# ---- muldiv_unit ----
[config.mk]
export PLATFORM = sky130hd
export DESIGN_NAME = muldiv_unit
export DESIGN_NICKNAME = d
export VERILOG_FILES = /design/src/rtl/alu_pkg.sv /design/src/rtl/muldiv_unit.sv
export SDC_FILE = /design/constraint.sdc
export NUM_CORES = 1
export LEC_CHECK = 0
export CORE_MARGIN = 4
export CORE_UTILIZATION = 55
export CTS_BUF_LIST = sky130_fd_sc_hd__clkbuf_4 sky130_fd_sc_hd__clkbuf_8 sky130_fd_sc_hd__clkbuf_16
export CTS_CLUSTER_DIAMETER = 150
export DETAILED_ROUTE_END_ITERATION = 8
export GPL_TIMING_DRIVEN = 0
export PLACE_DENSITY = 0.75
export SYNTH_ARGS = -nofsm -noshare
export SYNTH_HDL_FRONTEND = slang
export SYNTH_SLANG_ARGS = --single-unit
[constraint.sdc]
create_clock -name clk -period 6.8 [get_ports clk]
set_input_delay 1.36 -clock clk [delete_from_list [all_inputs] [get_ports clk]]
set_output_delay 1.36 -clock clk [all_outputs]
set_load 0.02 [all_outputs]
[src/rtl/alu_pkg.sv]
// Types and decode helpers for the M-extension multiply/divide unit.
package alu_pkg;

  typedef enum logic [2:0] {
    OP_MUL    = 3'b000,
    OP_MULH   = 3'b001,
    OP_MULHSU = 3'b010,
    OP_MULHU  = 3'b011,
    OP_DIV    = 3'b100,
    OP_DIVU   = 3'b101,
    OP_REM    = 3'b110,
    OP_REMU   = 3'b111
  } muldiv_op_e;

  typedef enum logic [1:0] {
    ST_IDLE = 2'd0,
    ST_MUL  = 2'd1,
    ST_DIV  = 2'd2,
    ST_DONE = 2'd3
  } muldiv_state_e;

  function automatic logic is_div(muldiv_op_e op);
    return op inside {OP_DIV, OP_DIVU, OP_REM, OP_REMU};
  endfunction

  function automatic logic is_rem(muldiv_op_e op);
    return op inside {OP_REM, OP_REMU};
  endfunction

  function automatic logic is_mul_high(muldiv_op_e op);
    return op inside {OP_MULH, OP_MULHSU, OP_MULHU};
  endfunction

  function automatic logic is_signed_rs1(muldiv_op_e op);
    return op inside {OP_MUL, OP_MULH, OP_MULHSU, OP_DIV, OP_REM};
  endfunction

  function automatic logic is_signed_rs2(muldiv_op_e op);
    return op inside {OP_MUL, OP_MULH, OP_DIV, OP_REM};
  endfunction

endpackage

[src/rtl/muldiv_unit.sv]
// Iterative radix-2 RV32M multiply/divide unit; one request in flight.
// Multiply and divide share the 2*XLEN shift register and the iteration counter.
module muldiv_unit
  import alu_pkg::*;
#(
  parameter int unsigned XLEN = 32
) (
  input  logic            clk,
  input  logic            rst,
  input  logic            flush,
  input  logic            in_valid,
  output logic            in_ready,
  input  logic [2:0]      op,
  input  logic [XLEN-1:0] in1,
  input  logic [XLEN-1:0] in2,
  output logic            out_valid,
  input  logic            out_ready,
  output logic [XLEN-1:0] result,
  output logic            busy
);

  localparam int unsigned     CW       = $clog2(XLEN);
  localparam logic [CW-1:0]   CNT_LAST = CW'(XLEN - 1);
  localparam logic [XLEN-1:0] MOST_NEG = {1'b1, {(XLEN-1){1'b0}}};

  muldiv_state_e     state;
  logic [CW-1:0]     cnt;
  logic [2*XLEN-1:0] acc;
  logic [XLEN-1:0]   divisor;
  muldiv_op_e        op_q;
  logic              neg_q;
  logic              neg_r;
  logic              special;

  muldiv_op_e      op_in;
  logic            s1, s2, div_zero, div_ovf;
  logic [XLEN-1:0] mag1, mag2, special_res;

  always_comb begin
    op_in       = muldiv_op_e'(op);
    s1          = is_signed_rs1(op_in) && in1[XLEN-1];
    s2          = is_signed_rs2(op_in) && in2[XLEN-1];
    mag1        = s1 ? -in1 : in1;
    mag2        = s2 ? -in2 : in2;
    div_zero    = is_div(op_in) && (in2 == '0);
    div_ovf     = (op_in inside {OP_DIV, OP_REM}) && (in1 == MOST_NEG) && (in2 == '1);
    special_res = is_rem(op_in) ? (div_zero ? in1 : '0) : (div_zero ? '1 : in1);
  end

  logic [XLEN:0]     mul_sum, div_diff;
  logic [2*XLEN-1:0] mul_nxt, div_nxt, iter_nxt, mul_prod;
  logic [XLEN-1:0]   quo, rem, final_res;

  // mul: {hi,lo} shifts right, adding the multiplicand into hi when lo[0] is set.
  // div: {rem,quo} shifts left, keeping the trial subtraction when it does not borrow.
  always_comb begin
    mul_sum  = {1'b0, acc[2*XLEN-1:XLEN]} + (acc[0] ? {1'b0, divisor} : '0);
    mul_nxt  = {mul_sum, acc[XLEN-1:1]};
    div_diff = acc[2*XLEN-1:XLEN-1] - {1'b0, divisor};
    div_nxt  = div_diff[XLEN] ? {acc[2*XLEN-2:0], 1'b0}
                              : {div_diff[XLEN-1:0], acc[XLEN-2:0], 1'b1};
    iter_nxt = (state == ST_DIV) ? div_nxt : mul_nxt;
    mul_prod = neg_q ? -mul_nxt : mul_nxt;
    quo      = neg_q ? -div_nxt[XLEN-1:0] : div_nxt[XLEN-1:0];
    rem      = neg_r ? -div_nxt[2*XLEN-1:XLEN] : div_nxt[2*XLEN-1:XLEN];
    if (special)
      final_res = acc[XLEN-1:0];
    else if (is_div(op_q))
      final_res = is_rem(op_q) ? rem : quo;
    else
      final_res = is_mul_high(op_q) ? mul_prod[2*XLEN-1:XLEN] : mul_prod[XLEN-1:0];
  end

  assign in_ready = (state == ST_IDLE) && !flush;
  assign busy     = (state != ST_IDLE);

  always_ff @(posedge clk or posedge rst) begin
    if (rst) begin
      state     <= ST_IDLE;
      cnt       <= '0;
      acc       <= '0;
      divisor   <= '0;
      op_q      <= OP_MUL;
      neg_q     <= 1'b0;
      neg_r     <= 1'b0;
      special   <= 1'b0;
      out_valid <= 1'b0;
      result    <= '0;
    end else if (flush) begin
      state     <= ST_IDLE;
      cnt       <= '0;
      out_valid <= 1'b0;
    end else begin
      unique case (state)
        ST_IDLE: begin
          if (in_valid && in_ready) begin
            op_q    <= op_in;
            divisor <= mag2;
            neg_q   <= s1 ^ s2;
            neg_r   <= s1;
            // Special divides take one pass through DIV with cnt=0 so the
            // result lands one edge after accept, like a 1-iteration op.
            if (div_zero || div_ovf) begin
              special <= 1'b1;
              acc     <= {{XLEN{1'b0}}, special_res};
              cnt     <= '0;
              state   <= ST_DIV;
            end else begin
              special <= 1'b0;
              acc     <= {{XLEN{1'b0}}, mag1};
              cnt     <= CNT_LAST;
              state   <= is_div(op_in) ? ST_DIV : ST_MUL;
            end
          end
        end
        ST_MUL, ST_DIV: begin
          acc <= iter_nxt;
          cnt <= cnt - 1'b1;
          if (cnt == '0) begin
            cnt       <= '0;
            result    <= final_res;
            out_valid <= 1'b1;
            state     <= ST_DONE;
          end
        end
        ST_DONE: begin
          if (out_ready) begin
            out_valid <= 1'b0;
            state     <= ST_IDLE;
          end
        end
        default: state <= ST_IDLE;
      endcase
    end
  end

endmodule
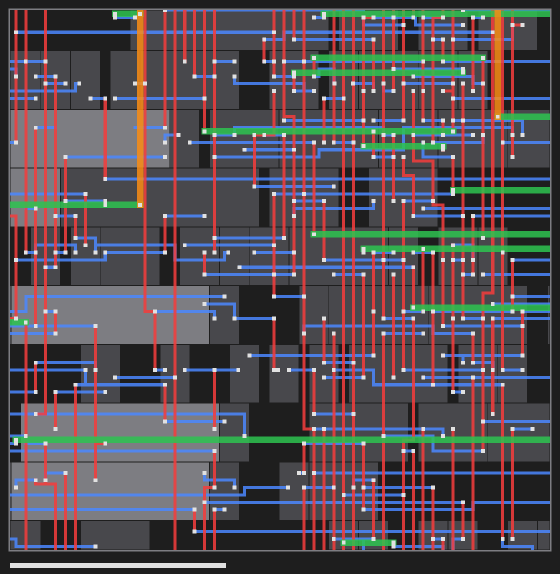
*A small window of the routed layout, muldiv_unit*
Bar = 10 um. Window x 34 to 59, y 34 to 59 um. Cells in gray, sequential cells in the stronger gray; small squares are vias.
[metal 1] blue
[metal 2] red
[metal 3] green
[metal 4] orange
most frequent: nor2_1 (7), inv_1 (7), ha_1 (7)
netlist names of flops here include: divisor (4)
cells with their middle in the window: 63
sequential cells in the window: 4

==> design notes <==
The run gives 9.12% for the xor and xnor fraction of the mapped netlist area. Layout buffer count excluding clock buffers: 269. The top register by number of flip-flops is acc.

The dominant cell type by area after synthesis was dfrtp_1. Summing all multiplexer cells gives an area fraction of 4.89%. The register with the most flip-flops in the layout has 64 of them.

After Yosys synthesis, full adders, half adders and majority gates account for 5.62% of the synthesized area. The data arrival time reported for the critical path is 6.95 ns. The global-route track usage on met3 is 9.86%, and the detailed-route wire length is 71.9 mm. The run gives 0.171 ns for the final worst setup slack. The clock period could shrink to 6.63 ns. The run gives 2329 as the cell count in the Yosys report. Once the floorplan was initialized, standard cells occupied 55.9% of the core. The endpoint of the lowest-slack register-to-register path was result[22]. Cell family contributing the most delay on the critical path: AND-OR/OR-AND gates. The number of clock sinks came to 142. Counting instances in the post-synthesis netlist gives the leading cell types as 274 x nand2_1, 241 x o21ai_0, 208 x nor2_1.

The final max-slew violation count recorded for this run is 0. TritonCTS built the clock tree. The run finished with clean final reports.
## cells in the final DEF, fill, tap and decap left out, types with 32 or more instances in the layout
master           Yosys  routed
nand3_1             37      37
mux2_2              32      32
nor3_1              63      63
o21ai_0            241     241
mux2i_1             48      48
dfrtp_1            142     142
o31ai_1             39      39
or3_1               51      51
nor2_1             208     208
nand2_1            274     274
xor2_1              78      78
inv_1               68      67
xnor2_1            101     101
clkdlybuf4s50_1      0     103
clkbuf_1           114     113
ha_1                74      74
a21oi_1            182     182
## metrics by stage
step	utilization (%)	hold slack [ns]	area, um2
final	62.9	0.479	19400
after global routing	62.9	0.509	19400
after CTS	62.9	0.488	19300
after detailed placement	61.0	0.473	18800
after global placement	60.9	0.463	18700
after floorplan	-	0.450	17200
## worst max path at each step
stage | start | to | slack [ns] | cells after the start
final | acc[31] | result[22] | 0.17 | 21
after CTS | acc[31] | result[22] | 0.19 | 21
after detailed placement | acc[31] | result[22] | 0.21 | 21
after floorplan | rst | acc[0] | 1.63 | 1
after global routing | acc[31] | result[22] | 0.0008 | 21
after global placement | rst | result[27] | -0.50 | 2

# ---- sq_detector ----
### Nets reached from selected ports, sq_detector

Bar = 10 um.
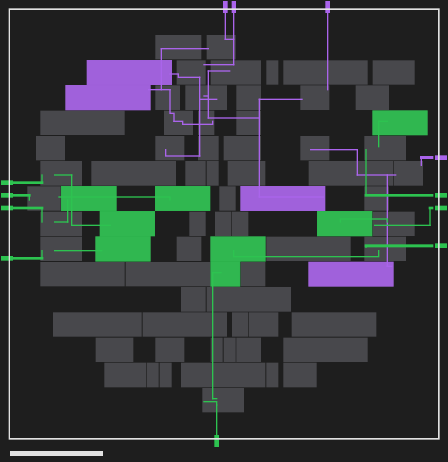
## src/rtl/sq_detector.sv

```systemverilog
`default_nettype none
// ============================================================================
// Module   : sq_detector
// Brief    : Serial sequence detector; flags and counts every (overlapping)
//            match of the last PAT_W samples against a live pattern.
// Revision : 1.0 - initial release
// ============================================================================
module sq_detector #(
    parameter int PAT_W = 8,
    parameter int CNT_W = 4
) (
    input  logic             clk,
    input  logic             clrn,
    input  logic             ds,
    input  logic [PAT_W-1:0] setd,
    output logic             dc,
    output logic [CNT_W-1:0] c
);

    localparam int FILL_W = $clog2(PAT_W + 1);
    localparam logic [FILL_W-1:0] FILL_FULL = FILL_W'(PAT_W);
    localparam logic [FILL_W-1:0] FILL_LAST = FILL_W'(PAT_W - 1);

    // The oldest history bit is shifted out by the same edge that compares,
    // so only PAT_W-1 bits ever need storing.
    logic [PAT_W-2:0]  hist;
    logic [FILL_W-1:0] fill_cnt;
    logic [PAT_W-1:0]  window;
    logic              match;

    always_comb begin
        window = {hist, ds};
        match  = (window == setd) && (fill_cnt >= FILL_LAST);
    end

    always_ff @(posedge clk or negedge clrn) begin
        if (!clrn) begin
            hist     <= '0;
            fill_cnt <= '0;
            dc       <= 1'b0;
            c        <= '0;
        end else begin
            hist <= window[PAT_W-2:0];
            if (fill_cnt != FILL_FULL) begin
                fill_cnt <= fill_cnt + FILL_W'(1);
            end
            dc <= match;
            if (match) begin
                c <= c + CNT_W'(1);
            end
        end
    end

endmodule
`default_nettype wire

```

## config.mk

```make
export PLATFORM = sky130hd
export DESIGN_NAME = sq_detector
export DESIGN_NICKNAME = d
export VERILOG_FILES = /design/src/rtl/sq_detector.sv
export SDC_FILE = /design/constraint.sdc
export NUM_CORES = 1
export LEC_CHECK = 0
export CAP_MARGIN = 25
export CORE_UTILIZATION = 35
export CTS_BUF_LIST = sky130_fd_sc_hd__clkbuf_4 sky130_fd_sc_hd__clkbuf_8 sky130_fd_sc_hd__clkbuf_16
export DETAILED_ROUTE_END_ITERATION = 10
export GPL_TIMING_DRIVEN = 0
export PLACE_DENSITY = 0.61
export SLEW_MARGIN = 30
export SYNTH_ARGS = -nofsm -noshare
export SYNTH_HDL_FRONTEND = slang
export SYNTH_SLANG_ARGS = --single-unit
```

## constraint.sdc

```tcl
create_clock -name clk -period 1.6 [get_ports clk]
set_clock_uncertainty 0.05 [all_clocks]
set_input_delay 0.32 -clock clk [delete_from_list [all_inputs] [get_ports clk]]
set_output_delay 0.32 -clock clk [all_outputs]
set_load 0.02 [all_outputs]
```

==> design notes <==
Per the synth stats, the flop cell with the highest instance count is dfrtp_1. TritonCTS built the clock tree. A synthesized cell averages 12.9 um2.

The OpenROAD warning count came out at 29. Timing analysis after detailed placement gives a worst setup slack of -0.417 ns. In this run the critical register-to-register path is captured at c[1].

Cell count of the worst hold path: 1. The run gives 0 as the Yosys warning count. The leading power group was sequential cells.

The largest vdd supply drop is 0.614 mV, and the endpoint arrival time on the critical path is 1.75 ns. Cell family contributing the most delay on the critical path: simple AND/OR/NAND/NOR gates. Dividing the detail-routed wire length by the instance count gives 11.5 um.

Looking at the hold checks, the worst path lands on hist[0]. With the number of primary I/O pins at 16, the final worst setup slack is -0.0179 ns. With the number of endpoints failing setup at the final stage at 1, the combined area of all synthesized cells is 683 um2. Yosys stat counts 53 cells in the synthesized netlist. Per the cell usage report, the commonest logic cells after layout are 15 x dfrtp_1, 8 x dlymetal6s2s_1, 7 x xnor2_2. Layout overhead on the synthesized area: 48.5%.

The checks that failed: negative setup slack. The run gives 113 uW for the power of the combinational group. The critical path goes through ha_4, a21o_1, nand2_1, or3_4, mux2_4.

In this run the register-to-register setup slack is -0.02 ns. Post-route period utilization is reported as 101%. The tools report the hold path startpoint as ds. Power spread over the standard cell area amounts to 805 nW/um2. Summed over all nets, the switching power comes to 195 uW.

The critical path maximum fanout is 4. The logs give -0.0179 ns for the sum of negative setup slack and 91 for the number of nets in the finished design. Yosys mapped a number of flops with a built-in enable equal to 0. The clock network power reported by the tool is 265 uW. The slew at the pin with the worst max-slew slack works out to 0.688 ns.

The flow ran to the end, but the final reports show violations. For the top achievable clock speed, the log shows 618 MHz. Internal power: 622 uW. The run gives 1.73 ns as the required time of the worst setup path.
About 'Nets reached from selected ports' of sq_detector:
[setd] green | bits: 8 | direction: input | edge: 4 west, 3 east, 1 south | end cells: 8 | buffers: 8 | wire: 121 um
[c] purple | bits: 4 | direction: output | edge: 3 north, 1 east | end cells: 4 | buffers: 4 | wire: 119 um

[registers in the layout (all words and copies together) (netlist names)]
name      count
hist          7
c             4
fill_cnt      4
dc            1
[cell families after synthesis]
group | after synthesis | share of synthesized area, %
AOI/OAI and AO/OA | 1 | 1.10
muxes | 3 | 5.31
and+or+nand+nor | 14 | 11.2
buffers and inverters | 3 | 1.65
xor gates and xnor gates | 13 | 16.7
DFF | 16 | 58.6
adders and majority gates | 3 | 5.50
[routing by layer]
metal  up-vias  track usage [%]  share of wire (%)
li1        225                -                  -
met1       202             17.7                 50
met2        13             17.5                 42
met3         4             2.35                4.7
met4         0             10.6                3.1
met5         -                0                  0
[cell type report]
cell class,count,area [um2]
inverter,3,11.3
fill,154,768
timing repair buffer,19,194
clock buffer,4,36.3
tap,25,31.3
sequential,16,402
multi-input combinational,34,340
[synthesized netlist by cell type, types with 2 or more instances]
| cell type | n | area, um2 |
|---|---|---|
| dfrtp_1 | 16 | 400 |
| ha_1 | 3 | 37.5 |
| inv_1 | 3 | 11.3 |
| nand2_1 | 3 | 11.3 |
| nand3_1 | 5 | 25.0 |
| nand4_1 | 2 | 12.5 |
| xnor2_1 | 12 | 105 |

# ---- cpu_instr_sequencer ----
===== src/rtl/simple_cpu_pkg.sv =====
// simple_cpu_pkg: opcodes, sequencer state encoding and default timing shared by the simple_cpu blocks
package simple_cpu_pkg;
   typedef enum logic [1:0] {OP_HALT = 2'b00, OP_ALU = 2'b01, OP_LOAD_R = 2'b10, OP_STORE_R = 2'b11} opcode_e;
   typedef enum logic [1:0] {S_IDLE, S_FETCH, S_ISSUE, S_DONE} seq_state_e;
   localparam int DEF_INSTR_WIDTH    = 20;
   localparam int DEF_PROG_ADDR_BITS = 4;
   localparam int DEF_ALU_CYCLES     = 4;
   localparam int DEF_MEM_CYCLES     = 3;
   function automatic logic [7:0] hold_cycles(input logic [1:0] op, input int alu, input int mem);
      return (op == OP_ALU) ? 8'(alu) : 8'(mem);
   endfunction
endpackage


===== src/rtl/instr_rom_ram.sv =====
// instr_rom_ram: program store with one write port and a registered read port, never cleared by reset
module instr_rom_ram #(
   parameter int W  = 20,
   parameter int AW = 4
) (
   input  logic          clk,
   input  logic          i_we,
   input  logic [AW-1:0] i_waddr,
   input  logic [W-1:0]  i_wdata,
   input  logic [AW-1:0] i_raddr,
   output logic [W-1:0]  o_rdata
);
   logic [W-1:0] r_mem [2**AW];
   always_ff @(posedge clk) begin
      if (i_we) r_mem[i_waddr] <= i_wdata;
      o_rdata <= r_mem[i_raddr];
   end
endmodule


===== src/rtl/cpu_instr_sequencer.sv =====
// cpu_instr_sequencer: steps through the program store, holding each word on the
// simple_cpu instruction bus for its opcode's issue time until HALT or the last address
module cpu_instr_sequencer
   import simple_cpu_pkg::*;
#(
   parameter int INSTR_WIDTH    = DEF_INSTR_WIDTH,
   parameter int PROG_ADDR_BITS = DEF_PROG_ADDR_BITS,
   parameter int ALU_CYCLES     = DEF_ALU_CYCLES,
   parameter int MEM_CYCLES     = DEF_MEM_CYCLES
) (
   input  logic                      clk,
   input  logic                      rst,
   input  logic                      prog_we,
   input  logic [PROG_ADDR_BITS-1:0] prog_addr,
   input  logic [INSTR_WIDTH-1:0]    prog_wdata,
   input  logic                      start,
   input  logic                      abort,
   output logic [INSTR_WIDTH-1:0]    instruction,
   output logic [PROG_ADDR_BITS-1:0] pc,
   output logic                      busy,
   output logic                      done,
   output logic [7:0]                retired
);
   localparam logic [PROG_ADDR_BITS-1:0] PC_ONE  = 1;
   localparam logic [PROG_ADDR_BITS-1:0] PC_LAST = '1;
   seq_state_e                r_state;
   logic [PROG_ADDR_BITS-1:0] r_pc;
   logic [INSTR_WIDTH-1:0]    r_instr;
   logic [7:0]                r_cnt;
   logic [7:0]                r_retired;
   logic                      r_busy;
   logic                      r_done;
   logic                      w_we;
   logic [PROG_ADDR_BITS-1:0] w_raddr;
   logic [INSTR_WIDTH-1:0]    w_rdata;
   logic [1:0]                w_op;
   assign w_we    = prog_we && (r_state == S_IDLE || r_state == S_DONE);
   // FETCH is only entered from a start (pc=0) or from the last ISSUE cycle (pc+1),
   // so the registered read is pointed at the address FETCH will need
   assign w_raddr = (r_state == S_ISSUE) ? r_pc + PC_ONE : '0;
   assign w_op    = w_rdata[INSTR_WIDTH-1 -: 2];
   instr_rom_ram #(.W(INSTR_WIDTH), .AW(PROG_ADDR_BITS)) u_store (
      .clk     (clk),
      .i_we    (w_we),
      .i_waddr (prog_addr),
      .i_wdata (prog_wdata),
      .i_raddr (w_raddr),
      .o_rdata (w_rdata)
   );
   always_ff @(posedge clk or posedge rst) begin
      if (rst) begin
         r_state   <= S_IDLE;
         r_pc      <= '0;
         r_instr   <= '0;
         r_cnt     <= '0;
         r_retired <= '0;
         r_busy    <= 1'b0;
         r_done    <= 1'b0;
      end else if (abort && r_state != S_IDLE) begin
         r_state <= S_IDLE;
         r_pc    <= '0;
         r_instr <= '0;
         r_cnt   <= '0;
         r_busy  <= 1'b0;
         r_done  <= 1'b0;
      end else begin
         case (r_state)
            S_IDLE, S_DONE: if (start) begin
               r_state   <= S_FETCH;
               r_pc      <= '0;
               r_retired <= '0;
               r_busy    <= 1'b1;
               r_done    <= 1'b0;
            end
            S_FETCH: if (w_op == OP_HALT) begin
               r_state <= S_DONE;
               r_busy  <= 1'b0;
               r_done  <= 1'b1;
            end else begin
               r_state <= S_ISSUE;
               r_instr <= w_rdata;
               r_cnt   <= hold_cycles(w_op, ALU_CYCLES, MEM_CYCLES);
            end
            S_ISSUE: begin
               r_cnt <= r_cnt - 8'd1;
               if (r_cnt == 8'd1) begin
                  r_instr <= '0;
                  if (r_retired != 8'hFF) r_retired <= r_retired + 8'd1;
                  if (r_pc == PC_LAST) begin
                     r_state <= S_DONE;
                     r_busy  <= 1'b0;
                     r_done  <= 1'b1;
                  end else begin
                     r_state <= S_FETCH;
                     r_pc    <= r_pc + PC_ONE;
                  end
               end
            end
         endcase
      end
   end
   assign instruction = r_instr;
   assign pc          = r_pc;
   assign busy        = r_busy;
   assign done        = r_done;
   assign retired     = r_retired;
endmodule


===== config.mk =====
export PLATFORM = sky130hd
export DESIGN_NAME = cpu_instr_sequencer
export DESIGN_NICKNAME = d
export VERILOG_FILES = /design/src/rtl/simple_cpu_pkg.sv /design/src/rtl/instr_rom_ram.sv /design/src/rtl/cpu_instr_sequencer.sv
export SDC_FILE = /design/constraint.sdc
export NUM_CORES = 1
export LEC_CHECK = 0
export CAP_MARGIN = 10
export CORE_ASPECT_RATIO = 1.5
export CORE_MARGIN = 2
export CORE_UTILIZATION = 35
export DETAILED_ROUTE_END_ITERATION = 16
export GPL_ROUTABILITY_DRIVEN = 1
export PLACE_DENSITY = 0.52
export SKIP_CTS_REPAIR_TIMING = 1
export SLEW_MARGIN = 10
export SYNTH_ARGS = -nofsm -noshare
export SYNTH_HDL_FRONTEND = slang
export SYNTH_SLANG_ARGS = --single-unit

===== constraint.sdc =====
create_clock -name clk -period 5.2 [get_ports clk]
set_input_delay 1.04 -clock clk [delete_from_list [all_inputs] [get_ports clk]]
set_output_delay 1.04 -clock clk [all_outputs]
set_load 0.1 [all_outputs]

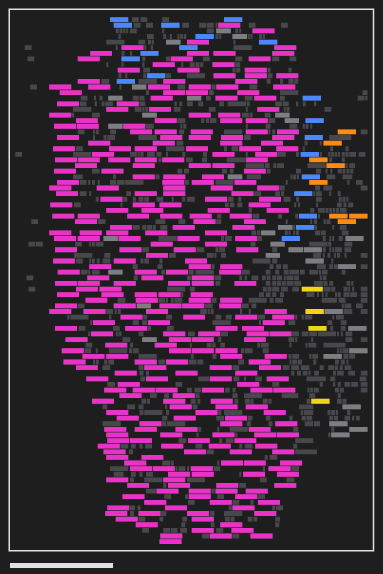
*Sequential cells colored by netlist name, cpu_instr_sequencer*
Bar = 50 um.
[u_store.r_mem] magenta | placed flops: 320
[pc] yellow | placed flops: 4 | where: east
[instruction] blue | placed flops: 20
[r_cnt] orange | placed flops: 8
not colored: 32
sequential standard cell area: 11100 um2
power attributed to sequential cells: 3690 uW
fin util: 41.4%

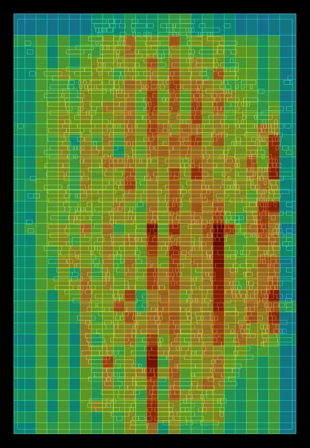
*Track usage over the die, cpu_instr_sequencer*
met2 Track Usage GR: 30.5%
wire per inst: 21.8 um
total routing resource utilization after global routing: 16.5%
met1 Usage GRT: 19.4%

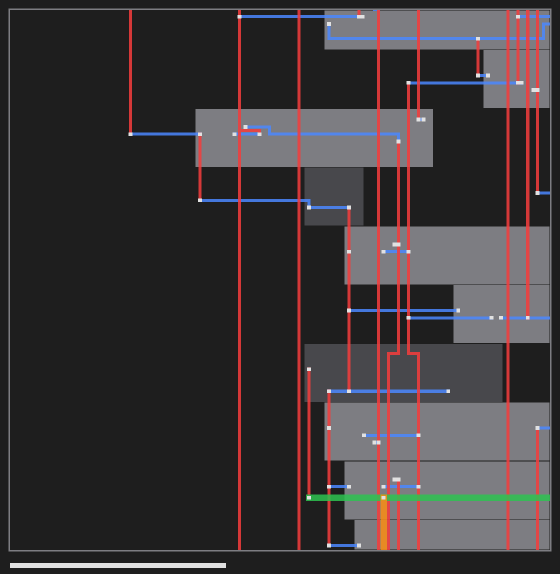
*A small window of the routed layout, cpu_instr_sequencer*
Bar = 10 um. Window x 31 to 56, y 53 to 78 um. Cells in gray, sequential cells in the stronger gray; small squares are vias.
[metal 4] orange
[metal 2] red
[metal 3] green
[metal 1] blue
most frequent: edfxtp_1 (6), clkbuf_16 (1), clkinvlp_4 (1)
sequential cells in the window: 6
netlist names of flops here include: u_store.r_mem (6)
cells with their middle in the window: 8

==> design notes <==
The run finished with clean final reports. For the worst-skew pair, the clock arrives at the later sink with an insertion delay of 0.54 ns. For the combined area of all synthesized cells, the log shows 15500 um2.

Checking hold timing, the worst path is listed with class flip-flop to flip-flop. The non-clock inverters instantiated in the layout total 11. The top cell types in the final layout, fill and taps aside, are 320 x edfxtp_1, 86 x a21oi_1, 80 x mux2i_1, 64 x nand2_1, 62 x clkdlybuf4s50_1. Logic area: 4150 um2. For reference, the post-synthesis area per instance comes to 14.7 um2.

Per the placement log, port buffering inserted 62 buffers. Per the OpenROAD power report, leakage power amounts to 0.00617 uW. The floorplan step defined a core boundary enclosing 43800 um2. Setup repair after global routing left no endpoint under its margin. Fraction of registers with async set/reset: 11.5%.

Part of the total power dissipated in combinational logic: 26.8%. The run gives 0.565% for the adder-cell share of the synthesized area. OpenSTA lists the critical path startpoint as pc[0].

The count of unique library cells instantiated by Yosys is 59. The number of global-route vias before repair was 8999. The run gives 61.4% for the fraction of standard cell area that is sequential. The run gives 176 um for the horizontal extent of the die.

Multiplexer area fraction after synthesis: 8.73%. The count of nets left with antenna violations once routing finished came out at 0. The area of the die was 46000 um2. TritonCTS built the clock tree.

After the last flow step, the layout net total stands at 1157. The share of synthesized cell area in and-or and or-and compound cells was 9.85%. Power per unit of standard cell area: 484 nW/um2. The finished layout cell area came out at 18100 um2. Dividing the final minimum period by the clock period gives 68.9%. OpenSTA lists the critical path endpoint as pc[0].

The logs give 1087 for the number of nets in the synthesized netlist and 37.6 mm for the detailed-route wire length. The internal power of the cells totals 5870 uW. After its last routability iteration, the placer logged a weighted congestion of 0.799.
-- power groups by stage --
stage	clock, uW	combinational [uW]	sequential (uW)
2_1_floorplan	0	1230	4260
3_3_place_gp	0	2360	3760
3_5_place_dp	0	2380	3760
4_1_cts	2780	2380	3700
5_1_grt	2890	2540	3720
6_report	2720	2350	3690
-- sequential cells by signal, summed over array words and instances, names as in the netlist --
signal           count
u_store.o_rdata     20
r_state              2
instruction         20
u_store.r_mem      320
done                 1
r_cnt                8
pc                   4
busy                 1
retired              8
-- metal layers --
metal	wire length (um)	vias up
li1	-	4165
met4	1220	0
met1	15200	4459
met3	1160	56
met5	0	-
met2	20000	165
-- per-stage QoR --
step                utilization, %  cells  power [uW]
floorplan                        -   1051        5490
CTS                           41.3   1725        8870
detailed placement            38.6   1657        6140
global placement              38.5   1656        6120
finish                        41.4   1725        8760
global route                  41.4   1725        9150
-- cells by family (layout without fill, tap and decap cells) --
family | count (synthesis) | in the layout
AND-OR/OR-AND | 232 | 232
buffers and inverters | 71 | 169
flip-flops | 384 | 384
AND/OR/NAND/NOR | 228 | 228
multiplexers | 128 | 128
XOR/XNOR | 1 | 1
adder cells (fa/ha/maj) | 7 | 7

# ---- trap_printer ----
### Sequential cells colored by netlist name, trap_printer

Bar = 20 um.
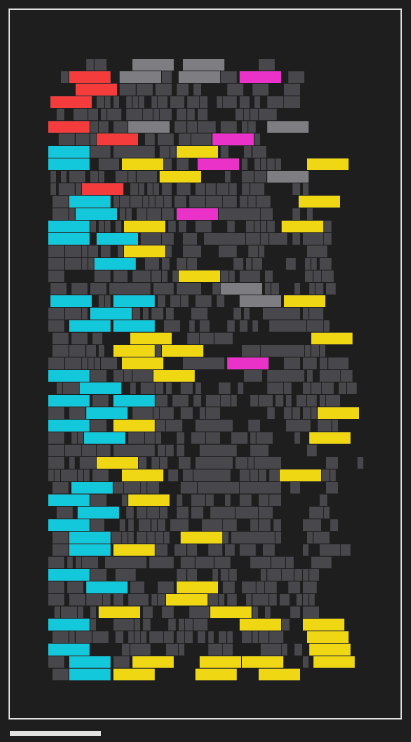
### A small window of the routed layout, trap_printer

Bar = 10 um. Window x 9 to 34, y 26 to 51 um. Cells in gray, sequential cells in the stronger gray; small squares are vias.
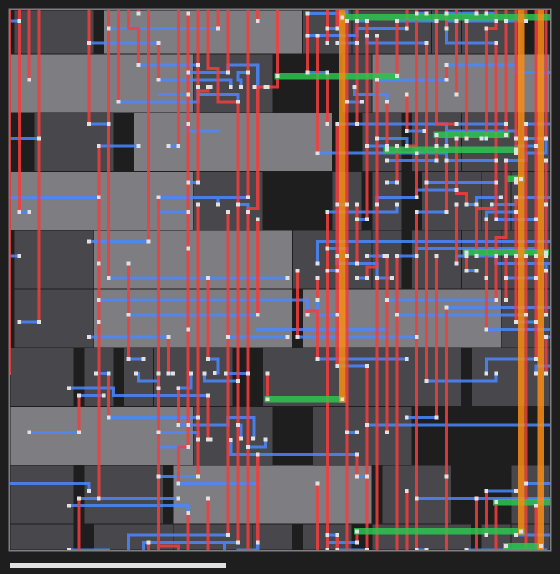
===== src/rtl/trap_printer.sv =====
// Prints the unsigned value captured on a rising trap edge as ASCII decimal followed by a newline.
// The first byte is offered WIDTH cycles after capture; a byte is held stable until out_ready accepts it.
module trap_printer #(
   parameter int WIDTH  = 32,
   parameter int DIGITS = 10
) (
   input  logic             clk,
   input  logic             reset,
   input  logic             trap,
   input  logic [WIDTH-1:0] value,
   output logic [7:0]       out_data,
   output logic             out_valid,
   input  logic             out_ready,
   output logic             busy,
   output logic             dropped
);

   localparam int PW = (DIGITS > 1) ? $clog2(DIGITS) : 1;
   localparam int CW = $clog2(WIDTH + 1);

   typedef enum logic [1:0] {IDLE, CONVERT, EMIT} state_t;

   state_t              state;
   logic                trap_q;
   logic [WIDTH-1:0]    shift_r;
   logic [4*DIGITS-1:0] bcd;
   logic [CW-1:0]       cnt;
   logic [PW-1:0]       ptr;

   logic                trap_edge;
   logic [4*DIGITS-1:0] bcd_adj;
   logic [4*DIGITS-1:0] bcd_nxt;
   logic [WIDTH-1:0]    shift_nxt;
   logic [PW-1:0]       msd;
   logic [3:0]          msd_digit;
   logic [PW-1:0]       ptr_dn;
   logic [3:0]          dn_digit;

   assign trap_edge = trap & ~trap_q;
   assign busy      = (state != IDLE);

   // One double-dabble step: correct digits >= 5, then shift the whole {bcd, shift} pair left.
   always_comb begin
      bcd_adj = bcd;
      for (int i = 0; i < DIGITS; i++) begin
         if (bcd[4*i +: 4] >= 4'd5) begin
            bcd_adj[4*i +: 4] = bcd[4*i +: 4] + 4'd3;
         end
      end
      {bcd_nxt, shift_nxt} = {bcd_adj, shift_r} << 1;
   end

   // Leading digit of the finished conversion, so the first byte is ready as EMIT is entered.
   always_comb begin
      msd = '0;
      for (int i = 0; i < DIGITS; i++) begin
         if (bcd_nxt[4*i +: 4] != 4'd0) begin
            msd = PW'(i);
         end
      end
   end

   assign msd_digit = bcd_nxt[4*msd +: 4];
   assign ptr_dn    = ptr - PW'(1);
   assign dn_digit  = bcd[4*ptr_dn +: 4];

   always_ff @(posedge clk or posedge reset) begin
      if (reset) begin
         state     <= IDLE;
         trap_q    <= 1'b0;
         shift_r   <= '0;
         bcd       <= '0;
         cnt       <= '0;
         ptr       <= '0;
         out_data  <= 8'h00;
         out_valid <= 1'b0;
         dropped   <= 1'b0;
      end else begin
         trap_q  <= trap;
         dropped <= trap_edge && (state != IDLE);
         case (state)
            IDLE: begin
               if (trap_edge) begin
                  shift_r <= value;
                  bcd     <= '0;
                  cnt     <= CW'(WIDTH);
                  state   <= CONVERT;
               end
            end
            CONVERT: begin
               bcd     <= bcd_nxt;
               shift_r <= shift_nxt;
               cnt     <= cnt - CW'(1);
               if (cnt == CW'(1)) begin
                  state     <= EMIT;
                  ptr       <= msd;
                  out_valid <= 1'b1;
                  out_data  <= 8'h30 + {4'h0, msd_digit};
               end
            end
            EMIT: begin
               if (out_ready) begin
                  if (out_data == 8'h0A) begin
                     state     <= IDLE;
                     out_valid <= 1'b0;
                     out_data  <= 8'h00;
                     ptr       <= '0;
                  end else if (ptr == '0) begin
                     out_data <= 8'h0A;
                  end else begin
                     ptr      <= ptr_dn;
                     out_data <= 8'h30 + {4'h0, dn_digit};
                  end
               end
            end
            default: state <= IDLE;
         endcase
      end
   end

endmodule


===== config.mk =====
export PLATFORM = sky130hd
export DESIGN_NAME = trap_printer
export DESIGN_NICKNAME = d
export VERILOG_FILES = /design/src/rtl/trap_printer.sv
export SDC_FILE = /design/constraint.sdc
export NUM_CORES = 1
export LEC_CHECK = 0
export CAP_MARGIN = 20
export CORE_ASPECT_RATIO = 2
export CORE_MARGIN = 8
export CORE_UTILIZATION = 60
export CTS_CLUSTER_DIAMETER = 40
export DETAILED_ROUTE_END_ITERATION = 8
export MAX_ROUTING_LAYER = met4
export PLACE_DENSITY = 0.93
export SYNTH_ARGS = -nofsm -noshare
export SYNTH_HDL_FRONTEND = slang
export SYNTH_SLANG_ARGS = --single-unit

===== constraint.sdc =====
create_clock -name clk -period 6.1 [get_ports clk]
set_input_delay 1.22 -clock clk [delete_from_list [all_inputs] [get_ports clk]]
set_output_delay 1.22 -clock clk [all_outputs]
set_load 0.005 [all_outputs]

==> design notes <==
The run finished with clean final reports. The worst path in the final design needs a cycle of 3.58 ns, including I/O delays and setup. The path class of the tightest hold or removal check is flip-flop to flip-flop.

The clock transition time at the flip-flop clock pins of the worst setup and hold paths is 0.07 ns. The clock net in this run drives a total of 92 sinks. The tools report the top achievable clock speed as 279 MHz.

The tap cell count is 104, and the headroom to the max-slew limit is 38.7%. In the final layout, multi-input gates take up 47.8% of the cell area. The root buffer cell chosen for the clock tree is clkbuf_16. Power after layout: 4010 uW. Routing layer with the top usage in global route: met2. The dominant cell type by area after synthesis is dfrtp_1.

The layout report gives the register share of total cell area as 35.1%. Setup total negative slack on the finished layout was measured at 0 ns. By area, logic gates come first. Once the clock tree was built, the resizer swapped 0 gates to a different size.
About 'Sequential cells colored by netlist name' of trap_printer:
[cnt] red | placed flops: 6 | where: north-west
[out_data] magenta | placed flops: 5 | where: north
[shift_r] cyan | placed flops: 32
[bcd] yellow | placed flops: 40
not colored: 9

About 'A small window of the routed layout' of trap_printer:
[metal 1] blue
[metal 4] orange
[metal 3] green
[metal 2] red
cells with their middle in the window: 48
sequential cells in the window: 10
most frequent: dfrtp_1 (10), clkdlybuf4s50_1 (7), inv_1 (5)
netlist names of flops here include: shift_r (8), bcd (2)

final timing paths:
check,slack (ns),cells past startpoint,endpoint,start
setup / recovery,2.52,11,out_data[1],bcd[32]
hold / removal,0.48,1,cnt[4],cnt[4]
setup reg to reg,2.52,11,out_data[1],bcd[32]
hold reg to reg,0.48,1,cnt[4],cnt[4]
max in group asynchronous,3.68,3,out_data[0],reset
min in group asynchronous,1.37,2,shift_r[2],reset
registers in the layout, summed over array words and instances, names as in the netlist:
signal and count:
bcd 40, shift_r 32, cnt 6, out_data 5, ptr 4, state 2
dropped 1, out_valid 1, trap_q 1
where the power goes:
| group | internal [uW] | switching, uW | total, uW |
|---|---|---|---|
| registers | 868 | 343 | 1210 |
| logic | 972 | 1260 | 2230 |
| clock network | 288 | 275 | 562 |
| total | 2130 | 1880 | 4010 |
critical path, stage by stage, from the launching register on:
cell       delay, ns
dfrtp_1         0.44
inv_1           0.15
ha_1            0.27
nand2b_1        0.12
a2111oi_0       0.45
a31oi_1         0.09
nand3b_1        0.45
and2b_2         0.40
a21o_4          0.25
or3_1           0.37
a311o_1         0.33
a31oi_1         0.16

# ---- fetch_stage ----
### src/rtl/cpu_pkg.sv
`default_nettype none
// ============================================================================
// Module      : cpu_pkg
// Description : Shared CPU definitions: opcode constants, the NOP word, the
//               fetch-stage state encoding, the PC reset vector and a PC
//               increment helper.
// Revision    : 1.0 - initial release
// ============================================================================
package cpu_pkg;

    // Opcode field [15:12] value for HLT
    localparam logic [3:0]  C_OP_HLT   = 4'hF;

    // Word loaded into IF/ID to form a bubble
    localparam logic [15:0] C_NOP_WORD = 16'h0000;

    // PC value after reset
    localparam logic [15:0] C_PC_RESET = 16'h0000;

    // Fetch-stage halt state machine
    typedef enum logic [1:0] {
        ST_RUN      = 2'd0,
        ST_HLT_SEEN = 2'd1,
        ST_HALTED   = 2'd2
    } fetch_state_e;

    // Byte-addressed sequential PC; wraps 0xFFFE -> 0x0000
    function automatic logic [15:0] pc_inc(input logic [15:0] pc);
        return pc + 16'd2;
    endfunction

endpackage : cpu_pkg
`default_nettype wire

### src/rtl/if_id_pipe.sv
`default_nettype none
// ============================================================================
// Module      : if_id_pipe
// Description : IF/ID pipeline register. Holds, loads a bubble, or loads the
//               fetched instruction with its PC+2.
// Ports       : clk, rst_n        - clock, async active-low reset
//               i_hold            - keep current contents (priority)
//               i_bubble          - load NOP / pc_plus2 0 / valid 0
//               i_instr           - fetched instruction word
//               i_pc_plus2        - PC+2 of the fetched instruction
//               o_instr, o_pc_plus2, o_valid - registered outputs
// Revision    : 1.0 - initial release
// ============================================================================
module if_id_pipe
    import cpu_pkg::*;
(
    input  logic        clk,
    input  logic        rst_n,
    input  logic        i_hold,
    input  logic        i_bubble,
    input  logic [15:0] i_instr,
    input  logic [15:0] i_pc_plus2,
    output logic [15:0] o_instr,
    output logic [15:0] o_pc_plus2,
    output logic        o_valid
);

    always_ff @(posedge clk or negedge rst_n) begin
        if (!rst_n) begin
            o_instr    <= C_NOP_WORD;
            o_pc_plus2 <= 16'h0000;
            o_valid    <= 1'b0;
        end else if (!i_hold) begin
            if (i_bubble) begin
                o_instr    <= C_NOP_WORD;
                o_pc_plus2 <= 16'h0000;
                o_valid    <= 1'b0;
            end else begin
                o_instr    <= i_instr;
                o_pc_plus2 <= i_pc_plus2;
                o_valid    <= 1'b1;
            end
        end
    end

endmodule : if_id_pipe
`default_nettype wire

### src/rtl/fetch_stage.sv
`default_nettype none
// ============================================================================
// Module      : fetch_stage
// Description : Instruction fetch stage. Owns the PC, the HLT drain state
//               machine and its drain counter; drives the IF/ID register.
// Ports       : clk, rst_n                  - clock, async active-low reset
//               stall                       - freeze PC and IF/ID
//               take_branch, branch_target  - redirect from ID
//               im_addr, im_rd_en, im_data  - instruction memory interface
//               instr_IF_ID, pc_plus2_IF_ID, valid_IF_ID - IF/ID outputs
//               halted                      - HLT fully drained
// Revision    : 1.0 - initial release
// ============================================================================
module fetch_stage
    import cpu_pkg::*;
(
    input  logic        clk,
    input  logic        rst_n,
    input  logic        stall,
    input  logic        take_branch,
    input  logic [15:0] branch_target,
    output logic [15:0] im_addr,
    output logic        im_rd_en,
    input  logic [15:0] im_data,
    output logic [15:0] instr_IF_ID,
    output logic [15:0] pc_plus2_IF_ID,
    output logic        valid_IF_ID,
    output logic        halted
);

    fetch_state_e r_state;
    fetch_state_e w_state_next;
    logic [15:0]  r_pc;
    logic [1:0]   r_drain_cnt;

    logic         w_fetch;      // normal fetch this cycle
    logic         w_redirect;   // accepted branch redirect
    logic         w_drain;      // bubble cycle while draining a HLT
    logic         w_pipe_hold;
    logic         w_pipe_bubble;
    logic         w_is_hlt;

    assign w_is_hlt = (im_data[15:12] == C_OP_HLT);
    assign im_addr  = r_pc;

    // ---------------- state register ----------------
    always_ff @(posedge clk or negedge rst_n) begin
        if (!rst_n) begin
            r_state <= ST_RUN;
        end else begin
            r_state <= w_state_next;
        end
    end

    // ---------------- next-state logic ----------------
    always_comb begin
        w_state_next = r_state;
        case (r_state)
            ST_RUN: begin
                // A HLT fetched in a redirect cycle is discarded
                if (!stall && !take_branch && w_is_hlt)
                    w_state_next = ST_HLT_SEEN;
            end
            ST_HLT_SEEN: begin
                if (!stall && (r_drain_cnt == 2'd3))
                    w_state_next = ST_HALTED;
            end
            ST_HALTED: w_state_next = ST_HALTED;
            default:   w_state_next = ST_RUN;
        endcase
    end

    // ---------------- output / control logic ----------------
    always_comb begin
        w_fetch    = 1'b0;
        w_redirect = 1'b0;
        w_drain    = 1'b0;
        im_rd_en   = 1'b0;
        halted     = 1'b0;
        case (r_state)
            ST_RUN: begin
                im_rd_en   = 1'b1;
                w_fetch    = !stall && !take_branch;
                w_redirect = !stall &&  take_branch;
            end
            ST_HLT_SEEN: w_drain = !stall;
            ST_HALTED:   halted  = 1'b1;
            default: ;
        endcase
        w_pipe_hold   = !(w_fetch || w_redirect || w_drain);
        w_pipe_bubble = w_redirect || w_drain;
    end

    // ---------------- PC ----------------
    // The PC freezes on the HLT fetch so it keeps pointing at the HLT.
    always_ff @(posedge clk or negedge rst_n) begin
        if (!rst_n) begin
            r_pc <= C_PC_RESET;
        end else if (w_redirect) begin
            r_pc <= branch_target & 16'hFFFE;
        end else if (w_fetch && !w_is_hlt) begin
            r_pc <= pc_inc(r_pc);
        end
    end

    // ---------------- drain counter ----------------
    // Four bubble cycles follow the HLT; the wrap 3 -> 0 ends the drain.
    always_ff @(posedge clk or negedge rst_n) begin
        if (!rst_n) begin
            r_drain_cnt <= 2'd0;
        end else if (w_drain) begin
            r_drain_cnt <= r_drain_cnt + 2'd1;
        end
    end

    if_id_pipe u_if_id_pipe (
        .clk        (clk),
        .rst_n      (rst_n),
        .i_hold     (w_pipe_hold),
        .i_bubble   (w_pipe_bubble),
        .i_instr    (im_data),
        .i_pc_plus2 (pc_inc(r_pc)),
        .o_instr    (instr_IF_ID),
        .o_pc_plus2 (pc_plus2_IF_ID),
        .o_valid    (valid_IF_ID)
    );

endmodule : fetch_stage
`default_nettype wire

### config.mk
export PLATFORM = sky130hd
export DESIGN_NAME = fetch_stage
export DESIGN_NICKNAME = d
export VERILOG_FILES = /design/src/rtl/cpu_pkg.sv /design/src/rtl/if_id_pipe.sv /design/src/rtl/fetch_stage.sv
export SDC_FILE = /design/constraint.sdc
export NUM_CORES = 1
export LEC_CHECK = 0
export CORE_MARGIN = 4
export CORE_UTILIZATION = 50
export CTS_CLUSTER_DIAMETER = 30
export CTS_CLUSTER_SIZE = 28
export DETAILED_ROUTE_END_ITERATION = 6
export GPL_ROUTABILITY_DRIVEN = 1
export PLACE_DENSITY_LB_ADDON = 0.15
export SLEW_MARGIN = 20
export SYNTH_ARGS = -nofsm -noshare
export SYNTH_HDL_FRONTEND = slang
export SYNTH_HIERARCHICAL = 1
export SYNTH_SLANG_ARGS = --single-unit
### constraint.sdc
create_clock -name clk -period 4 [get_ports clk]
set_input_delay 0.4 -clock clk [delete_from_list [all_inputs] [get_ports clk]]
set_output_delay 0.4 -clock clk [all_outputs]
set_load 0.03 [all_outputs]
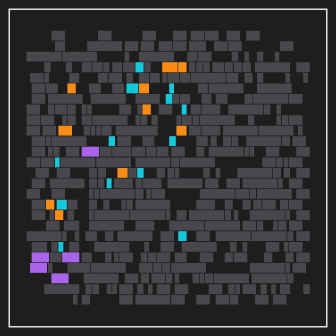
*Logic cells by family, fetch_stage*
[NOR gates] cyan | cells: 13
[adder and majority cells] purple | cells: 5 | where: south-west
[AND and OR gates] orange | cells: 10

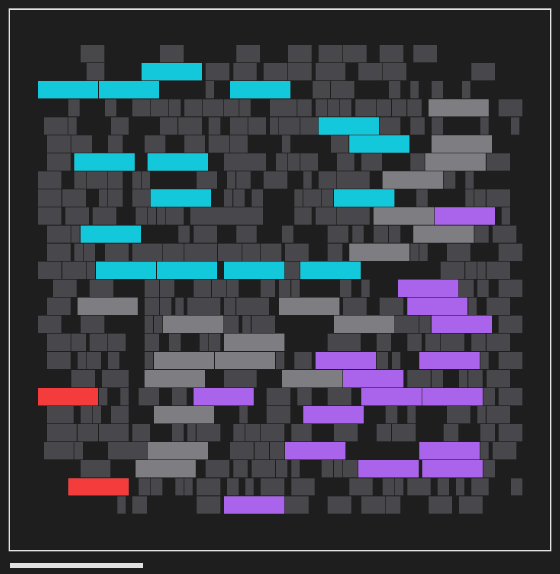
*Sequential cells colored by netlist name, fetch_stage*
Bar = 20 um.
[r_state] red | placed flops: 2
[u_if_id_pipe/o_instr] purple | placed flops: 16
[im_addr] cyan | placed flops: 15
not colored: 19

## synthesized netlist by cell type, drive strengths merged (2+ instances only)
cell type	count
or3	2
nand3	15
mux2	2
a22oi	8
nand2b	31
a21o	3
xor2	7
dfrtp	52
nand2	45
clkbuf	6
and3	3
xnor2	9
or4	3
nor2	6
inv	5
o211ai	3
nand3b	6
ha	5
nand4	4
buf	11
o21ai	35
a221o	3
nor3	4
## cell families (layout without fill, tap and decap cells)
kind of cell               count (synthesis)  count (layout)
adders and majority gates                  5               5
xor gates and xnor gates                  16              16
AOI/OAI and AO/OA                         57              57
other                                      1               2
DFF                                       52              52
and+or+nand+nor                          124             124
muxes                                      3               3
buffers and inverters                     22              99
## registers in the layout (all words and copies together) (netlist names)
signal                   count
u_if_id_pipe/o_valid         1
u_if_id_pipe/o_instr        16
r_drain_cnt                  2
u_if_id_pipe/o_pc_plus2     16
im_addr                     15
r_state                      2
## stage by stage
step / power [uW] / utilization [%] / setup WS, ns
after global routing: 3130 / 70.8 / 1.41
after CTS: 2960 / 70.8 / 1.69
after detailed placement: 2570 / 68.3 / 1.59
after floorplan: 1950 / - / 2.02
final: 2930 / 70.8 / 1.66
after global placement: 2530 / 68.3 / 1.62
==> design notes <==
The run finished with clean final reports. The floorplan report gives the top-level pin count as 87. The required time at the worst endpoint is listed as 4.16 ns. Per the detail_route log, met3 wirelength is 469 um. The tools report the tap cell count as 70.

The library cell used most frequently in the layout, excluding fill and tap cells, is clkdlybuf4s50_1. For the via total after detailed routing, the log shows 2300. The routed design uses 2.97 mm of met2 wire.

The fraction of post-synthesis cell area in the top cell type by area came out at 48.3%. The internal power of the cells totals 1650 uW. The worst setup path endpoint was im_addr[2]. Timing would allow up to 427 MHz.

The layout has 7 clock buffers. The finished layout cell area came out at 3660 um2. In the final layout, the multi-input gates occupy 1270 um2. The layout report lists the non-clock buffer share of cell area as 23.2%. The max-slew check reports its worst relative slack as 32.0%. The maximum fanout count along the critical path is 15.

# ---- match_collector ----
[config.mk]
export PLATFORM = sky130hd
export DESIGN_NAME = match_collector
export DESIGN_NICKNAME = d
export VERILOG_FILES = /design/src/rtl/match_collector.sv
export SDC_FILE = /design/constraint.sdc
export NUM_CORES = 1
export LEC_CHECK = 0
export CORE_ASPECT_RATIO = 1.1
export CORE_MARGIN = 2
export CORE_UTILIZATION = 60
export DETAILED_ROUTE_END_ITERATION = 7
export PLACE_DENSITY = 0.9
export SLEW_MARGIN = 10
export SYNTH_ARGS = -nofsm -noshare
export SYNTH_HDL_FRONTEND = slang
export SYNTH_SLANG_ARGS = --single-unit
[constraint.sdc]
create_clock -name clk -period 3.4 [get_ports clk]
set_input_delay 0.34 -clock clk [delete_from_list [all_inputs] [get_ports clk]]
set_output_delay 0.34 -clock clk [all_outputs]
set_load 0.05 [all_outputs]
[src/rtl/match_collector.sv]
// match_collector: tags comparator results with {query, ref} indices and
// queues the matching pairs in a FWFT FIFO with a valid/ready output.
//
// Ports:
//   clk, rstn        clock, async active-low reset
//   i_Clear          sync clear of indices, FIFO and statistics
//   i_RefCount       reference vectors per query (0 = 2^ID_WIDTH)
//   i_Valid/i_Match  comparator result strobe and match bit
//   o_Valid/i_Ready  output stream handshake
//   o_Data           {query_idx, ref_idx} of head entry
//   o_Level          FIFO occupancy
//   o_Overflow       sticky: a match was dropped
//   o_MatchCnt       matches seen (saturating)
//   o_DropCnt        matches dropped (saturating)
//   o_QueryIdx       current query index
module match_collector #(
    parameter int ID_WIDTH   = 16,
    parameter int FIFO_DEPTH = 16,
    parameter int LVL_WIDTH  = $clog2(FIFO_DEPTH) + 1,
    parameter int STAT_WIDTH = 32
) (
    input  logic                    clk,
    input  logic                    rstn,
    input  logic                    i_Clear,
    input  logic [ID_WIDTH-1:0]     i_RefCount,
    input  logic                    i_Valid,
    input  logic                    i_Match,
    output logic                    o_Valid,
    input  logic                    i_Ready,
    output logic [2*ID_WIDTH-1:0]   o_Data,
    output logic [LVL_WIDTH-1:0]    o_Level,
    output logic                    o_Overflow,
    output logic [STAT_WIDTH-1:0]   o_MatchCnt,
    output logic [STAT_WIDTH-1:0]   o_DropCnt,
    output logic [ID_WIDTH-1:0]     o_QueryIdx
);

    localparam int PTR_W = $clog2(FIFO_DEPTH);
    localparam logic [LVL_WIDTH-1:0] LVL_FULL = LVL_WIDTH'(FIFO_DEPTH);

    logic [ID_WIDTH-1:0]   r_RefIdx;
    logic [ID_WIDTH-1:0]   r_QueryIdx;
    logic [2*ID_WIDTH-1:0] r_Mem [FIFO_DEPTH];
    logic [PTR_W-1:0]      r_WrPtr;
    logic [PTR_W-1:0]      r_RdPtr;
    logic [LVL_WIDTH-1:0]  r_Level;
    logic                  r_Overflow;
    logic [STAT_WIDTH-1:0] r_MatchCnt;
    logic [STAT_WIDTH-1:0] r_DropCnt;

    logic [ID_WIDTH-1:0]   w_RefLastIdx;
    logic                  w_RefLast;
    logic                  w_PushReq;
    logic                  w_Full;
    logic                  w_NotEmpty;
    logic                  w_Pop;
    logic                  w_PushAcc;
    logic                  w_Drop;

    // RefCount of 0 wraps to all-ones, giving a 2^ID_WIDTH ref loop.
    assign w_RefLastIdx = i_RefCount - ID_WIDTH'(1);
    assign w_RefLast    = (r_RefIdx == w_RefLastIdx);

    assign w_PushReq  = i_Valid & i_Match;
    assign w_Full     = (r_Level == LVL_FULL);
    assign w_NotEmpty = (r_Level != '0);
    assign w_Pop      = w_NotEmpty & i_Ready;
    // A full FIFO still takes a new entry when the head leaves this cycle.
    assign w_PushAcc  = w_PushReq & (~w_Full | w_Pop);
    assign w_Drop     = w_PushReq & w_Full & ~w_Pop;

    // Index tracking
    always_ff @(posedge clk or negedge rstn) begin
        if (!rstn) begin
            r_RefIdx   <= '0;
            r_QueryIdx <= '0;
        end else if (i_Clear) begin
            r_RefIdx   <= '0;
            r_QueryIdx <= '0;
        end else if (i_Valid) begin
            if (w_RefLast) begin
                r_RefIdx   <= '0;
                r_QueryIdx <= r_QueryIdx + ID_WIDTH'(1);
            end else begin
                r_RefIdx   <= r_RefIdx + ID_WIDTH'(1);
            end
        end
    end

    // Storage is not reset; the output is masked while empty instead.
    always_ff @(posedge clk) begin
        if (w_PushAcc && !i_Clear) begin
            r_Mem[r_WrPtr] <= {r_QueryIdx, r_RefIdx};
        end
    end

    // FIFO pointers and level
    always_ff @(posedge clk or negedge rstn) begin
        if (!rstn) begin
            r_WrPtr <= '0;
            r_RdPtr <= '0;
            r_Level <= '0;
        end else if (i_Clear) begin
            r_WrPtr <= '0;
            r_RdPtr <= '0;
            r_Level <= '0;
        end else begin
            if (w_PushAcc) begin
                r_WrPtr <= r_WrPtr + PTR_W'(1);
            end
            if (w_Pop) begin
                r_RdPtr <= r_RdPtr + PTR_W'(1);
            end
            case ({w_PushAcc, w_Pop})
                2'b10:   r_Level <= r_Level + LVL_WIDTH'(1);
                2'b01:   r_Level <= r_Level - LVL_WIDTH'(1);
                default: r_Level <= r_Level;
            endcase
        end
    end

    // Statistics
    always_ff @(posedge clk or negedge rstn) begin
        if (!rstn) begin
            r_MatchCnt <= '0;
            r_DropCnt  <= '0;
            r_Overflow <= 1'b0;
        end else if (i_Clear) begin
            r_MatchCnt <= '0;
            r_DropCnt  <= '0;
            r_Overflow <= 1'b0;
        end else begin
            if (w_PushReq && (r_MatchCnt != '1)) begin
                r_MatchCnt <= r_MatchCnt + STAT_WIDTH'(1);
            end
            if (w_Drop) begin
                r_Overflow <= 1'b1;
                if (r_DropCnt != '1) begin
                    r_DropCnt <= r_DropCnt + STAT_WIDTH'(1);
                end
            end
        end
    end

    assign o_Valid    = w_NotEmpty;
    assign o_Data     = w_NotEmpty ? r_Mem[r_RdPtr] : '0;
    assign o_Level    = r_Level;
    assign o_Overflow = r_Overflow;
    assign o_MatchCnt = r_MatchCnt;
    assign o_DropCnt  = r_DropCnt;
    assign o_QueryIdx = r_QueryIdx;

endmodule

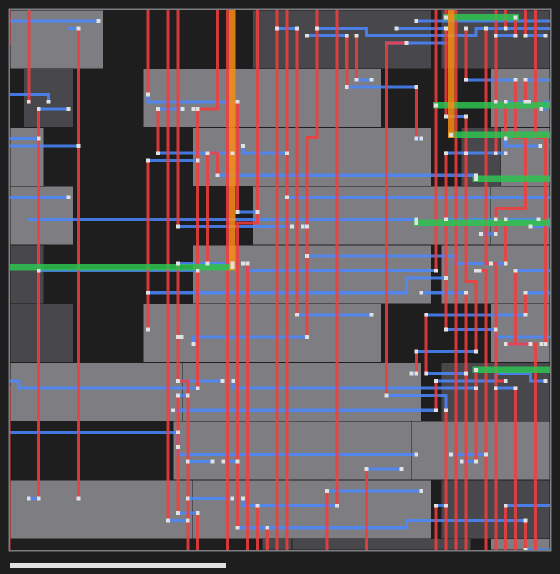
*A small window of the routed layout, match_collector*
Bar = 10 um. Window x 38 to 63, y 43 to 68 um. Cells in gray, sequential cells in the stronger gray; small squares are vias.
[metal 1] blue
[metal 4] orange
[metal 3] green
[metal 2] red
cells with their middle in the window: 17
most frequent: edfxtp_1 (10), mux4_2 (3)
netlist names of flops here include: r_Mem (10), o_DropCnt (1)
sequential cells in the window: 11

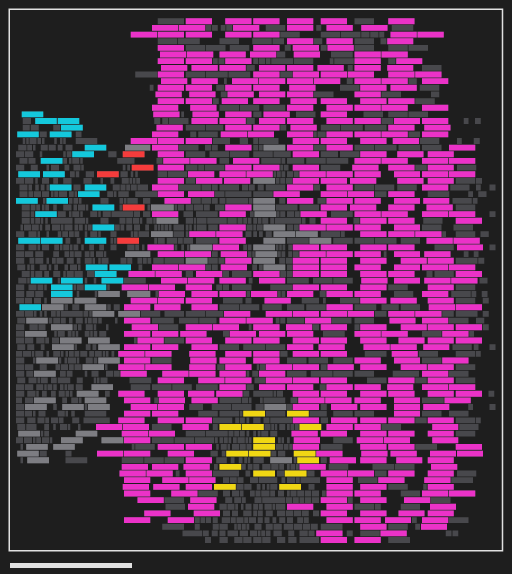
*Sequential cells colored by netlist name, match_collector*
Bar = 50 um.
[r_Mem] magenta | placed flops: 512
[o_Level] red | placed flops: 5
[o_MatchCnt] cyan | placed flops: 32
[r_RefIdx] yellow | placed flops: 16 | where: south
not colored: 57

==> design notes <==
In this run, the number of DRC markers left after iteration 0 of detailed routing was 1775. The layout summary lists the proportion of cells stronger than drive strength 1 as 23.5%. In this run the top signal layer used is met4. In the detailed route, the total length drawn on met3 is 5.81 mm. The fraction of registers with async set/reset works out to 17.7%. Averaged over all synthesized cells, the footprint is 17.8 um2. In this run the horizontal extent of the chip is 201 um. The worst setup path endpoint is o_Data[9].

The congestion estimate from routability-driven global placement came to 0.843. For the worst-skew pair, the clock arrives at the later sink with an insertion delay of 0.61 ns. After the last flow step, the layout net total stands at 1692. The finished layout reports a core utilization of 71.6%. The tightest hold path in the finished design has a slack of 0.141 ns.

The longest incremental delay of any stage on the critical path is reported as 0.82 ns. In this run the vertical extent of the chip is 221 um. The startpoint of the lowest-slack register-to-register path is r_RefIdx[15].

The setup check on the worst reg-to-reg path leaves a slack of 0.39 ns. Per the summary, power density relative to cell area is 616 nW/um2. Entering global routing, the biggest net connects 69 pins. The worst-case IR drop observed on VDD is 0.407 mV. The tools report the placed instance count as 2157.

The cell count along the critical path is 5, and the total of max-cap violations is 0. In the post-synthesis netlist, the cell with the most instances is edfxtp_1. Per the layout area report, the register area comes to 18100 um2. Slew at the pin with the worst max-slew slack: 0.924 ns. The dominant cell type by area after synthesis was edfxtp_1. The flow ran to the end, and the final reports show no timing, DRC or antenna violations. The tools report the count of fill cells added during filler insertion as 2367. Ranked by total cell area, the synthesized netlist is headed by edfxtp_1 60%, mux4_2 14%, dfrtp_1 11%.

The logic area was 7330 um2; the count of unique library cells instantiated by Yosys was 57. The run gives 3.01 ns as the endpoint arrival time on the critical path. Buffers added to address setup during post-CTS repair amount to 3. The hold path startpoint was i_Clear. The cell that appears most often on the critical path is mux4_2. The CTS log lists the clock sinks for this run as 622. The root buffer selected by CTS was clkbuf_16. In this run the tool buffered the top-level ports with 140 buffer cells. The power after layout came out at 18600 uW.

Final worst setup slack: 0.0471 ns. Clock-pin slew was measured on the worst setup and hold paths at 0.06 ns. The worst setup path is captured at a primary output.

The via total after detailed routing came out at 14900. Before antenna repair, the detailed router went through 5 iterations.
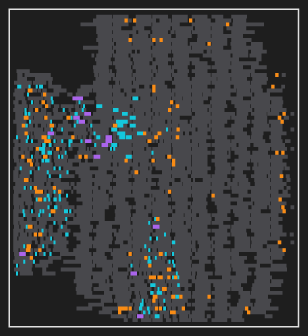
*Logic cells by family, match_collector*
[NOR gates] cyan | cells: 160
[AND and OR gates] orange | cells: 107 | where: spread over the die
[adder and majority cells] purple | cells: 14
Final Instance Count excl. Fillers: 2271
most frequent logic cell in the layout: edfxtp_1

-- cell families (layout without fill, tap and decap cells) --
kind of cell | after synthesis | after routing | share of synthesized area, %
DFF | 622 | 622 | 70.7
and+or+nand+nor | 393 | 393 | 8.05
muxes | 162 | 162 | 14.1
xor gates and xnor gates | 100 | 100 | 3.41
buffers and inverters | 78 | 338 | 1.21
AOI/OAI and AO/OA | 75 | 75 | 1.81
adders and majority gates | 14 | 14 | 0.712
-- power by group --
group          switching [uW]  internal (uW)  total [uW]
Sequential                101           8220        8320
Clock                    2780           3800        6580
Combinational            2310           1400        3720
-- layout make-up --
cell class | count | area share, %
sequential | 622 | 60.0
clock inverter | 26 | 1.06
multi-input combinational | 744 | 24.3
inverter | 15 | 0.186
timing repair buffer | 217 | 6.73
clock buffer | 80 | 5.37
tap | 567 | 2.35
-- sequential cells by signal, summed over array words and instances, names as in the netlist --
register / cells
o_DropCnt: 32
o_Level: 5
o_MatchCnt: 32
o_Overflow: 1
o_QueryIdx: 16
r_Mem: 512
r_RdPtr: 4
r_RefIdx: 16
r_WrPtr: 4

# ---- freelist_fifo_mp ----
### Nets reached from selected ports, freelist_fifo_mp

Bar = 20 um.
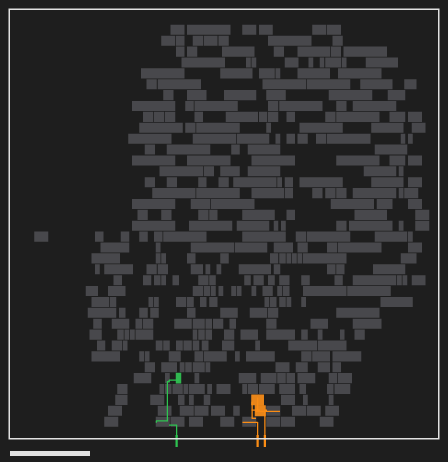
--- config.mk ---
export PLATFORM = sky130hd
export DESIGN_NAME = freelist_fifo_mp
export DESIGN_NICKNAME = d
export VERILOG_FILES = /design/src/rtl/freelist_fifo_mp_pkg.sv /design/src/rtl/freelist_fifo_mp_leading_ones.sv /design/src/rtl/freelist_fifo_mp.sv
export SDC_FILE = /design/constraint.sdc
export NUM_CORES = 1
export LEC_CHECK = 0
export CORE_MARGIN = 2
export CORE_UTILIZATION = 35
export CTS_BUF_LIST = sky130_fd_sc_hd__clkbuf_8
export CTS_CLUSTER_DIAMETER = 150
export CTS_CLUSTER_SIZE = 25
export DETAILED_ROUTE_END_ITERATION = 10
export PLACE_DENSITY = 0.61
export SYNTH_ARGS = -nofsm -noshare
export SYNTH_HDL_FRONTEND = slang
export SYNTH_HIERARCHICAL = 1
export SYNTH_SLANG_ARGS = --single-unit
--- constraint.sdc ---
create_clock -name clock -period 10.15 [get_ports clock]
set_input_delay 3.045 -clock clock [delete_from_list [all_inputs] [get_ports clock]]
set_output_delay 3.045 -clock clock [all_outputs]
set_load 0.005 [all_outputs]
--- src/rtl/freelist_fifo_mp_pkg.sv ---
// Shared rename-stage definitions: physical tag type, free-list sizing and the
// free-list pointer type stored by the BRAT. Optional bypass: FREELIST_BYPASS_EN.
`ifndef FREELIST_SIZE
`define FREELIST_SIZE 8
`endif
`ifndef SUPERSCALAR_WIDTH
`define SUPERSCALAR_WIDTH 2
`endif
`ifndef ARCH_REGFILE_SIZE
`define ARCH_REGFILE_SIZE 32
`endif

package freelist_fifo_mp_pkg;

  localparam int FREELIST_SIZE     = `FREELIST_SIZE;
  localparam int SUPERSCALAR_WIDTH = `SUPERSCALAR_WIDTH;
  localparam int ARCH_REGFILE_SIZE = `ARCH_REGFILE_SIZE;
  localparam int PHYS_REG_TAG_W    = $clog2(ARCH_REGFILE_SIZE + FREELIST_SIZE);

  typedef logic [PHYS_REG_TAG_W-1:0] PHYS_REG_TAG;

  // Head/tail pointer with wrap bit; the BRAT checkpoints values of this type.
  typedef logic [$clog2(FREELIST_SIZE):0] freelist_ptr_t;

endpackage

--- src/rtl/freelist_fifo_mp_leading_ones.sv ---
// leading_ones_count: length of the run of set bits starting at lane 0.
module leading_ones_count
  import freelist_fifo_mp_pkg::*;
#(
  parameter  int WIDTH = SUPERSCALAR_WIDTH,
  localparam int CW    = $clog2(WIDTH + 1)
) (
  input  logic [WIDTH-1:0] i_vec,
  output logic [CW-1:0]    o_count
);

  always_comb begin
    logic run;
    // NOTE: blocking assignments let the run flag ripple lane to lane in one evaluation.
    o_count = '0;
    run     = 1'b1;
    for (int i = 0; i < WIDTH; i++) begin
      run = run & i_vec[i];
      if (run) o_count = o_count + CW'(1);
    end
  end

endmodule

--- src/rtl/freelist_fifo_mp.sv ---
// freelist_fifo_mp: multi-lane free-list FIFO with head checkpoint restore.
// Define FREELIST_BYPASS_EN to forward same-cycle enqueues to the dequeue lanes.
module freelist_fifo_mp
  import freelist_fifo_mp_pkg::*;
#(
  parameter  type DATA_TYPE  = PHYS_REG_TAG,
  parameter  int  FIFO_DEPTH = `FREELIST_SIZE,
  parameter  int  WIDTH      = `SUPERSCALAR_WIDTH,
  parameter  int  INIT_FULL  = 1,
  localparam int  PW         = $clog2(FIFO_DEPTH) + 1,
  localparam int  CW         = $clog2(FIFO_DEPTH + 1)
) (
  input  logic             clock,
  input  logic             reset,
  input  logic             checkpoint_enable,
  input  logic [PW-1:0]    checkpoint_head_ptr_in,
  input  logic [WIDTH-1:0] enqueue,
  input  DATA_TYPE         data_in [WIDTH],
  input  logic [WIDTH-1:0] dequeue,
  output DATA_TYPE         head_packets [WIDTH],
  output logic [WIDTH-1:0] head_valid,
  output logic [WIDTH-1:0] enqueue_ready,
  output logic [CW-1:0]    count,
  output logic             full,
  output logic             empty,
  output logic [PW-1:0]    checkpoint_head_ptr_out
);

  localparam int IW  = PW - 1;
  localparam int LW  = $clog2(WIDTH + 1);
  localparam int LIW = (WIDTH > 1) ? $clog2(WIDTH) : 1;
  localparam int DW  = $bits(DATA_TYPE);

  DATA_TYPE      r_mem [FIFO_DEPTH];
  logic [PW-1:0] r_head;
  logic [PW-1:0] r_tail;

  logic [PW-1:0]    w_head_next;
  logic [LW-1:0]    w_n_enq_req;
  logic [LW-1:0]    w_n_deq_req;
  logic [LW-1:0]    w_n_enq;
  logic [WIDTH-1:0] w_wr_en;
  logic [IW-1:0]    w_wr_idx [WIDTH];

  leading_ones_count #(.WIDTH(WIDTH)) u_enq_run (
    .i_vec   (enqueue),
    .o_count (w_n_enq_req)
  );

  leading_ones_count #(.WIDTH(WIDTH)) u_deq_run (
    .i_vec   (dequeue),
    .o_count (w_n_deq_req)
  );

  // Wrap bit makes tail - head exact even when the buffer is completely full.
  assign count = CW'(r_tail - r_head);
  assign full  = (count == CW'(FIFO_DEPTH));
  assign empty = (count == '0);
  assign checkpoint_head_ptr_out = w_head_next;

  always_comb begin
    int space;
    int avail;
    int n_enq;
    int n_deq;
`ifdef FREELIST_BYPASS_EN
    int rel;
`endif
    space = FIFO_DEPTH - int'(count);
    n_enq = (int'(w_n_enq_req) < space) ? int'(w_n_enq_req) : space;
`ifdef FREELIST_BYPASS_EN
    avail = int'(count) + n_enq;
`else
    avail = int'(count);
`endif
    n_deq = (int'(w_n_deq_req) < avail) ? int'(w_n_deq_req) : avail;

    w_n_enq     = LW'(n_enq);
    w_head_next = checkpoint_enable ? checkpoint_head_ptr_in : r_head + PW'(n_deq);

    for (int i = 0; i < WIDTH; i++) begin
      enqueue_ready[i] = (i < space);
      head_valid[i]    = (i < avail);
      w_wr_en[i]       = (i < n_enq);
      w_wr_idx[i]      = r_tail[IW-1:0] + IW'(i);
      head_packets[i]  = r_mem[r_head[IW-1:0] + IW'(i)];
`ifdef FREELIST_BYPASS_EN
      // Lanes past the stored entries forward this cycle's enqueue data.
      rel = i - int'(count);
      if (rel >= 0 && rel < n_enq) head_packets[i] = data_in[LIW'(rel)];
`endif
    end
  end

  always_ff @(posedge clock) begin
    if (reset) begin
      // NOTE: the storage array is reset on purpose: the free list must come up
      // holding every physical tag above the architectural ones.
      for (int k = 0; k < FIFO_DEPTH; k++) begin
        r_mem[IW'(k)] <= DW'(k + ARCH_REGFILE_SIZE);
      end
      r_head <= '0;
      r_tail <= (INIT_FULL != 0) ? PW'(FIFO_DEPTH) : '0;
    end else begin
      for (int j = 0; j < WIDTH; j++) begin
        if (w_wr_en[j]) r_mem[w_wr_idx[j]] <= data_in[LIW'(j)];
      end
      r_head <= w_head_next;
      r_tail <= r_tail + PW'(w_n_enq);
    end
  end

endmodule

==> design notes <==
The kind of start point of the critical path was a primary input. The dominant cell type by area after synthesis was edfxtp_1. In the placement report, post-DP HPWL is listed as 6.29 mm. The OpenROAD warning count is 32, and the number of logic gates is 237. The power per unit of standard cell area was 292 nW/um2. The tools report the finished layout cell area as 4340 um2. The synthesized netlist devotes 6.00% of its cell area to adder and majority cells. The detailed-route wire length on metal 1 came out at 4.00 mm. In this run the tool buffered the top-level ports with 42 buffer cells. The run gives 56 as the number of clock sinks seen by CTS.

After layout, the design draws a total of 1270 uW. Sequential cells account for 27.0% of the total power. The flow ran to the end, and the final reports show no timing, DRC or antenna violations. The number of H-tree branching levels was 2.

Entering global routing, the biggest net connects 41 pins. In the final run the clock tree shows a worst skew of 0.0121 ns.
## Picture notes: 'Nets reached from selected ports' of freelist_fifo_mp
[dequeue] orange | bits: 2 | direction: input | edge: south | end cells: 2 | buffers: 2 | wire: 30.6 um
[full] green | bits: 1 | direction: output | edge: south | end cells: 1 | buffers: 1 | wire: 20.8 um

state kept, by name (all words and copies together) (netlist names):
register  flops
r_tail        4
r_head        4
r_mem        48
through the flow:
stage,hold WS (ns),cells
4_1_cts,0.600,493
6_report,0.595,493
3_3_place_gp,0.562,485
2_1_floorplan,0.528,319
3_5_place_dp,0.579,485
5_1_grt,0.631,493
power by group through the flow:
stage                     clock network [uW]  registers [uW]  logic [uW]
after floorplan                            0             329         542
after global placement                     0             344         792
after detailed placement                   0             347         804
after CTS                                122             342         808
after global routing                     129             348         895
final                                    120             342         805
critical path: cells and delay by family:
| family | cells | cell delay, ns |
|---|---|---|
| buffers and inverters | 2 | 0.96 |
| AOI/OAI and AO/OA | 4 | 0.65 |
| adders and majority gates | 2 | 0.54 |
| and+or+nand+nor | 3 | 0.50 |
| muxes | 1 | 0.42 |
| xor gates and xnor gates | 1 | 0.08 |
final timing paths:
kind,startpoint,endpoint,slack [ns],cells past startpoint
max,dequeue[1],checkpoint_head_ptr_out[3],0.91,13
min,r_tail[3],r_tail[3],0.60,2
max reg2reg,r_tail[0],r_mem[3][2],4.86,14
min reg2reg,r_tail[3],r_tail[3],0.60,2

# ---- lock_ctrl ----
File: src/rtl/lock_ctrl.sv
// Two-gate boat lock sequencer: levels the pound, cycles the entry and exit gates
// with acknowledge timeouts, and latches a sticky fault if a gate fails to respond.
module lock_ctrl #(
   parameter int GATE_TIMEOUT = 16,
   parameter int SETTLE       = 8
) (
   input  logic clk,
   input  logic reset,
   input  logic fiveMinTillArriv,
   input  logic dir,
   input  logic poundOccu,
   input  logic diffOk0,
   input  logic diffOk1,
   input  logic doorOpen0,
   input  logic doorOpen1,
   output logic ctrl0,
   output logic ctrl1,
   output logic fill,
   output logic drain,
   output logic busy,
   output logic fault
);

   localparam int MAX_CNT = (GATE_TIMEOUT > SETTLE) ? GATE_TIMEOUT : SETTLE;
   localparam int CW      = $clog2(MAX_CNT + 1);
   localparam logic [CW-1:0] CNT_MAX     = CW'(MAX_CNT);
   localparam logic [CW-1:0] GATE_LAST   = CW'(GATE_TIMEOUT - 1);
   localparam logic [CW-1:0] SETTLE_LAST = CW'(SETTLE - 1);

   typedef enum logic [3:0] {
      IDLE     = 4'd0,
      PREP     = 4'd1,
      OPEN_A   = 4'd2,
      ENTER    = 4'd3,
      CLOSE_A  = 4'd4,
      ADJUST   = 4'd5,
      SETTLE_W = 4'd6,
      OPEN_B   = 4'd7,
      EXIT     = 4'd8,
      CLOSE_B  = 4'd9,
      FAULT    = 4'd10
   } state_t;

   state_t          state_r, state_s;
   logic            dir_r, dir_s;
   logic [CW-1:0]   gate_cnt_r, gate_cnt_s;
   logic [CW-1:0]   settle_cnt_r, settle_cnt_s;
   logic            ctrl0_s, ctrl1_s, fill_s, drain_s, busy_s, fault_s;
   logic            a_ok_s, b_ok_s, a_open_s, b_open_s, a_ok_nxt_s;

   function automatic logic [CW-1:0] sat_inc(input logic [CW-1:0] v);
      sat_inc = (v >= CNT_MAX) ? v : v + CW'(1);
   endfunction

   // Gate A is the entry side selected by the latched direction; B is the far side.
   assign a_ok_s     = dir_r ? diffOk1   : diffOk0;
   assign b_ok_s     = dir_r ? diffOk0   : diffOk1;
   assign a_open_s   = dir_r ? doorOpen1 : doorOpen0;
   assign b_open_s   = dir_r ? doorOpen0 : doorOpen1;
   assign a_ok_nxt_s = dir_s ? diffOk1   : diffOk0;

   // Next-state, counter and next-output logic.
   always_comb begin
      state_s      = state_r;
      dir_s        = dir_r;
      gate_cnt_s   = '0;
      settle_cnt_s = '0;
      case (state_r)
         IDLE: begin
            if (fiveMinTillArriv && !poundOccu) begin
               state_s = PREP;
               dir_s   = dir;
            end else begin
               state_s = IDLE;
            end
         end
         PREP:    state_s = a_ok_s    ? OPEN_A  : PREP;
         ENTER:   state_s = poundOccu ? CLOSE_A : ENTER;
         ADJUST:  state_s = b_ok_s    ? SETTLE_W : ADJUST;
         EXIT:    state_s = poundOccu ? EXIT    : CLOSE_B;
         OPEN_A, CLOSE_A, OPEN_B, CLOSE_B: begin
            // Acknowledge is tested before the timeout so an ack on the limit cycle wins.
            if ((state_r == OPEN_A  &&  a_open_s) || (state_r == CLOSE_A && !a_open_s) ||
                (state_r == OPEN_B  &&  b_open_s) || (state_r == CLOSE_B && !b_open_s)) begin
               case (state_r)
                  OPEN_A:  state_s = ENTER;
                  CLOSE_A: state_s = ADJUST;
                  OPEN_B:  state_s = EXIT;
                  default: state_s = IDLE;
               endcase
            end else if (gate_cnt_r >= GATE_LAST) begin
               state_s = FAULT;
            end else begin
               gate_cnt_s = sat_inc(gate_cnt_r);
            end
         end
         SETTLE_W: begin
            if (!b_ok_s) begin
               state_s = ADJUST;
            end else if (settle_cnt_r >= SETTLE_LAST) begin
               state_s = OPEN_B;
            end else begin
               settle_cnt_s = sat_inc(settle_cnt_r);
            end
         end
         FAULT:   state_s = FAULT;
         default: state_s = FAULT;
      endcase

      ctrl0_s = 1'b0;
      ctrl1_s = 1'b0;
      fill_s  = 1'b0;
      drain_s = 1'b0;
      fault_s = 1'b0;
      busy_s  = (state_s != IDLE) && (state_s != FAULT);
      case (state_s)
         PREP: begin
            fill_s  =  dir_s & ~a_ok_nxt_s;
            drain_s = ~dir_s & ~a_ok_nxt_s;
         end
         OPEN_A, ENTER: begin
            ctrl0_s = ~dir_s;
            ctrl1_s =  dir_s;
         end
         ADJUST: begin
            fill_s  = ~dir_s;
            drain_s =  dir_s;
         end
         OPEN_B, EXIT: begin
            ctrl0_s =  dir_s;
            ctrl1_s = ~dir_s;
         end
         FAULT:   fault_s = 1'b1;
         default: fault_s = 1'b0;
      endcase
   end

   // State, counters and registered Moore outputs.
   always_ff @(posedge clk or negedge reset) begin
      if (!reset) begin
         state_r      <= IDLE;
         dir_r        <= 1'b0;
         gate_cnt_r   <= '0;
         settle_cnt_r <= '0;
         ctrl0        <= 1'b0;
         ctrl1        <= 1'b0;
         fill         <= 1'b0;
         drain        <= 1'b0;
         busy         <= 1'b0;
         fault        <= 1'b0;
      end else begin
         state_r      <= state_s;
         dir_r        <= dir_s;
         gate_cnt_r   <= gate_cnt_s;
         settle_cnt_r <= settle_cnt_s;
         ctrl0        <= ctrl0_s;
         ctrl1        <= ctrl1_s;
         fill         <= fill_s;
         drain        <= drain_s;
         busy         <= busy_s;
         fault        <= fault_s;
      end
   end

endmodule

File: config.mk
export PLATFORM = sky130hd
export DESIGN_NAME = lock_ctrl
export DESIGN_NICKNAME = d
export VERILOG_FILES = /design/src/rtl/lock_ctrl.sv
export SDC_FILE = /design/constraint.sdc
export NUM_CORES = 1
export LEC_CHECK = 0
export ABC_AREA = 1
export CELL_PAD_IN_SITES_DETAIL_PLACEMENT = 1
export CELL_PAD_IN_SITES_GLOBAL_PLACEMENT = 1
export CORE_UTILIZATION = 43
export CTS_CLUSTER_SIZE = 14
export DETAILED_ROUTE_END_ITERATION = 8
export GPL_TIMING_DRIVEN = 0
export PLACE_DENSITY = 0.9
export SLEW_MARGIN = 25
export SYNTH_ARGS = -nofsm -noshare
export SYNTH_HDL_FRONTEND = slang
export SYNTH_SLANG_ARGS = --single-unit
File: constraint.sdc
create_clock -name clk -period 5.4 [get_ports clk]
set_input_delay 0.54 -clock clk [delete_from_list [all_inputs] [get_ports clk]]
set_output_delay 0.54 -clock clk [all_outputs]
set_load 0.01 [all_outputs]
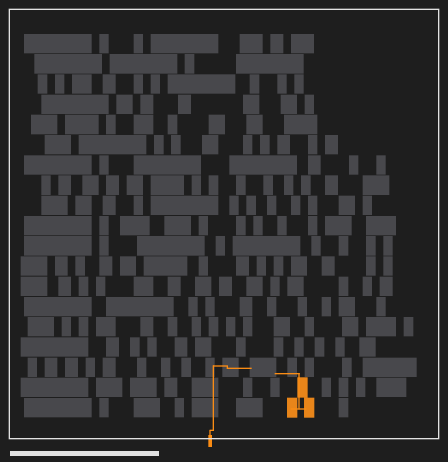
*Nets reached from selected ports, lock_ctrl*
Bar = 20 um.
[doorOpen1] orange | bits: 1 | direction: input | edge: south | end cells: 3 | buffers: 1 | wire: 25.2 um

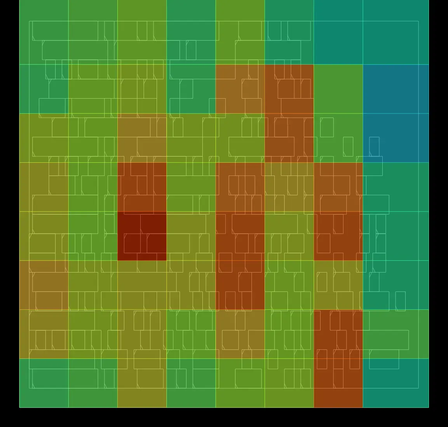
*Track usage over the die, lock_ctrl*
most used routing layer in global routing: met2
met2 Track Usage GR: 39.7%

==> design notes <==
The flow ran to the end, and the final reports show no timing, DRC or antenna violations. The tools report the total inserted antenna cells as 0. The fraction of registers with async set/reset was 100%; the simple-gate share of the synthesized area was 43.7%. STA shows the worst reg2reg path with a cell count of 11.

Most frequently used flop master after synthesis: dfrtp_1. On the final layout, the worst hold slack is 0.172 ns. Across the whole layout, storage elements make up 34.3% of the cell area. With the number of H-tree branching levels at 1, the adder-cell share of the synthesized area is 2.83%.

The tools report the worst slack after detailed placement as 2.99 ns. Once layout is complete, the cells apart from fillers number 231. The run gives 2830 um2 for the area of the placeable core. Per the placement log, port buffering inserted 14 buffers.

The number of placed instances, taps included, is 227. Of the total standard cell area in the layout, the multi-input combinational portion is 46.1%. The tools report the number of clock buffers in the layout as 3.

The detailed-route wire length was 3.35 mm; the power dissipated in sequential cells was 159 uW. Per the Yosys statistics, synthesis produced 181 cells. The maximum fanout count along the critical path came out at 6. The floorplan step defined a die boundary enclosing 3310 um2. For this run, the number of Yosys warnings is 0.

The post-route utilization of the core is recorded as 54.2%. The critical path's largest stage delay came out at 0.48 ns. The die span in y was 57.6 um. The timing report lists the critical path depth as 13 cells.

Ranked by total cell area, the synthesized netlist is headed by dfrtp_1 40%, nand2_1 13%, nor2_1 7.4%. Origin of the worst setup path: diffOk0. For the combinational group, total power comes out at 15.8 uW.

The number of antenna violations at the first check in global routing was 0. In this run the mean area of a mapped cell was 7.33 um2. Per the skew report, the later register of the worst-skew pair sees a clock latency of 0.31 ns.

Before antenna repair, the detailed router went through 4 iterations. The script computed a power per unit cell area of 163 nW/um2. The routed design shows a via density per instance of 5.19. The total routing resource utilization after global routing came out at 22.8%. Setup repair after global routing left no endpoint under its margin.
==> sequential cells by signal, summed over array words and instances (netlist names) <==
register,count
busy,1
ctrl0,1
ctrl1,1
dir_r,1
drain,1
fault,1
fill,1
gate_cnt_r,5
settle_cnt_r,5
state_r,4
==> cell usage in the layout (no fill, tap or decap) <==
cell,n
nor3_1,2
nor2_1,26
nand2_2,8
clkinv_2,1
nor2_8,1
clkdlybuf4s50_1,13
nor2_2,4
nand2_4,4
o21ai_1,2
nor4b_1,1
nor3b_1,1
a21oi_4,1
inv_2,5
buf_2,2
nand2_1,47
nand3_1,12
conb_1,2
nand3_2,3
o41ai_1,1
ha_1,3
nand4_1,5
inv_1,20
o21ai_0,3
clkbuf_4,3
or2_2,1
a31oi_1,1
nor4_1,2
dfrtp_1,21
a21oi_1,5
==> per-stage QoR <==
step | area [um2] | power [uW]
after floorplan | 1330 | 167
after global placement | 1510 | 177
after detailed placement | 1510 | 178
after CTS | 1540 | 253
after global routing | 1530 | 260
final | 1530 | 250
==> per-layer routing <==
layer,up-vias,part of all wire (%),wire (um)
li1,611,-,-
met1,572,47,1570
met2,12,51,1690
met3,4,1.2,40
met4,0,1.5,49
met5,-,0,0

# ---- mem_port_arbiter ----
### Logic cells by family, mem_port_arbiter

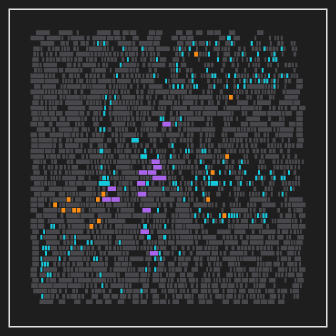
**src/rtl/mem_port_arbiter.sv**
```systemverilog
// Byte-wide RAM port arbiter for fetch, load and committed-store traffic.
// Define MEM_ARB_AGING_EN to let a starved fetch override store/load priority.
module mem_port_arbiter #(
  parameter int unsigned AGE_LIMIT = 8
) (
  input  logic        clk,
  input  logic        rst,
  input  logic        rdy,
  input  logic        flush,
  input  logic        io_buffer_full,
  input  logic        if_req,
  input  logic [31:0] if_addr,
  output logic        if_ack,
  input  logic        ld_req,
  input  logic [31:0] ld_addr,
  input  logic [2:0]  ld_size,
  input  logic        ld_signed,
  output logic        ld_ack,
  input  logic        st_req,
  input  logic [31:0] st_addr,
  input  logic [2:0]  st_size,
  input  logic [31:0] st_data,
  output logic        st_ack,
  output logic [31:0] rd_data,
  input  logic [7:0]  mem_din,
  output logic [7:0]  mem_dout,
  output logic [31:0] mem_a,
  output logic        mem_wr,
  output logic [1:0]  grant
);

  localparam logic [1:0] StIdle  = 2'd0;
  localparam logic [1:0] StRead  = 2'd1;
  localparam logic [1:0] StWrite = 2'd2;

  localparam logic [1:0] GrNone  = 2'd0;
  localparam logic [1:0] GrFetch = 2'd1;
  localparam logic [1:0] GrLoad  = 2'd2;
  localparam logic [1:0] GrStore = 2'd3;

  logic [1:0]  state_q, state_d;
  logic [1:0]  grant_q, grant_d;
  logic [31:0] addr_q, addr_d;
  logic [2:0]  size_q, size_d;
  logic        signed_q, signed_d;
  logic [1:0]  k_q, k_d;
  logic [31:0] asm_q, asm_d;
  logic [31:0] data_q, data_d;
  logic [31:0] rd_data_q, rd_data_d;
  logic [31:0] mem_a_q, mem_a_d;
  logic [7:0]  mem_dout_q, mem_dout_d;
  logic        mem_wr_q, mem_wr_d;
  logic        if_ack_q, if_ack_d;
  logic        ld_ack_q, ld_ack_d;
  logic        st_ack_q, st_ack_d;
  logic [1:0]  cool_q, cool_d;
  logic [3:0]  age_q, age_d;

  logic        st_blocked;
  logic        last_byte;
  logic [31:0] asm_next;
  logic [31:0] ext_word;
  logic [1:0]  pick;
  logic [3:0]  age_inc;

  function automatic logic [2:0] decode_size(input logic [2:0] s);
    case (s)
      3'd1:    decode_size = 3'd1;
      3'd2:    decode_size = 3'd2;
      default: decode_size = 3'd4;
    endcase
  endfunction

  // A blocked UART store also holds back loads so they cannot pass it.
  assign st_blocked = (st_addr[17:16] == 2'b11) && (io_buffer_full || (cool_q != 2'd0));
  assign last_byte  = ({1'b0, k_q} == (size_q - 3'd1));
  assign asm_next   = asm_q | (32'(mem_din) << {k_q, 3'b000});
  assign age_inc    = ((age_q != 4'hf) && (32'(age_q) < AGE_LIMIT)) ? age_q + 4'd1 : age_q;

  always_comb begin
    ext_word = asm_next;
    if (grant_q == GrLoad) begin
      case (size_q)
        3'd1:    ext_word = {{24{signed_q & asm_next[7]}}, asm_next[7:0]};
        3'd2:    ext_word = {{16{signed_q & asm_next[15]}}, asm_next[15:0]};
        default: ext_word = asm_next;
      endcase
    end
  end

  always_comb begin
    pick = GrNone;
    if (st_req && !st_blocked) begin
      pick = GrStore;
    end else if (ld_req && !st_req) begin
      pick = GrLoad;
    end else if (if_req) begin
      pick = GrFetch;
    end
`ifdef MEM_ARB_AGING_EN
    if (if_req && (32'(age_q) >= AGE_LIMIT)) begin
      pick = GrFetch;
    end
`endif
  end

  always_comb begin
    state_d    = state_q;
    grant_d    = grant_q;
    addr_d     = addr_q;
    size_d     = size_q;
    signed_d   = signed_q;
    k_d        = k_q;
    asm_d      = asm_q;
    data_d     = data_q;
    rd_data_d  = rd_data_q;
    mem_a_d    = mem_a_q;
    mem_dout_d = mem_dout_q;
    mem_wr_d   = mem_wr_q;
    if_ack_d   = if_ack_q;
    ld_ack_d   = ld_ack_q;
    st_ack_d   = st_ack_q;
    cool_d     = cool_q;
    age_d      = age_q;

    if (rdy) begin
      if_ack_d = 1'b0;
      ld_ack_d = 1'b0;
      st_ack_d = 1'b0;
      mem_wr_d = 1'b0;
      if (cool_q != 2'd0) begin
        cool_d = cool_q - 2'd1;
      end
      if (flush) begin
        rd_data_d = 32'd0;
        age_d     = 4'd0;
      end

      case (state_q)
        StIdle: begin
          if (!flush && (pick != GrNone)) begin
            grant_d = pick;
            k_d     = 2'd0;
            asm_d   = 32'd0;
            case (pick)
              GrFetch: begin
                addr_d   = if_addr;
                size_d   = 3'd4;
                signed_d = 1'b0;
                state_d  = StRead;
                age_d    = 4'd0;
              end
              GrLoad: begin
                addr_d   = ld_addr;
                size_d   = decode_size(ld_size);
                signed_d = ld_signed;
                state_d  = StRead;
                if (if_req) age_d = age_inc;
              end
              default: begin
                addr_d   = st_addr;
                size_d   = decode_size(st_size);
                signed_d = 1'b0;
                data_d   = st_data;
                state_d  = StWrite;
                if (if_req) age_d = age_inc;
              end
            endcase
            mem_a_d = addr_d;
          end
        end
        StRead: begin
          if (flush) begin
            state_d = StIdle;
            grant_d = GrNone;
          end else begin
            asm_d = asm_next;
            k_d   = k_q + 2'd1;
            if (last_byte) begin
              state_d   = StIdle;
              grant_d   = GrNone;
              rd_data_d = ext_word;
              if_ack_d  = (grant_q == GrFetch);
              ld_ack_d  = (grant_q == GrLoad);
            end else begin
              mem_a_d = mem_a_q + 32'd1;
            end
          end
        end
        StWrite: begin
          // Committed stores are architecturally visible, so flush never cuts them short.
          mem_wr_d   = 1'b1;
          mem_a_d    = addr_q + {30'd0, k_q};
          mem_dout_d = data_q[{k_q, 3'b000} +: 8];
          k_d        = k_q + 2'd1;
          if (last_byte) begin
            st_ack_d = 1'b1;
            state_d  = StIdle;
            grant_d  = GrNone;
            if (addr_q[17:16] == 2'b11) cool_d = 2'd2;
          end
        end
        default: begin
          state_d = StIdle;
          grant_d = GrNone;
        end
      endcase
    end
  end

  always_ff @(posedge clk) begin
    if (rst) begin
      state_q    <= StIdle;
      grant_q    <= GrNone;
      addr_q     <= 32'd0;
      size_q     <= 3'd0;
      signed_q   <= 1'b0;
      k_q        <= 2'd0;
      asm_q      <= 32'd0;
      data_q     <= 32'd0;
      rd_data_q  <= 32'd0;
      mem_a_q    <= 32'd0;
      mem_dout_q <= 8'd0;
      mem_wr_q   <= 1'b0;
      if_ack_q   <= 1'b0;
      ld_ack_q   <= 1'b0;
      st_ack_q   <= 1'b0;
      cool_q     <= 2'd0;
      age_q      <= 4'd0;
    end else begin
      state_q    <= state_d;
      grant_q    <= grant_d;
      addr_q     <= addr_d;
      size_q     <= size_d;
      signed_q   <= signed_d;
      k_q        <= k_d;
      asm_q      <= asm_d;
      data_q     <= data_d;
      rd_data_q  <= rd_data_d;
      mem_a_q    <= mem_a_d;
      mem_dout_q <= mem_dout_d;
      mem_wr_q   <= mem_wr_d;
      if_ack_q   <= if_ack_d;
      ld_ack_q   <= ld_ack_d;
      st_ack_q   <= st_ack_d;
      cool_q     <= cool_d;
      age_q      <= age_d;
    end
  end

  // A stalled write byte is masked, then reappears unchanged once rdy returns.
  assign mem_wr   = mem_wr_q & rdy;
  assign mem_a    = mem_a_q;
  assign mem_dout = mem_dout_q;
  assign rd_data  = rd_data_q;
  assign grant    = grant_q;
  assign if_ack   = if_ack_q;
  assign ld_ack   = ld_ack_q;
  assign st_ack   = st_ack_q;

endmodule
```
**config.mk**
```make
export PLATFORM = sky130hd
export DESIGN_NAME = mem_port_arbiter
export DESIGN_NICKNAME = d
export VERILOG_FILES = /design/src/rtl/mem_port_arbiter.sv
export SDC_FILE = /design/constraint.sdc
export NUM_CORES = 1
export LEC_CHECK = 0
export ABC_AREA = 1
export CAP_MARGIN = 15
export CORE_MARGIN = 10
export CORE_UTILIZATION = 56
export CTS_BUF_LIST = sky130_fd_sc_hd__clkbuf_16
export DETAILED_ROUTE_END_ITERATION = 7
export GPL_TIMING_DRIVEN = 0
export PLACE_DENSITY = 0.87
export SETUP_SLACK_MARGIN = 0.05
export SLEW_MARGIN = 25
export SYNTH_ARGS = -nofsm -noshare
export SYNTH_HDL_FRONTEND = slang
export SYNTH_SLANG_ARGS = --single-unit
```
**constraint.sdc**
```tcl
create_clock -name clk -period 5.4 [get_ports clk]
set_input_delay 1.08 -clock clk [delete_from_list [all_inputs] [get_ports clk]]
set_output_delay 1.08 -clock clk [all_outputs]
set_load 0.02 [all_outputs]
```
==> design notes <==
The run finished with clean final reports. Routing resource usage on met1 recorded by global route was 33.8%. Broken down by cell family, the worst path's largest delay share belongs to buffers and inverters. Counting I/O delays and the setup requirement, the final critical path takes 3.63 ns. The die span in y is 160 um. Setup slack on the worst reg-to-reg path comes out at 2.59 ns.

The filler cells instantiated in the layout total 1659. For the non-filler instance count after layout, the log shows 2291. The run gives 0.00530 uW for the static leakage power. The tools report the startpoint of the lowest-slack register-to-register path as cool_q[1]. The largest family of logic cells by area was simple AND/OR/NAND/NOR gates.

In the Yosys report the total cell count is 1766. After detailed routing, the number of remaining DRC violations is 0. On the critical path the data arrives at 2.55 ns. The leading power group is sequential cells. OpenROAD reports that the post-layout worst path occupies 67.2% of the period. The run gives 1260 uW as the total clock network power. The tools report the final worst setup slack as 1.77 ns. STA classifies the critical path endpoint as a primary output.
## Picture notes: 'Logic cells by family' of mem_port_arbiter
[NOR gates] cyan | cells: 189 | where: spread over the die
[AND and OR gates] orange | cells: 15
[adder and majority cells] purple | cells: 14 | where: center

==> placed cells by master, fill, tap and decap left out, types with 3 or more instances in the layout <==
| master | count |
|---|---|
| a211oi_1 | 12 |
| a21oi_1 | 230 |
| a22o_1 | 4 |
| a31o_2 | 4 |
| a31oi_1 | 7 |
| buf_1 | 7 |
| buf_2 | 28 |
| buf_6 | 3 |
| clkbuf_1 | 57 |
| clkbuf_16 | 17 |
| clkdlybuf4s50_1 | 227 |
| clkinv_1 | 3 |
| clkinv_8 | 5 |
| dfxtp_1 | 184 |
| ha_1 | 13 |
| inv_1 | 148 |
| inv_2 | 6 |
| inv_6 | 4 |
| inv_8 | 4 |
| nand2_1 | 466 |
| nand2_2 | 3 |
| nand3_1 | 180 |
| nor2_1 | 178 |
| nor2_2 | 3 |
| o211a_1 | 8 |
| o211ai_1 | 4 |
| o21ai_0 | 158 |
| o21bai_1 | 19 |
| or2_2 | 14 |
| xnor2_1 | 3 |
==> layout make-up <==
type	instances	area share [%]
diodes	1	0.0177
plain buffers	98	3.07
clock buffers	17	3.01
clock inverters	15	1.23
inverters	156	4.14
multi-input cells	1328	44.0
flip-flops and latches	184	26.1
well taps	265	2.35
repair buffers	227	16.1

# ---- uno_seq ----
### Sequential cells colored by netlist name, uno_seq

Bar = 20 um.
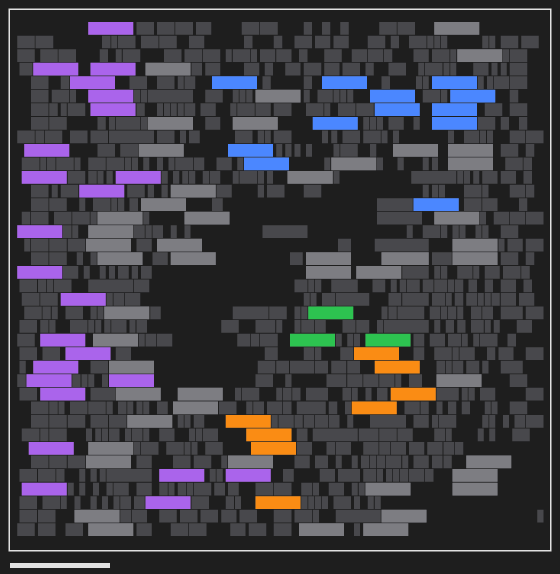
### Track usage over the die, uno_seq

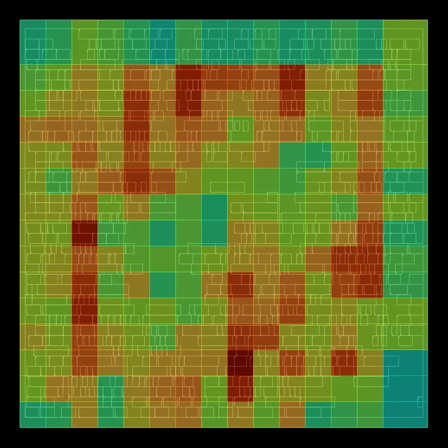
### A small window of the routed layout, uno_seq

Bar = 10 um. Window x 15 to 40, y 15 to 40 um. Cells in gray, sequential cells in the stronger gray; small squares are vias.
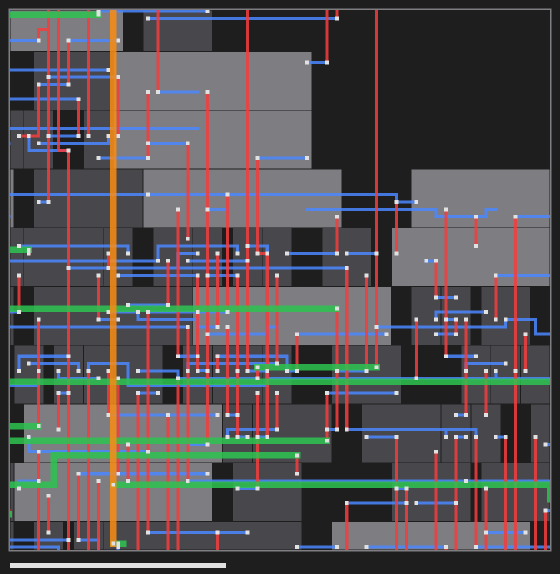
[src/rtl/uno_pkg.sv]
// uno_pkg: shared definitions for the uno command sequencer.
//   - op encoding and sequencer state enums
//   - default widths / term count
//   - per-op polynomial coefficient tables, indexed by power of X
//     (entry 0 is the constant term, entry DEF_TERMS-1 the highest power)
package uno_pkg;

  localparam int DEF_MAC_BW = 12;
  localparam int DEF_TERMS  = 4;
  localparam int DEF_LEN_W  = 8;

  typedef enum logic [1:0] {
    OP_MAC = 2'b00,
    OP_DIV = 2'b01,
    OP_EXP = 2'b10,
    OP_LOG = 2'b11
  } op_e;

  typedef enum logic [2:0] {
    ST_IDLE     = 3'd0,
    ST_MAC_RUN  = 3'd1,
    ST_POLY_RUN = 3'd2,
    ST_DRAIN    = 3'd3,
    ST_RESP     = 3'd4
  } state_e;

  typedef logic [DEF_MAC_BW-1:0] coeff_t;

  localparam coeff_t DIV_COEFF [DEF_TERMS] = '{12'h400, 12'h2C3, 12'h1A5, 12'h0F0};
  localparam coeff_t EXP_COEFF [DEF_TERMS] = '{12'h001, 12'h008, 12'h040, 12'h100};
  localparam coeff_t LOG_COEFF [DEF_TERMS] = '{12'h0AA, 12'h155, 12'h2AA, 12'h3FF};

endpackage

[src/rtl/uno_coeff_rom.sv]
// uno_coeff_rom: combinational coefficient lookup.
// Ports:
//   op    in  2      op select (OP_MAC returns 0)
//   idx   in  IDX_W  power-of-X index; indices >= TERMS return 0
//   coeff out MAC_BW coefficient
module uno_coeff_rom
  import uno_pkg::*;
#(
  parameter int MAC_BW = DEF_MAC_BW,
  parameter int TERMS  = DEF_TERMS,
  parameter int IDX_W  = $clog2(TERMS)
) (
  input  logic [1:0]        op,
  input  logic [IDX_W-1:0]  idx,
  output logic [MAC_BW-1:0] coeff
);

  always_comb begin
    coeff = '0;
    // Entries beyond the package table (or beyond TERMS) read as zero.
    for (int i = 0; i < DEF_TERMS; i++) begin
      if (i < TERMS && idx == IDX_W'(i)) begin
        case (op)
          OP_DIV:  coeff = MAC_BW'(DIV_COEFF[i]);
          OP_EXP:  coeff = MAC_BW'(EXP_COEFF[i]);
          OP_LOG:  coeff = MAC_BW'(LOG_COEFF[i]);
          default: coeff = '0;
        endcase
      end
    end
  end

endmodule

[src/rtl/uno_seq.sv]
// uno_seq: command sequencer in front of the unified MAC/div/exp/log PE.
// Accepts one command, streams MAC elements or walks the coefficient ROM
// in Horner order, then returns the PE's registered result.
// Ports:
//   clk, rst_n                 clock, async active-low reset
//   cmd_valid/ready, cmd_op, cmd_x, cmd_y, cmd_z, cmd_len   command port
//   el_valid/ready, el_x, el_y                            MAC element port
//   pe_op, pe_x, pe_y, pe_z, pe_coeff                     PE operands
//   pe_first_cycle, pe_last_cycle, pe_acc_en              PE strobes
//   pe_res                                                PE result (1-cycle latency)
//   res_valid/ready, res_data                             response port
//
// Handshakes: a transfer happens on a rising edge where valid and ready are
// both high. Producers hold valid and payload until the transfer; ready here
// is a pure function of state and never depends on the matching valid.
module uno_seq
  import uno_pkg::*;
#(
  parameter int MAC_BW = DEF_MAC_BW,
  parameter int TERMS  = DEF_TERMS,
  parameter int LEN_W  = DEF_LEN_W
) (
  input  logic                  clk,
  input  logic                  rst_n,
  input  logic                  cmd_valid,
  output logic                  cmd_ready,
  input  logic [1:0]            cmd_op,
  input  logic [MAC_BW-1:0]     cmd_x,
  input  logic [MAC_BW-1:0]     cmd_y,
  input  logic [2*MAC_BW-1:0]   cmd_z,
  input  logic [LEN_W-1:0]      cmd_len,
  input  logic                  el_valid,
  output logic                  el_ready,
  input  logic [MAC_BW-1:0]     el_x,
  input  logic [MAC_BW-1:0]     el_y,
  output logic [1:0]            pe_op,
  output logic [MAC_BW-1:0]     pe_x,
  output logic [MAC_BW-1:0]     pe_y,
  output logic [2*MAC_BW-1:0]   pe_z,
  output logic [MAC_BW-1:0]     pe_coeff,
  output logic                  pe_first_cycle,
  output logic                  pe_last_cycle,
  output logic                  pe_acc_en,
  input  logic [2*MAC_BW-1:0]   pe_res,
  output logic                  res_valid,
  input  logic                  res_ready,
  output logic [2*MAC_BW-1:0]   res_data
);

  localparam int IDX_W = $clog2(TERMS);
  localparam logic [IDX_W-1:0] LAST_STEP = IDX_W'(TERMS - 1);

  state_e                state_q, state_d;
  logic [1:0]            op_q;
  logic [MAC_BW-1:0]     x_q, y_q;
  logic [2*MAC_BW-1:0]   z_q, res_q;
  logic [LEN_W-1:0]      len_q, count_q;
  logic [IDX_W-1:0]      step_q, rom_idx;
  logic [MAC_BW-1:0]     rom_coeff;
  logic                  cmd_fire, el_fire, res_fire;

  assign cmd_fire = cmd_valid && cmd_ready;
  assign el_fire  = el_valid && el_ready;
  assign res_fire = res_valid && res_ready;

  // Horner order: highest power first.
  assign rom_idx = LAST_STEP - step_q;

  uno_coeff_rom #(
    .MAC_BW (MAC_BW),
    .TERMS  (TERMS),
    .IDX_W  (IDX_W)
  ) u_rom (
    .op    (op_q),
    .idx   (rom_idx),
    .coeff (rom_coeff)
  );

  // State register
  always_ff @(posedge clk or negedge rst_n) begin
    if (!rst_n) state_q <= ST_IDLE;
    else        state_q <= state_d;
  end

  // Next-state logic
  always_comb begin
    state_d = state_q;
    case (state_q)
      ST_IDLE: begin
        if (cmd_fire) begin
          if (cmd_op != OP_MAC)     state_d = ST_POLY_RUN;
          else if (cmd_len == '0)   state_d = ST_RESP;
          else                      state_d = ST_MAC_RUN;
        end
      end
      ST_MAC_RUN:  if (el_fire && count_q == len_q - LEN_W'(1)) state_d = ST_DRAIN;
      ST_POLY_RUN: if (step_q == LAST_STEP) state_d = ST_DRAIN;
      ST_DRAIN:    state_d = ST_RESP;
      ST_RESP:     if (res_fire) state_d = ST_IDLE;
      default:     state_d = ST_IDLE;
    endcase
  end

  // Command latch, counters and result capture
  always_ff @(posedge clk or negedge rst_n) begin
    if (!rst_n) begin
      op_q    <= '0;
      x_q     <= '0;
      y_q     <= '0;
      z_q     <= '0;
      len_q   <= '0;
      count_q <= '0;
      step_q  <= '0;
      res_q   <= '0;
    end else begin
      case (state_q)
        ST_IDLE: begin
          if (cmd_fire) begin
            op_q    <= cmd_op;
            x_q     <= cmd_x;
            y_q     <= cmd_y;
            z_q     <= cmd_z;
            len_q   <= cmd_len;
            count_q <= '0;
            step_q  <= '0;
            // Empty MAC vector: the answer is the initial accumulator.
            if (cmd_op == OP_MAC && cmd_len == '0) res_q <= cmd_z;
          end
        end
        ST_MAC_RUN: if (el_fire) count_q <= count_q + LEN_W'(1);
        ST_POLY_RUN: step_q <= (step_q == LAST_STEP) ? '0 : step_q + IDX_W'(1);
        // The last step's result is on pe_res during the drain cycle.
        ST_DRAIN: res_q <= pe_res;
        default: ;
      endcase
    end
  end

  // Outputs
  always_comb begin
    cmd_ready      = 1'b0;
    el_ready       = 1'b0;
    res_valid      = 1'b0;
    pe_op          = '0;
    pe_x           = '0;
    pe_y           = '0;
    pe_z           = '0;
    pe_coeff       = '0;
    pe_first_cycle = 1'b0;
    pe_last_cycle  = 1'b0;
    pe_acc_en      = 1'b0;
    case (state_q)
      ST_IDLE: cmd_ready = 1'b1;
      ST_MAC_RUN: begin
        el_ready = 1'b1;
        pe_op    = OP_MAC;
        pe_z     = z_q;
        // The PE runs every cycle: once an element has gone in, keep
        // accumulating so bubbles (zero operands) add nothing.
        pe_acc_en = (count_q != '0);
        if (el_valid) begin
          pe_x = el_x;
          pe_y = el_y;
        end
      end
      ST_POLY_RUN: begin
        pe_op          = op_q;
        pe_x           = x_q;
        pe_y           = y_q;
        pe_coeff       = rom_coeff;
        pe_first_cycle = (step_q == '0);
        pe_last_cycle  = (step_q == LAST_STEP);
      end
      ST_RESP: res_valid = 1'b1;
      default: ;
    endcase
  end

  assign res_data = res_q;

endmodule

[config.mk]
export PLATFORM = sky130hd
export DESIGN_NAME = uno_seq
export DESIGN_NICKNAME = d
export VERILOG_FILES = /design/src/rtl/uno_pkg.sv /design/src/rtl/uno_coeff_rom.sv /design/src/rtl/uno_seq.sv
export SDC_FILE = /design/constraint.sdc
export NUM_CORES = 1
export LEC_CHECK = 0
export CAP_MARGIN = 20
export CORE_UTILIZATION = 44
export DETAILED_ROUTE_END_ITERATION = 16
export PLACE_DENSITY = 0.82
export SLEW_MARGIN = 20
export SYNTH_ARGS = -nofsm -noshare
export SYNTH_HDL_FRONTEND = slang
export SYNTH_SLANG_ARGS = --single-unit
[constraint.sdc]
create_clock -name clk -period 2.6 [get_ports clk]
set_clock_uncertainty 0.15 [all_clocks]
set_input_delay 0.39 -clock clk [delete_from_list [all_inputs] [get_ports clk]]
set_output_delay 0.39 -clock clk [all_outputs]
set_load 0.02 [all_outputs]
==> design notes <==
The horizontal extent of the die came out at 108 um. Among all flip-flop cells after synthesis, the most frequent one is dfrtp_1. The timing report notes that buffer and inverter cells on the critical path total 3.

The internal power came out at 4690 uW. The run gives -0.0146 ns as the worst slack after detailed placement. The critical path goes through buf_4, nor3b_4, and2_1, buf_12, a22o_1, clkdlybuf4s15_1. The worst setup path is of the flip-flop to primary output kind. Data arrives at the worst endpoint at 1.98 ns.

Based on the critical path, the design can be clocked at up to 396 MHz. Of all nets on the critical path, the largest fanout is 30. The tools report the kind of start point of the critical path as a flip-flop. The multiplexer area fraction after synthesis was 5.45%.

The cell family contributing the most delay on the critical path was buffers and inverters. The cell-mix breakdown from Yosys lists the simple-gate area share as 26.2%. The tools report the root buffer selected by CTS as clkbuf_16.

Cell at the slowest stage of the critical path: dfrtp_1. The total of max-cap violations is 0, and the detailed-router iteration count before antenna repair is 4. Combinational cells consume a total of 4120 uW. Ranking logic cells in the layout by count gives the top entries 211 x nand2_1, 139 x clkdlybuf4s50_1, 94 x dfrtp_1, 33 x dlygate4sd2_1, 26 x mux2i_1. The path class of the tightest hold or removal check is flip-flop to flip-flop. The flow ran to the end, and the final reports show no timing, DRC or antenna violations. Across all layers, the routed design uses 4682 vias. The tools report the last weighted congestion value of the routability-driven placer as 0.893.

For the total grt overflow, the log shows 0. After synthesis, the cell types taking the most area are dfrtp_1 48%, nand2_1 16%, mux2i_1 5.2%. The power per unit of standard cell area works out to 1100 nW/um2. The number of primary I/O pins came out at 203. The fraction of registers with async set/reset was 100%.

The worst register-to-register path has a setup slack of 0.55 ns. Summed over all layers, the routed wires come to 14.2 mm. The first global-routing pass estimated 22.5 mm of wire.
## Picture notes: 'Sequential cells colored by netlist name' of uno_seq
[y_q] blue | placed flops: 12
[state_q] green | placed flops: 3
[count_q] orange | placed flops: 8 | where: south
[res_data] purple | placed flops: 24
not colored: 48
sequential standard cell area: 2380 um2
power attributed to sequential cells: 2580 uW
fin util: 67.1%
proportion of cell area occupied by registers: 32.4%

## Picture notes: 'Track usage over the die' of uno_seq
total routing resource utilization after global routing: 24.9%
met3 Use GR: 9.28%

## Picture notes: 'A small window of the routed layout' of uno_seq
[metal 4] orange
[metal 1] blue
[metal 2] red
[metal 3] green
cells with their middle in the window: 44
most frequent: nand2_1 (18), dfrtp_1 (9), clkdlybuf4s50_1 (6)
sequential cells in the window: 9
netlist names of flops here include: z_q (7), res_data (2)

[worst min path at each step]
stage | startpoint | to | slack [ns]
global route | z_q[4] | z_q[4] | 0.35
finish | z_q[21] | z_q[21] | 0.32
floorplan | rst_n | count_q[0] | -0.06
CTS | z_q[11] | z_q[11] | 0.32
global placement | rst_n | res_data[19] | 0.29
detailed placement | rst_n | res_data[15] | 0.30
[layer usage]
metal | part of all wire, % | wire (um) | track usage [%] | vias to the layer above
met1 | 40 | 5710 | 28.9 | 2216
met2 | 50 | 7070 | 43.4 | 179
met4 | 1.1 | 161 | 6.27 | 0
met3 | 9.1 | 1300 | 9.28 | 13
li1 | - | - | - | 2274
met5 | 0 | 0 | 0 | -
[area by class of cell]
type                            instances  area (um2)  area share, %
Clock buffer                           14         264           3.60
Clock inverter                          2        38.8          0.528
Inverter                               11        41.3          0.563
Multi-Input combinational cell        430        2400           32.7
Sequential cell                        95        2380           32.4
Tap cell                              140         175           2.39
Timing Repair Buffer                  220        2040           27.8
[flip-flops by register name, summed over array words and instances, names as in the netlist]
name and count:
res_data 24, z_q 24, x_q 12, y_q 12, count_q 8, len_q 8
state_q 3, op_q 2, step_q 2

# ---- mux_n_1_rr ----
### A small window of the routed layout, mux_n_1_rr

Bar = 10 um. Window x 2 to 27, y 2 to 27 um. Cells in gray, sequential cells in the stronger gray; small squares are vias.
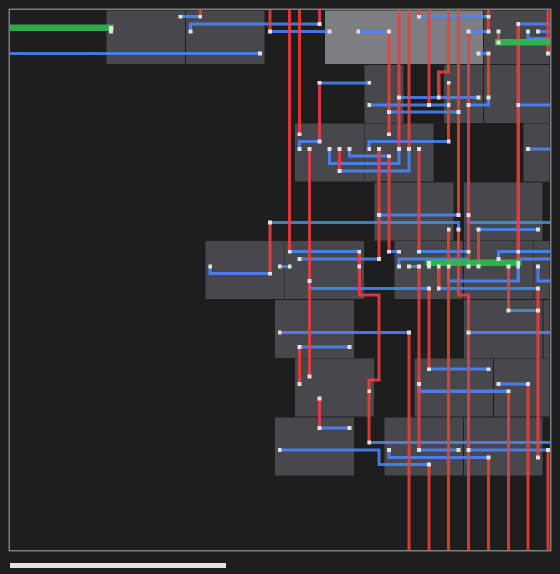
### Logic cells by family, mux_n_1_rr

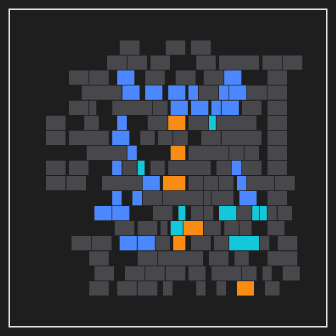
<file path="src/rtl/mux_n_1_rr.sv">
// N-to-1 streaming mux with valid/ready on every channel and a one-beat registered output.
// Define MUX_RR_EN to add the mode port and a round-robin arbiter; otherwise select is external only.
module mux_n_1_rr #(
   parameter int N  = 4,
   parameter int W  = 8,
   parameter int SW = $clog2(N)
) (
   input  logic           clk,
   input  logic           rst,
   input  logic [N*W-1:0] in_data,
   input  logic [N-1:0]   in_valid,
   output logic [N-1:0]   in_ready,
   input  logic [SW-1:0]  sel,
`ifdef MUX_RR_EN
   input  logic           mode,
`endif
   output logic [W-1:0]   out_data,
   output logic [SW-1:0]  out_ch,
   output logic           out_valid,
   input  logic           out_ready
);

   logic [W-1:0]  out_data_r;
   logic [SW-1:0] out_ch_r;
   logic          out_valid_r;
   logic          can_load_s;
   logic          grant_vld_s;
   logic [SW-1:0] grant_s;
   logic [SW:0]   pick_s;
   logic [W-1:0]  grant_data_s;
   logic [N-1:0]  in_ready_s;
   logic          xfer_s;

   // External select: a grant only for an in-range, valid channel.
   function automatic logic [SW:0] sel_pick(input logic [N-1:0] v, input logic [SW-1:0] s);
      logic [SW:0] res;
      res = '0;
      if (int'(s) < N) begin
         if (v[s]) begin
            res = {1'b1, s};
         end else begin
            res = '0;
         end
      end else begin
         res = '0;
      end
      return res;
   endfunction

`ifdef MUX_RR_EN
   logic [SW-1:0] rr_ptr_r;

   // Scan descending by offset so the channel closest to ptr wins.
   function automatic logic [SW:0] rr_pick(input logic [N-1:0] v, input logic [SW-1:0] ptr);
      logic [SW:0] res;
      int          k;
      res = '0;
      for (int i = N - 1; i >= 0; i--) begin
         k = int'(ptr) + i;
         if (k >= N) begin
            k = k - N;
         end else begin
            k = k;
         end
         if (v[k]) begin
            res = {1'b1, SW'(k)};
         end else begin
            res = res;
         end
      end
      return res;
   endfunction
`endif

   assign can_load_s = !out_valid_r || out_ready;

   // Grant selection for the current cycle.
   always_comb begin
      pick_s = '0;
`ifdef MUX_RR_EN
      if (mode) begin
         pick_s = rr_pick(in_valid, rr_ptr_r);
      end else begin
         pick_s = sel_pick(in_valid, sel);
      end
`else
      pick_s = sel_pick(in_valid, sel);
`endif
      grant_vld_s  = pick_s[SW];
      grant_s      = pick_s[SW-1:0];
      grant_data_s = in_data[int'(grant_s)*W +: W];
   end

   // Only the granted channel sees ready, and never while reset is asserted.
   always_comb begin
      in_ready_s = '0;
      if (grant_vld_s && !rst) begin
         in_ready_s[grant_s] = can_load_s;
      end else begin
         in_ready_s = '0;
      end
   end

   assign xfer_s = grant_vld_s && can_load_s && !rst;

   // Output register: load on transfer, otherwise drain when the consumer takes the beat.
   always_ff @(posedge clk) begin
      if (rst) begin
         out_data_r  <= '0;
         out_ch_r    <= '0;
         out_valid_r <= 1'b0;
      end else if (xfer_s) begin
         out_data_r  <= grant_data_s;
         out_ch_r    <= grant_s;
         out_valid_r <= 1'b1;
      end else if (out_valid_r && out_ready) begin
         out_valid_r <= 1'b0;
      end
   end

`ifdef MUX_RR_EN
   // Round-robin pointer moves past the channel just served.
   always_ff @(posedge clk) begin
      if (rst) begin
         rr_ptr_r <= '0;
      end else if (xfer_s && mode) begin
         rr_ptr_r <= (grant_s == SW'(N - 1)) ? '0 : grant_s + 1'b1;
      end
   end
`endif

   assign in_ready  = in_ready_s;
   assign out_data  = out_data_r;
   assign out_ch    = out_ch_r;
   assign out_valid = out_valid_r;

endmodule

</file>
<file path="config.mk">
export PLATFORM = sky130hd
export DESIGN_NAME = mux_n_1_rr
export DESIGN_NICKNAME = d
export VERILOG_FILES = /design/src/rtl/mux_n_1_rr.sv
export SDC_FILE = /design/constraint.sdc
export NUM_CORES = 1
export LEC_CHECK = 0
export CORE_MARGIN = 4
export CORE_UTILIZATION = 29
export CTS_CLUSTER_SIZE = 40
export DETAILED_ROUTE_END_ITERATION = 12
export PLACE_DENSITY = 0.8
export SETUP_SLACK_MARGIN = 0.02
export SLEW_MARGIN = 20
export SYNTH_ARGS = -nofsm -noshare
export SYNTH_HDL_FRONTEND = slang
export SYNTH_SLANG_ARGS = --single-unit
</file>
<file path="constraint.sdc">
create_clock -name clk -period 1.5 [get_ports clk]
set_input_delay 0.225 -clock clk [delete_from_list [all_inputs] [get_ports clk]]
set_output_delay 0.225 -clock clk [all_outputs]
set_load 0.005 [all_outputs]
</file>
==> design notes <==
STA classifies the critical path endpoint as a primary output. The end-of-flow timing check tallies setup violations at 0. The tool warning count for the run is 27. The number of global-route vias before repair is 1000, and the area taken by flip-flops and latches is 221 um2. In this run, synthesis produced a sequential element count of 11.

Per the cell usage report, the commonest logic cells after layout are 43 x clkdlybuf4s50_1, 18 x buf_4, 16 x a221oi_1, 11 x mux2i_1, 10 x dfxtp_1. Looking at the worst setup and hold paths, the clock pins of their registers show a slew of 0.07 ns. The flow ran to the end, and the final reports show no timing, DRC or antenna violations. Layout overhead on the synthesized area: 104%.

The run gives 0.00732 ns for the clock skew after layout. The most common cell after layout, fill and taps aside was clkdlybuf4s50_1. Setup repair after global routing could not meet its margin everywhere. The fraction of cell area in sequential cells is reported as 15.5%. The gate count of the mapped netlist is 76, and the area of the placeable core is 2250 um2.

STA puts the critical path data arrival time at 1.18 ns. For reference, full adder, half adder and majority cells occupy 0% of the area reported after synthesis.
## Picture notes: 'A small window of the routed layout' of mux_n_1_rr
[metal 1] blue
[metal 2] red
[metal 3] green
sequential cells in the window: 1
netlist names of flops here include: out_data (1)
most frequent: clkdlybuf4s50_1 (13), a221oi_1 (5)
cells with their middle in the window: 23

## Picture notes: 'Logic cells by family' of mux_n_1_rr
[NOR gates] cyan | cells: 8
[inverting AOI/OAI gates] blue | cells: 26
[AND and OR gates] orange | cells: 6

==> worst paths after layout <==
kind / startpoint / to / slack (ns) / cells past startpoint
setup reg to reg: out_valid / out_data[1] / 0.24 / 6
hold / removal: sel[0] / out_ch[0] / 0.42 / 4
hold reg to reg: out_ch[1] / out_ch[1] / 0.50 / 2
setup / recovery: sel[0] / in_ready[0] / 0.09 / 6
==> worst max-delay path: stages <==
cell and delay, ns:
buf_2 0.14, mux2i_1 0.23, nor2b_2 0.07, buf_4 0.13
nor4b_2 0.24, buf_2 0.15
==> where the power goes <==
part,internal [uW],switching (uW)
Combinational,252,140
Clock,103,95.0
Sequential,330,22.7
Total,685,257
==> stage by stage <==
| stage | setup WS (ns) | instance area, um2 |
|---|---|---|
| after detailed placement | -0.716 | 1360 |
| after global routing | 0.0179 | 1430 |
| after floorplan | 0.0575 | 699 |
| after CTS | 0.0352 | 1440 |
| after global placement | -0.662 | 1360 |
| final | 0.0929 | 1430 |
==> what timing repair did <==
action	4_1_cts	5_1_grt
setup endpoints to repair	14	4
resized	41	7
endpoints found under the hold margin	0	0
setup buffers	4	0
pin swaps	5	1

# ---- led_pattern_gen ----
--- config.mk ---
export PLATFORM = sky130hd
export DESIGN_NAME = led_pattern_gen
export DESIGN_NICKNAME = d
export VERILOG_FILES = /design/src/rtl/led_pattern_gen.sv
export SDC_FILE = /design/constraint.sdc
export NUM_CORES = 1
export LEC_CHECK = 0
export CAP_MARGIN = 20
export CORE_MARGIN = 5
export CORE_UTILIZATION = 35
export DETAILED_ROUTE_END_ITERATION = 7
export GPL_TIMING_DRIVEN = 0
export REMOVE_ABC_BUFFERS = 1
export SETUP_SLACK_MARGIN = 0.05
export SYNTH_ARGS = -nofsm -noshare
export SYNTH_HDL_FRONTEND = slang
export SYNTH_SLANG_ARGS = --single-unit
--- constraint.sdc ---
create_clock -name i_Clk -period 2.95 [get_ports i_Clk]
set_input_delay 0.59 -clock i_Clk [delete_from_list [all_inputs] [get_ports i_Clk]]
set_output_delay 0.59 -clock i_Clk [all_outputs]
set_load 0.01 [all_outputs]
--- src/rtl/led_pattern_gen.sv ---
`default_nettype none
// ============================================================================
// Module      : led_pattern_gen
// Description : LED pattern generator with POINT, BAR, CHASE and BOUNCE modes
//               stepped by a programmable animation tick divider.
// Revision    : 1.0 - initial release
// ============================================================================
module led_pattern_gen #(
    parameter int LED_COUNT = 16,
    parameter int IDX_WIDTH = 4,
    parameter int TICK_DIV  = 25_000_000
) (
    input  logic                 i_Clk,
    input  logic                 i_Reset,
    input  logic                 i_Load,
    input  logic [1:0]           i_Mode,
    input  logic [IDX_WIDTH-1:0] i_LED_Value,
    output logic [LED_COUNT-1:0] o_LED,
    output logic                 o_Tick
);

    localparam int CNT_W = (TICK_DIV > 1) ? $clog2(TICK_DIV) : 1;

    localparam logic [CNT_W-1:0]     C_CNT_LAST   = CNT_W'(TICK_DIV - 1);
    localparam logic [CNT_W-1:0]     C_CNT_ONE    = CNT_W'(1);
    localparam logic [IDX_WIDTH-1:0] C_POS_LAST   = IDX_WIDTH'(LED_COUNT - 1);
    localparam logic [IDX_WIDTH-1:0] C_POS_PENULT = IDX_WIDTH'(LED_COUNT - 2);
    localparam logic [IDX_WIDTH-1:0] C_POS_ONE    = IDX_WIDTH'(1);

    typedef enum logic [1:0] {
        MODE_POINT  = 2'd0,
        MODE_BAR    = 2'd1,
        MODE_CHASE  = 2'd2,
        MODE_BOUNCE = 2'd3
    } mode_t;

    mode_t                mode_q, mode_d;
    logic [IDX_WIDTH-1:0] pos_q,  pos_d;
    logic                 dir_q,  dir_d;
    logic [CNT_W-1:0]     cnt_q,  cnt_d;
    logic [LED_COUNT-1:0] led_q,  led_d;
    logic                 tick_q, tick_d;

    logic                 w_wrap;
    logic [LED_COUNT-1:0] w_onehot;
    logic [LED_COUNT-1:0] w_bar;

    // Per-LED decode of the current position into one-hot and bar patterns.
    genvar n;
    generate
        for (n = 0; n < LED_COUNT; n++) begin : g_led
            assign w_onehot[n] = (pos_q == IDX_WIDTH'(n));
            assign w_bar[n]    = (pos_q >= IDX_WIDTH'(n));
        end
    endgenerate

    assign w_wrap = (cnt_q == C_CNT_LAST);

    always_comb begin
        mode_d = mode_q;
        pos_d  = pos_q;
        dir_d  = dir_q;
        cnt_d  = cnt_q;
        tick_d = 1'b0;

        if (i_Load) begin
            mode_d = mode_t'(i_Mode);
            pos_d  = (i_LED_Value > C_POS_LAST) ? C_POS_LAST : i_LED_Value;
            dir_d  = 1'b1;
            cnt_d  = '0;
        end else begin
            tick_d = w_wrap;
            cnt_d  = w_wrap ? '0 : (cnt_q + C_CNT_ONE);
            if (w_wrap) begin
                case (mode_q)
                    MODE_POINT: ;
                    MODE_BAR:   ;
                    MODE_CHASE: begin
                        pos_d = (pos_q == C_POS_LAST) ? '0 : (pos_q + C_POS_ONE);
                    end
                    MODE_BOUNCE: begin
                        // Turnaround happens on the end LED itself, so each end is lit for one step.
                        if (dir_q) begin
                            if (pos_q == C_POS_LAST) begin
                                dir_d = 1'b0;
                                pos_d = C_POS_PENULT;
                            end else begin
                                pos_d = pos_q + C_POS_ONE;
                            end
                        end else begin
                            if (pos_q == '0) begin
                                dir_d = 1'b1;
                                pos_d = C_POS_ONE;
                            end else begin
                                pos_d = pos_q - C_POS_ONE;
                            end
                        end
                    end
                endcase
            end
        end

        case (mode_q)
            MODE_POINT:  led_d = w_onehot;
            MODE_BAR:    led_d = w_bar;
            MODE_CHASE:  led_d = w_onehot;
            MODE_BOUNCE: led_d = w_onehot;
        endcase
    end

    always_ff @(posedge i_Clk) begin
        if (i_Reset) begin
            mode_q <= MODE_POINT;
            pos_q  <= '0;
            dir_q  <= 1'b1;
            cnt_q  <= '0;
            led_q  <= '0;
            tick_q <= 1'b0;
        end else begin
            mode_q <= mode_d;
            pos_q  <= pos_d;
            dir_q  <= dir_d;
            cnt_q  <= cnt_d;
            led_q  <= led_d;
            tick_q <= tick_d;
        end
    end

    assign o_LED  = led_q;
    assign o_Tick = tick_q;

endmodule
`default_nettype wire

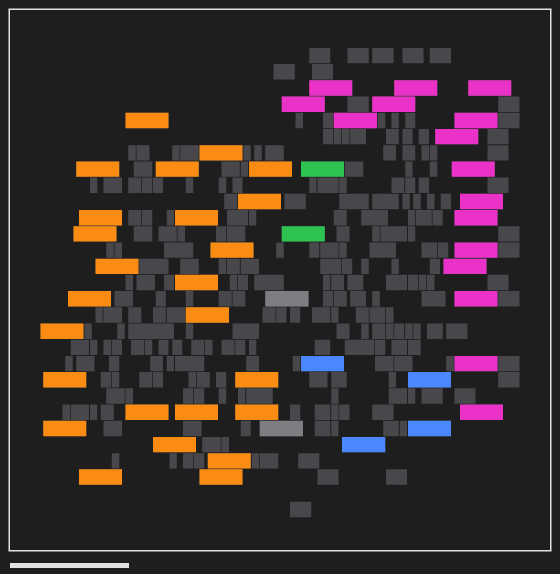
*Sequential cells colored by netlist name, led_pattern_gen*
Bar = 20 um.
[o_LED] magenta | placed flops: 16
[mode_q] green | placed flops: 2
[pos_q] blue | placed flops: 4
[cnt_q] orange | placed flops: 25
sequential standard cell area: 981 um2
proportion of cell area occupied by registers: 37.3%

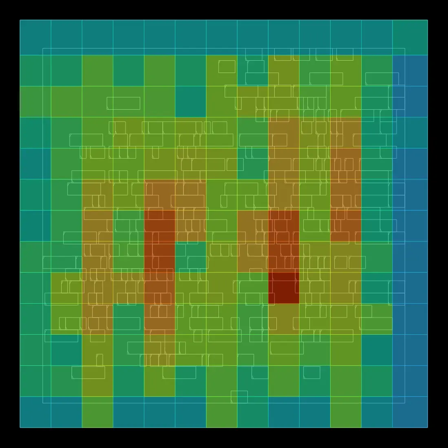
*Track usage over the die, led_pattern_gen*
most used routing layer in global routing: met2
wire per inst: 12.9 um

final timing paths:
| path | from | cells after the start | endpoint |
|---|---|---|---|
| worst max-delay path | i_Reset | 4 | cnt_q[10] |
| worst min-delay path | cnt_q[0] | 1 | cnt_q[0] |
| worst max register to register | cnt_q[0] | 6 | cnt_q[10] |
| worst min register to register | cnt_q[0] | 1 | cnt_q[0] |
metrics by stage:
step	setup WS [ns]	hold slack [ns]	power, uW	util [%]
final	0.606	0.486	1190	41.4
after global routing	0.371	0.515	1250	41.4
after CTS	0.576	0.489	1210	41.3
after detailed placement	0.243	0.464	813	40.0
after global placement	0.272	0.458	812	40.0
after floorplan	1.04	0.441	763	-
critical path, delay by kind of cell:
family                 cells  cell delay (ns)
and+or+nand+nor            3             0.94
buffers and inverters      1             0.96
cell families (layout without fill, tap and decap cells):
logic type	after synthesis	count (layout)	share of synthesized area, %
mux	5	5	2.20
buf+inv	18	38	4.29
xor+xnor	22	22	8.47
compound gates	32	32	8.97
flops	49	49	43.1
fa+ha+maj	5	5	2.75
simple gates	136	136	30.2
where the power goes:
group / switching [uW] / internal, uW
Sequential: 19.5 / 674
Clock: 227 / 164
Combinational: 53.3 / 48.7
Total: 300 / 887
==> design notes <==
The top cell type in the final layout, fill and taps aside, is nor2_1. The run gives 35.8% for the initial standard-cell utilization of the core. The chip occupies 8210 um2. For the count of final max-slew check failures, the log shows 0. The via density per instance works out to 5.14.

The root buffer selected by CTS is clkbuf_8. In this run the layout overhead on the synthesized area is reported as 15.6%. Across all checked pins, the minimum headroom to the slew limit is 38.3%. After layout, the buffer instance count without clock buffers stands at 26. nor2_1 is the most common cell in the netlist. After detailed placement, the design holds a cell count of 355. The run finished with clean final reports.

The routed design has 4.70 mm of wire. The netlist uses 45 different library cells. Per the area breakdown, the dominant cell category is logic gates. Looking at the post-CTS report, the setup buffer insertion count equals 0. The run gives 200 as the number of logic gates. For the layout sequential cell count, the log shows 49. With the combined area of all synthesized cells at 2270 um2, the fraction of post-synthesis cell area in the top cell type by area is 43.1%.

Routing resource usage on met2 recorded by global route was 19.9%. The run gives 2.21 mm as the detailed-route wire length on metal 1. The detailed router's first-iteration violation count is 72. Overall routing resource usage recorded by global route was 11.7%. The run gives 0 as the number of instances resized during post-cts repair.

Kind of critical path: primary input to flip-flop. The run gives 0.833 for the last weighted congestion value of the routability-driven placer. The clock H-tree reported by CTS has 2 levels.


==> notes/layouts.md <==
Pictures saved along the way, in no particular order.

Logic cells by family.
panel A
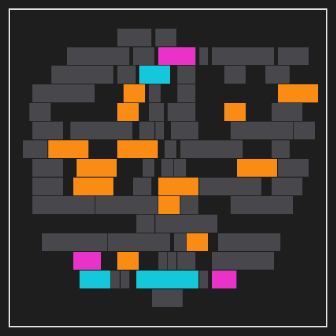
panel B
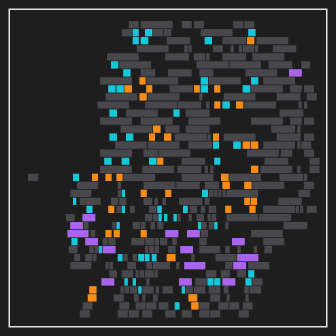
panel C
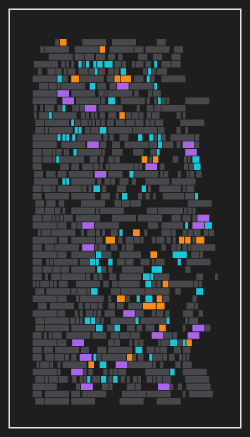
panel D
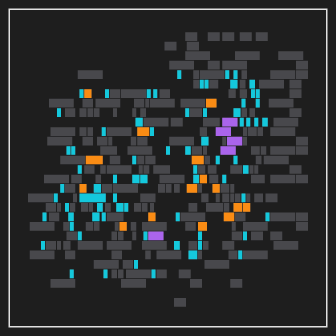
panel E
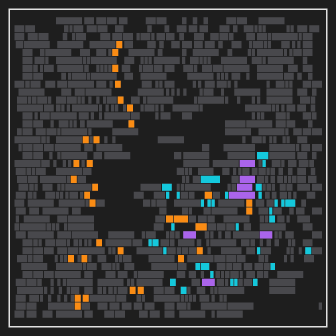
panel F
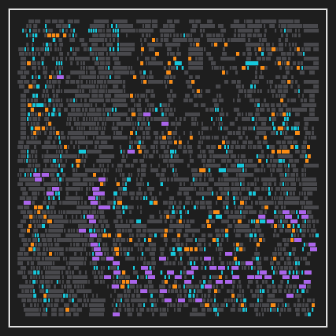
sq_detector: panel A
freelist_fifo_mp: panel B
muldiv_unit: panel F
led_pattern_gen: panel D
trap_printer: panel C
uno_seq: panel E
- fewest cells: panel A

Key to panel F:
[adder and majority cells] purple | cells: 76
[NOR gates] cyan | cells: 315 | where: spread over the die
[AND and OR gates] orange | cells: 139 | where: spread over the die


## Gallery

Nets reached from selected ports.
(a)
Bar = 20 um.
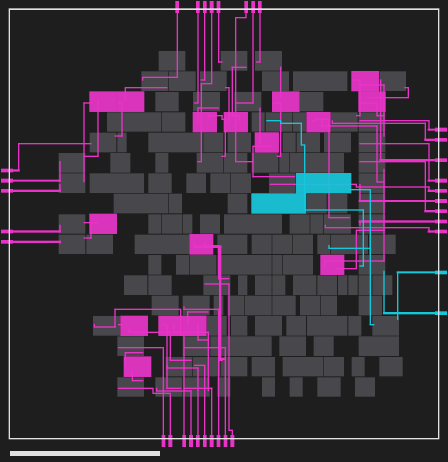
(b)
Bar = 20 um.
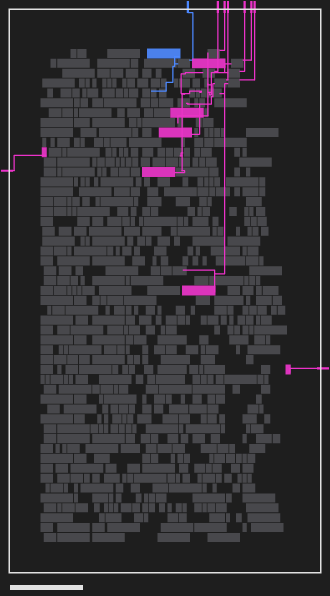
(c)
Bar = 50 um.
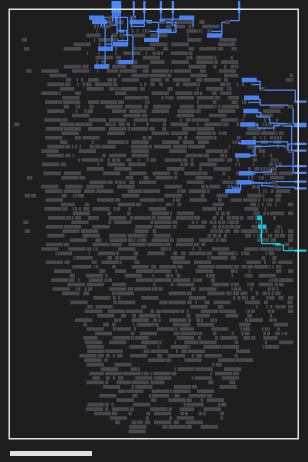
(d)
Bar = 20 um.
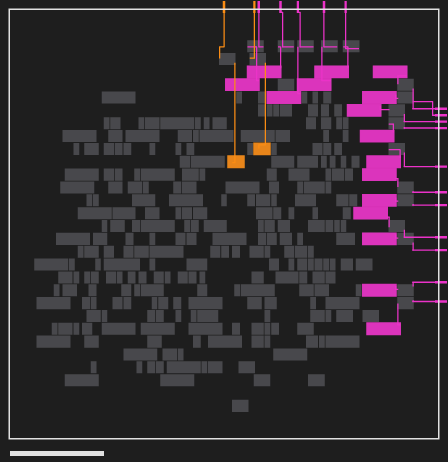
(e)
Bar = 50 um.
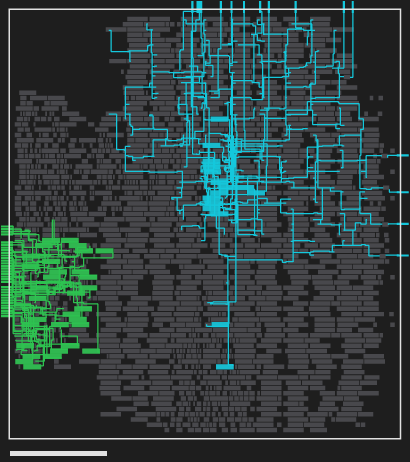
(f)
Bar = 50 um.
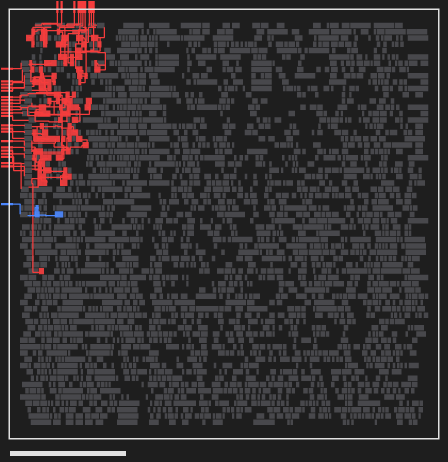
(f) comes from muldiv_unit.
(a) comes from mux_n_1_rr.
(c) comes from cpu_instr_sequencer.
(e) comes from match_collector.
(d) comes from led_pattern_gen.
(b) comes from trap_printer.
The one with the smallest die is (a).
The one with the fewest cells is (a).

Key to (e):
[o_QueryIdx] cyan | bits: 16 | direction: output | edge: 12 north, 4 east | end cells: 16 | buffers: 24 | wire: 4280 um
[o_DropCnt] green | bits: 32 | direction: output | edge: west | end cells: 32 | buffers: 32 | wire: 2060 um

Power figures rest on the tool's default switching activity, not on a simulated workload.
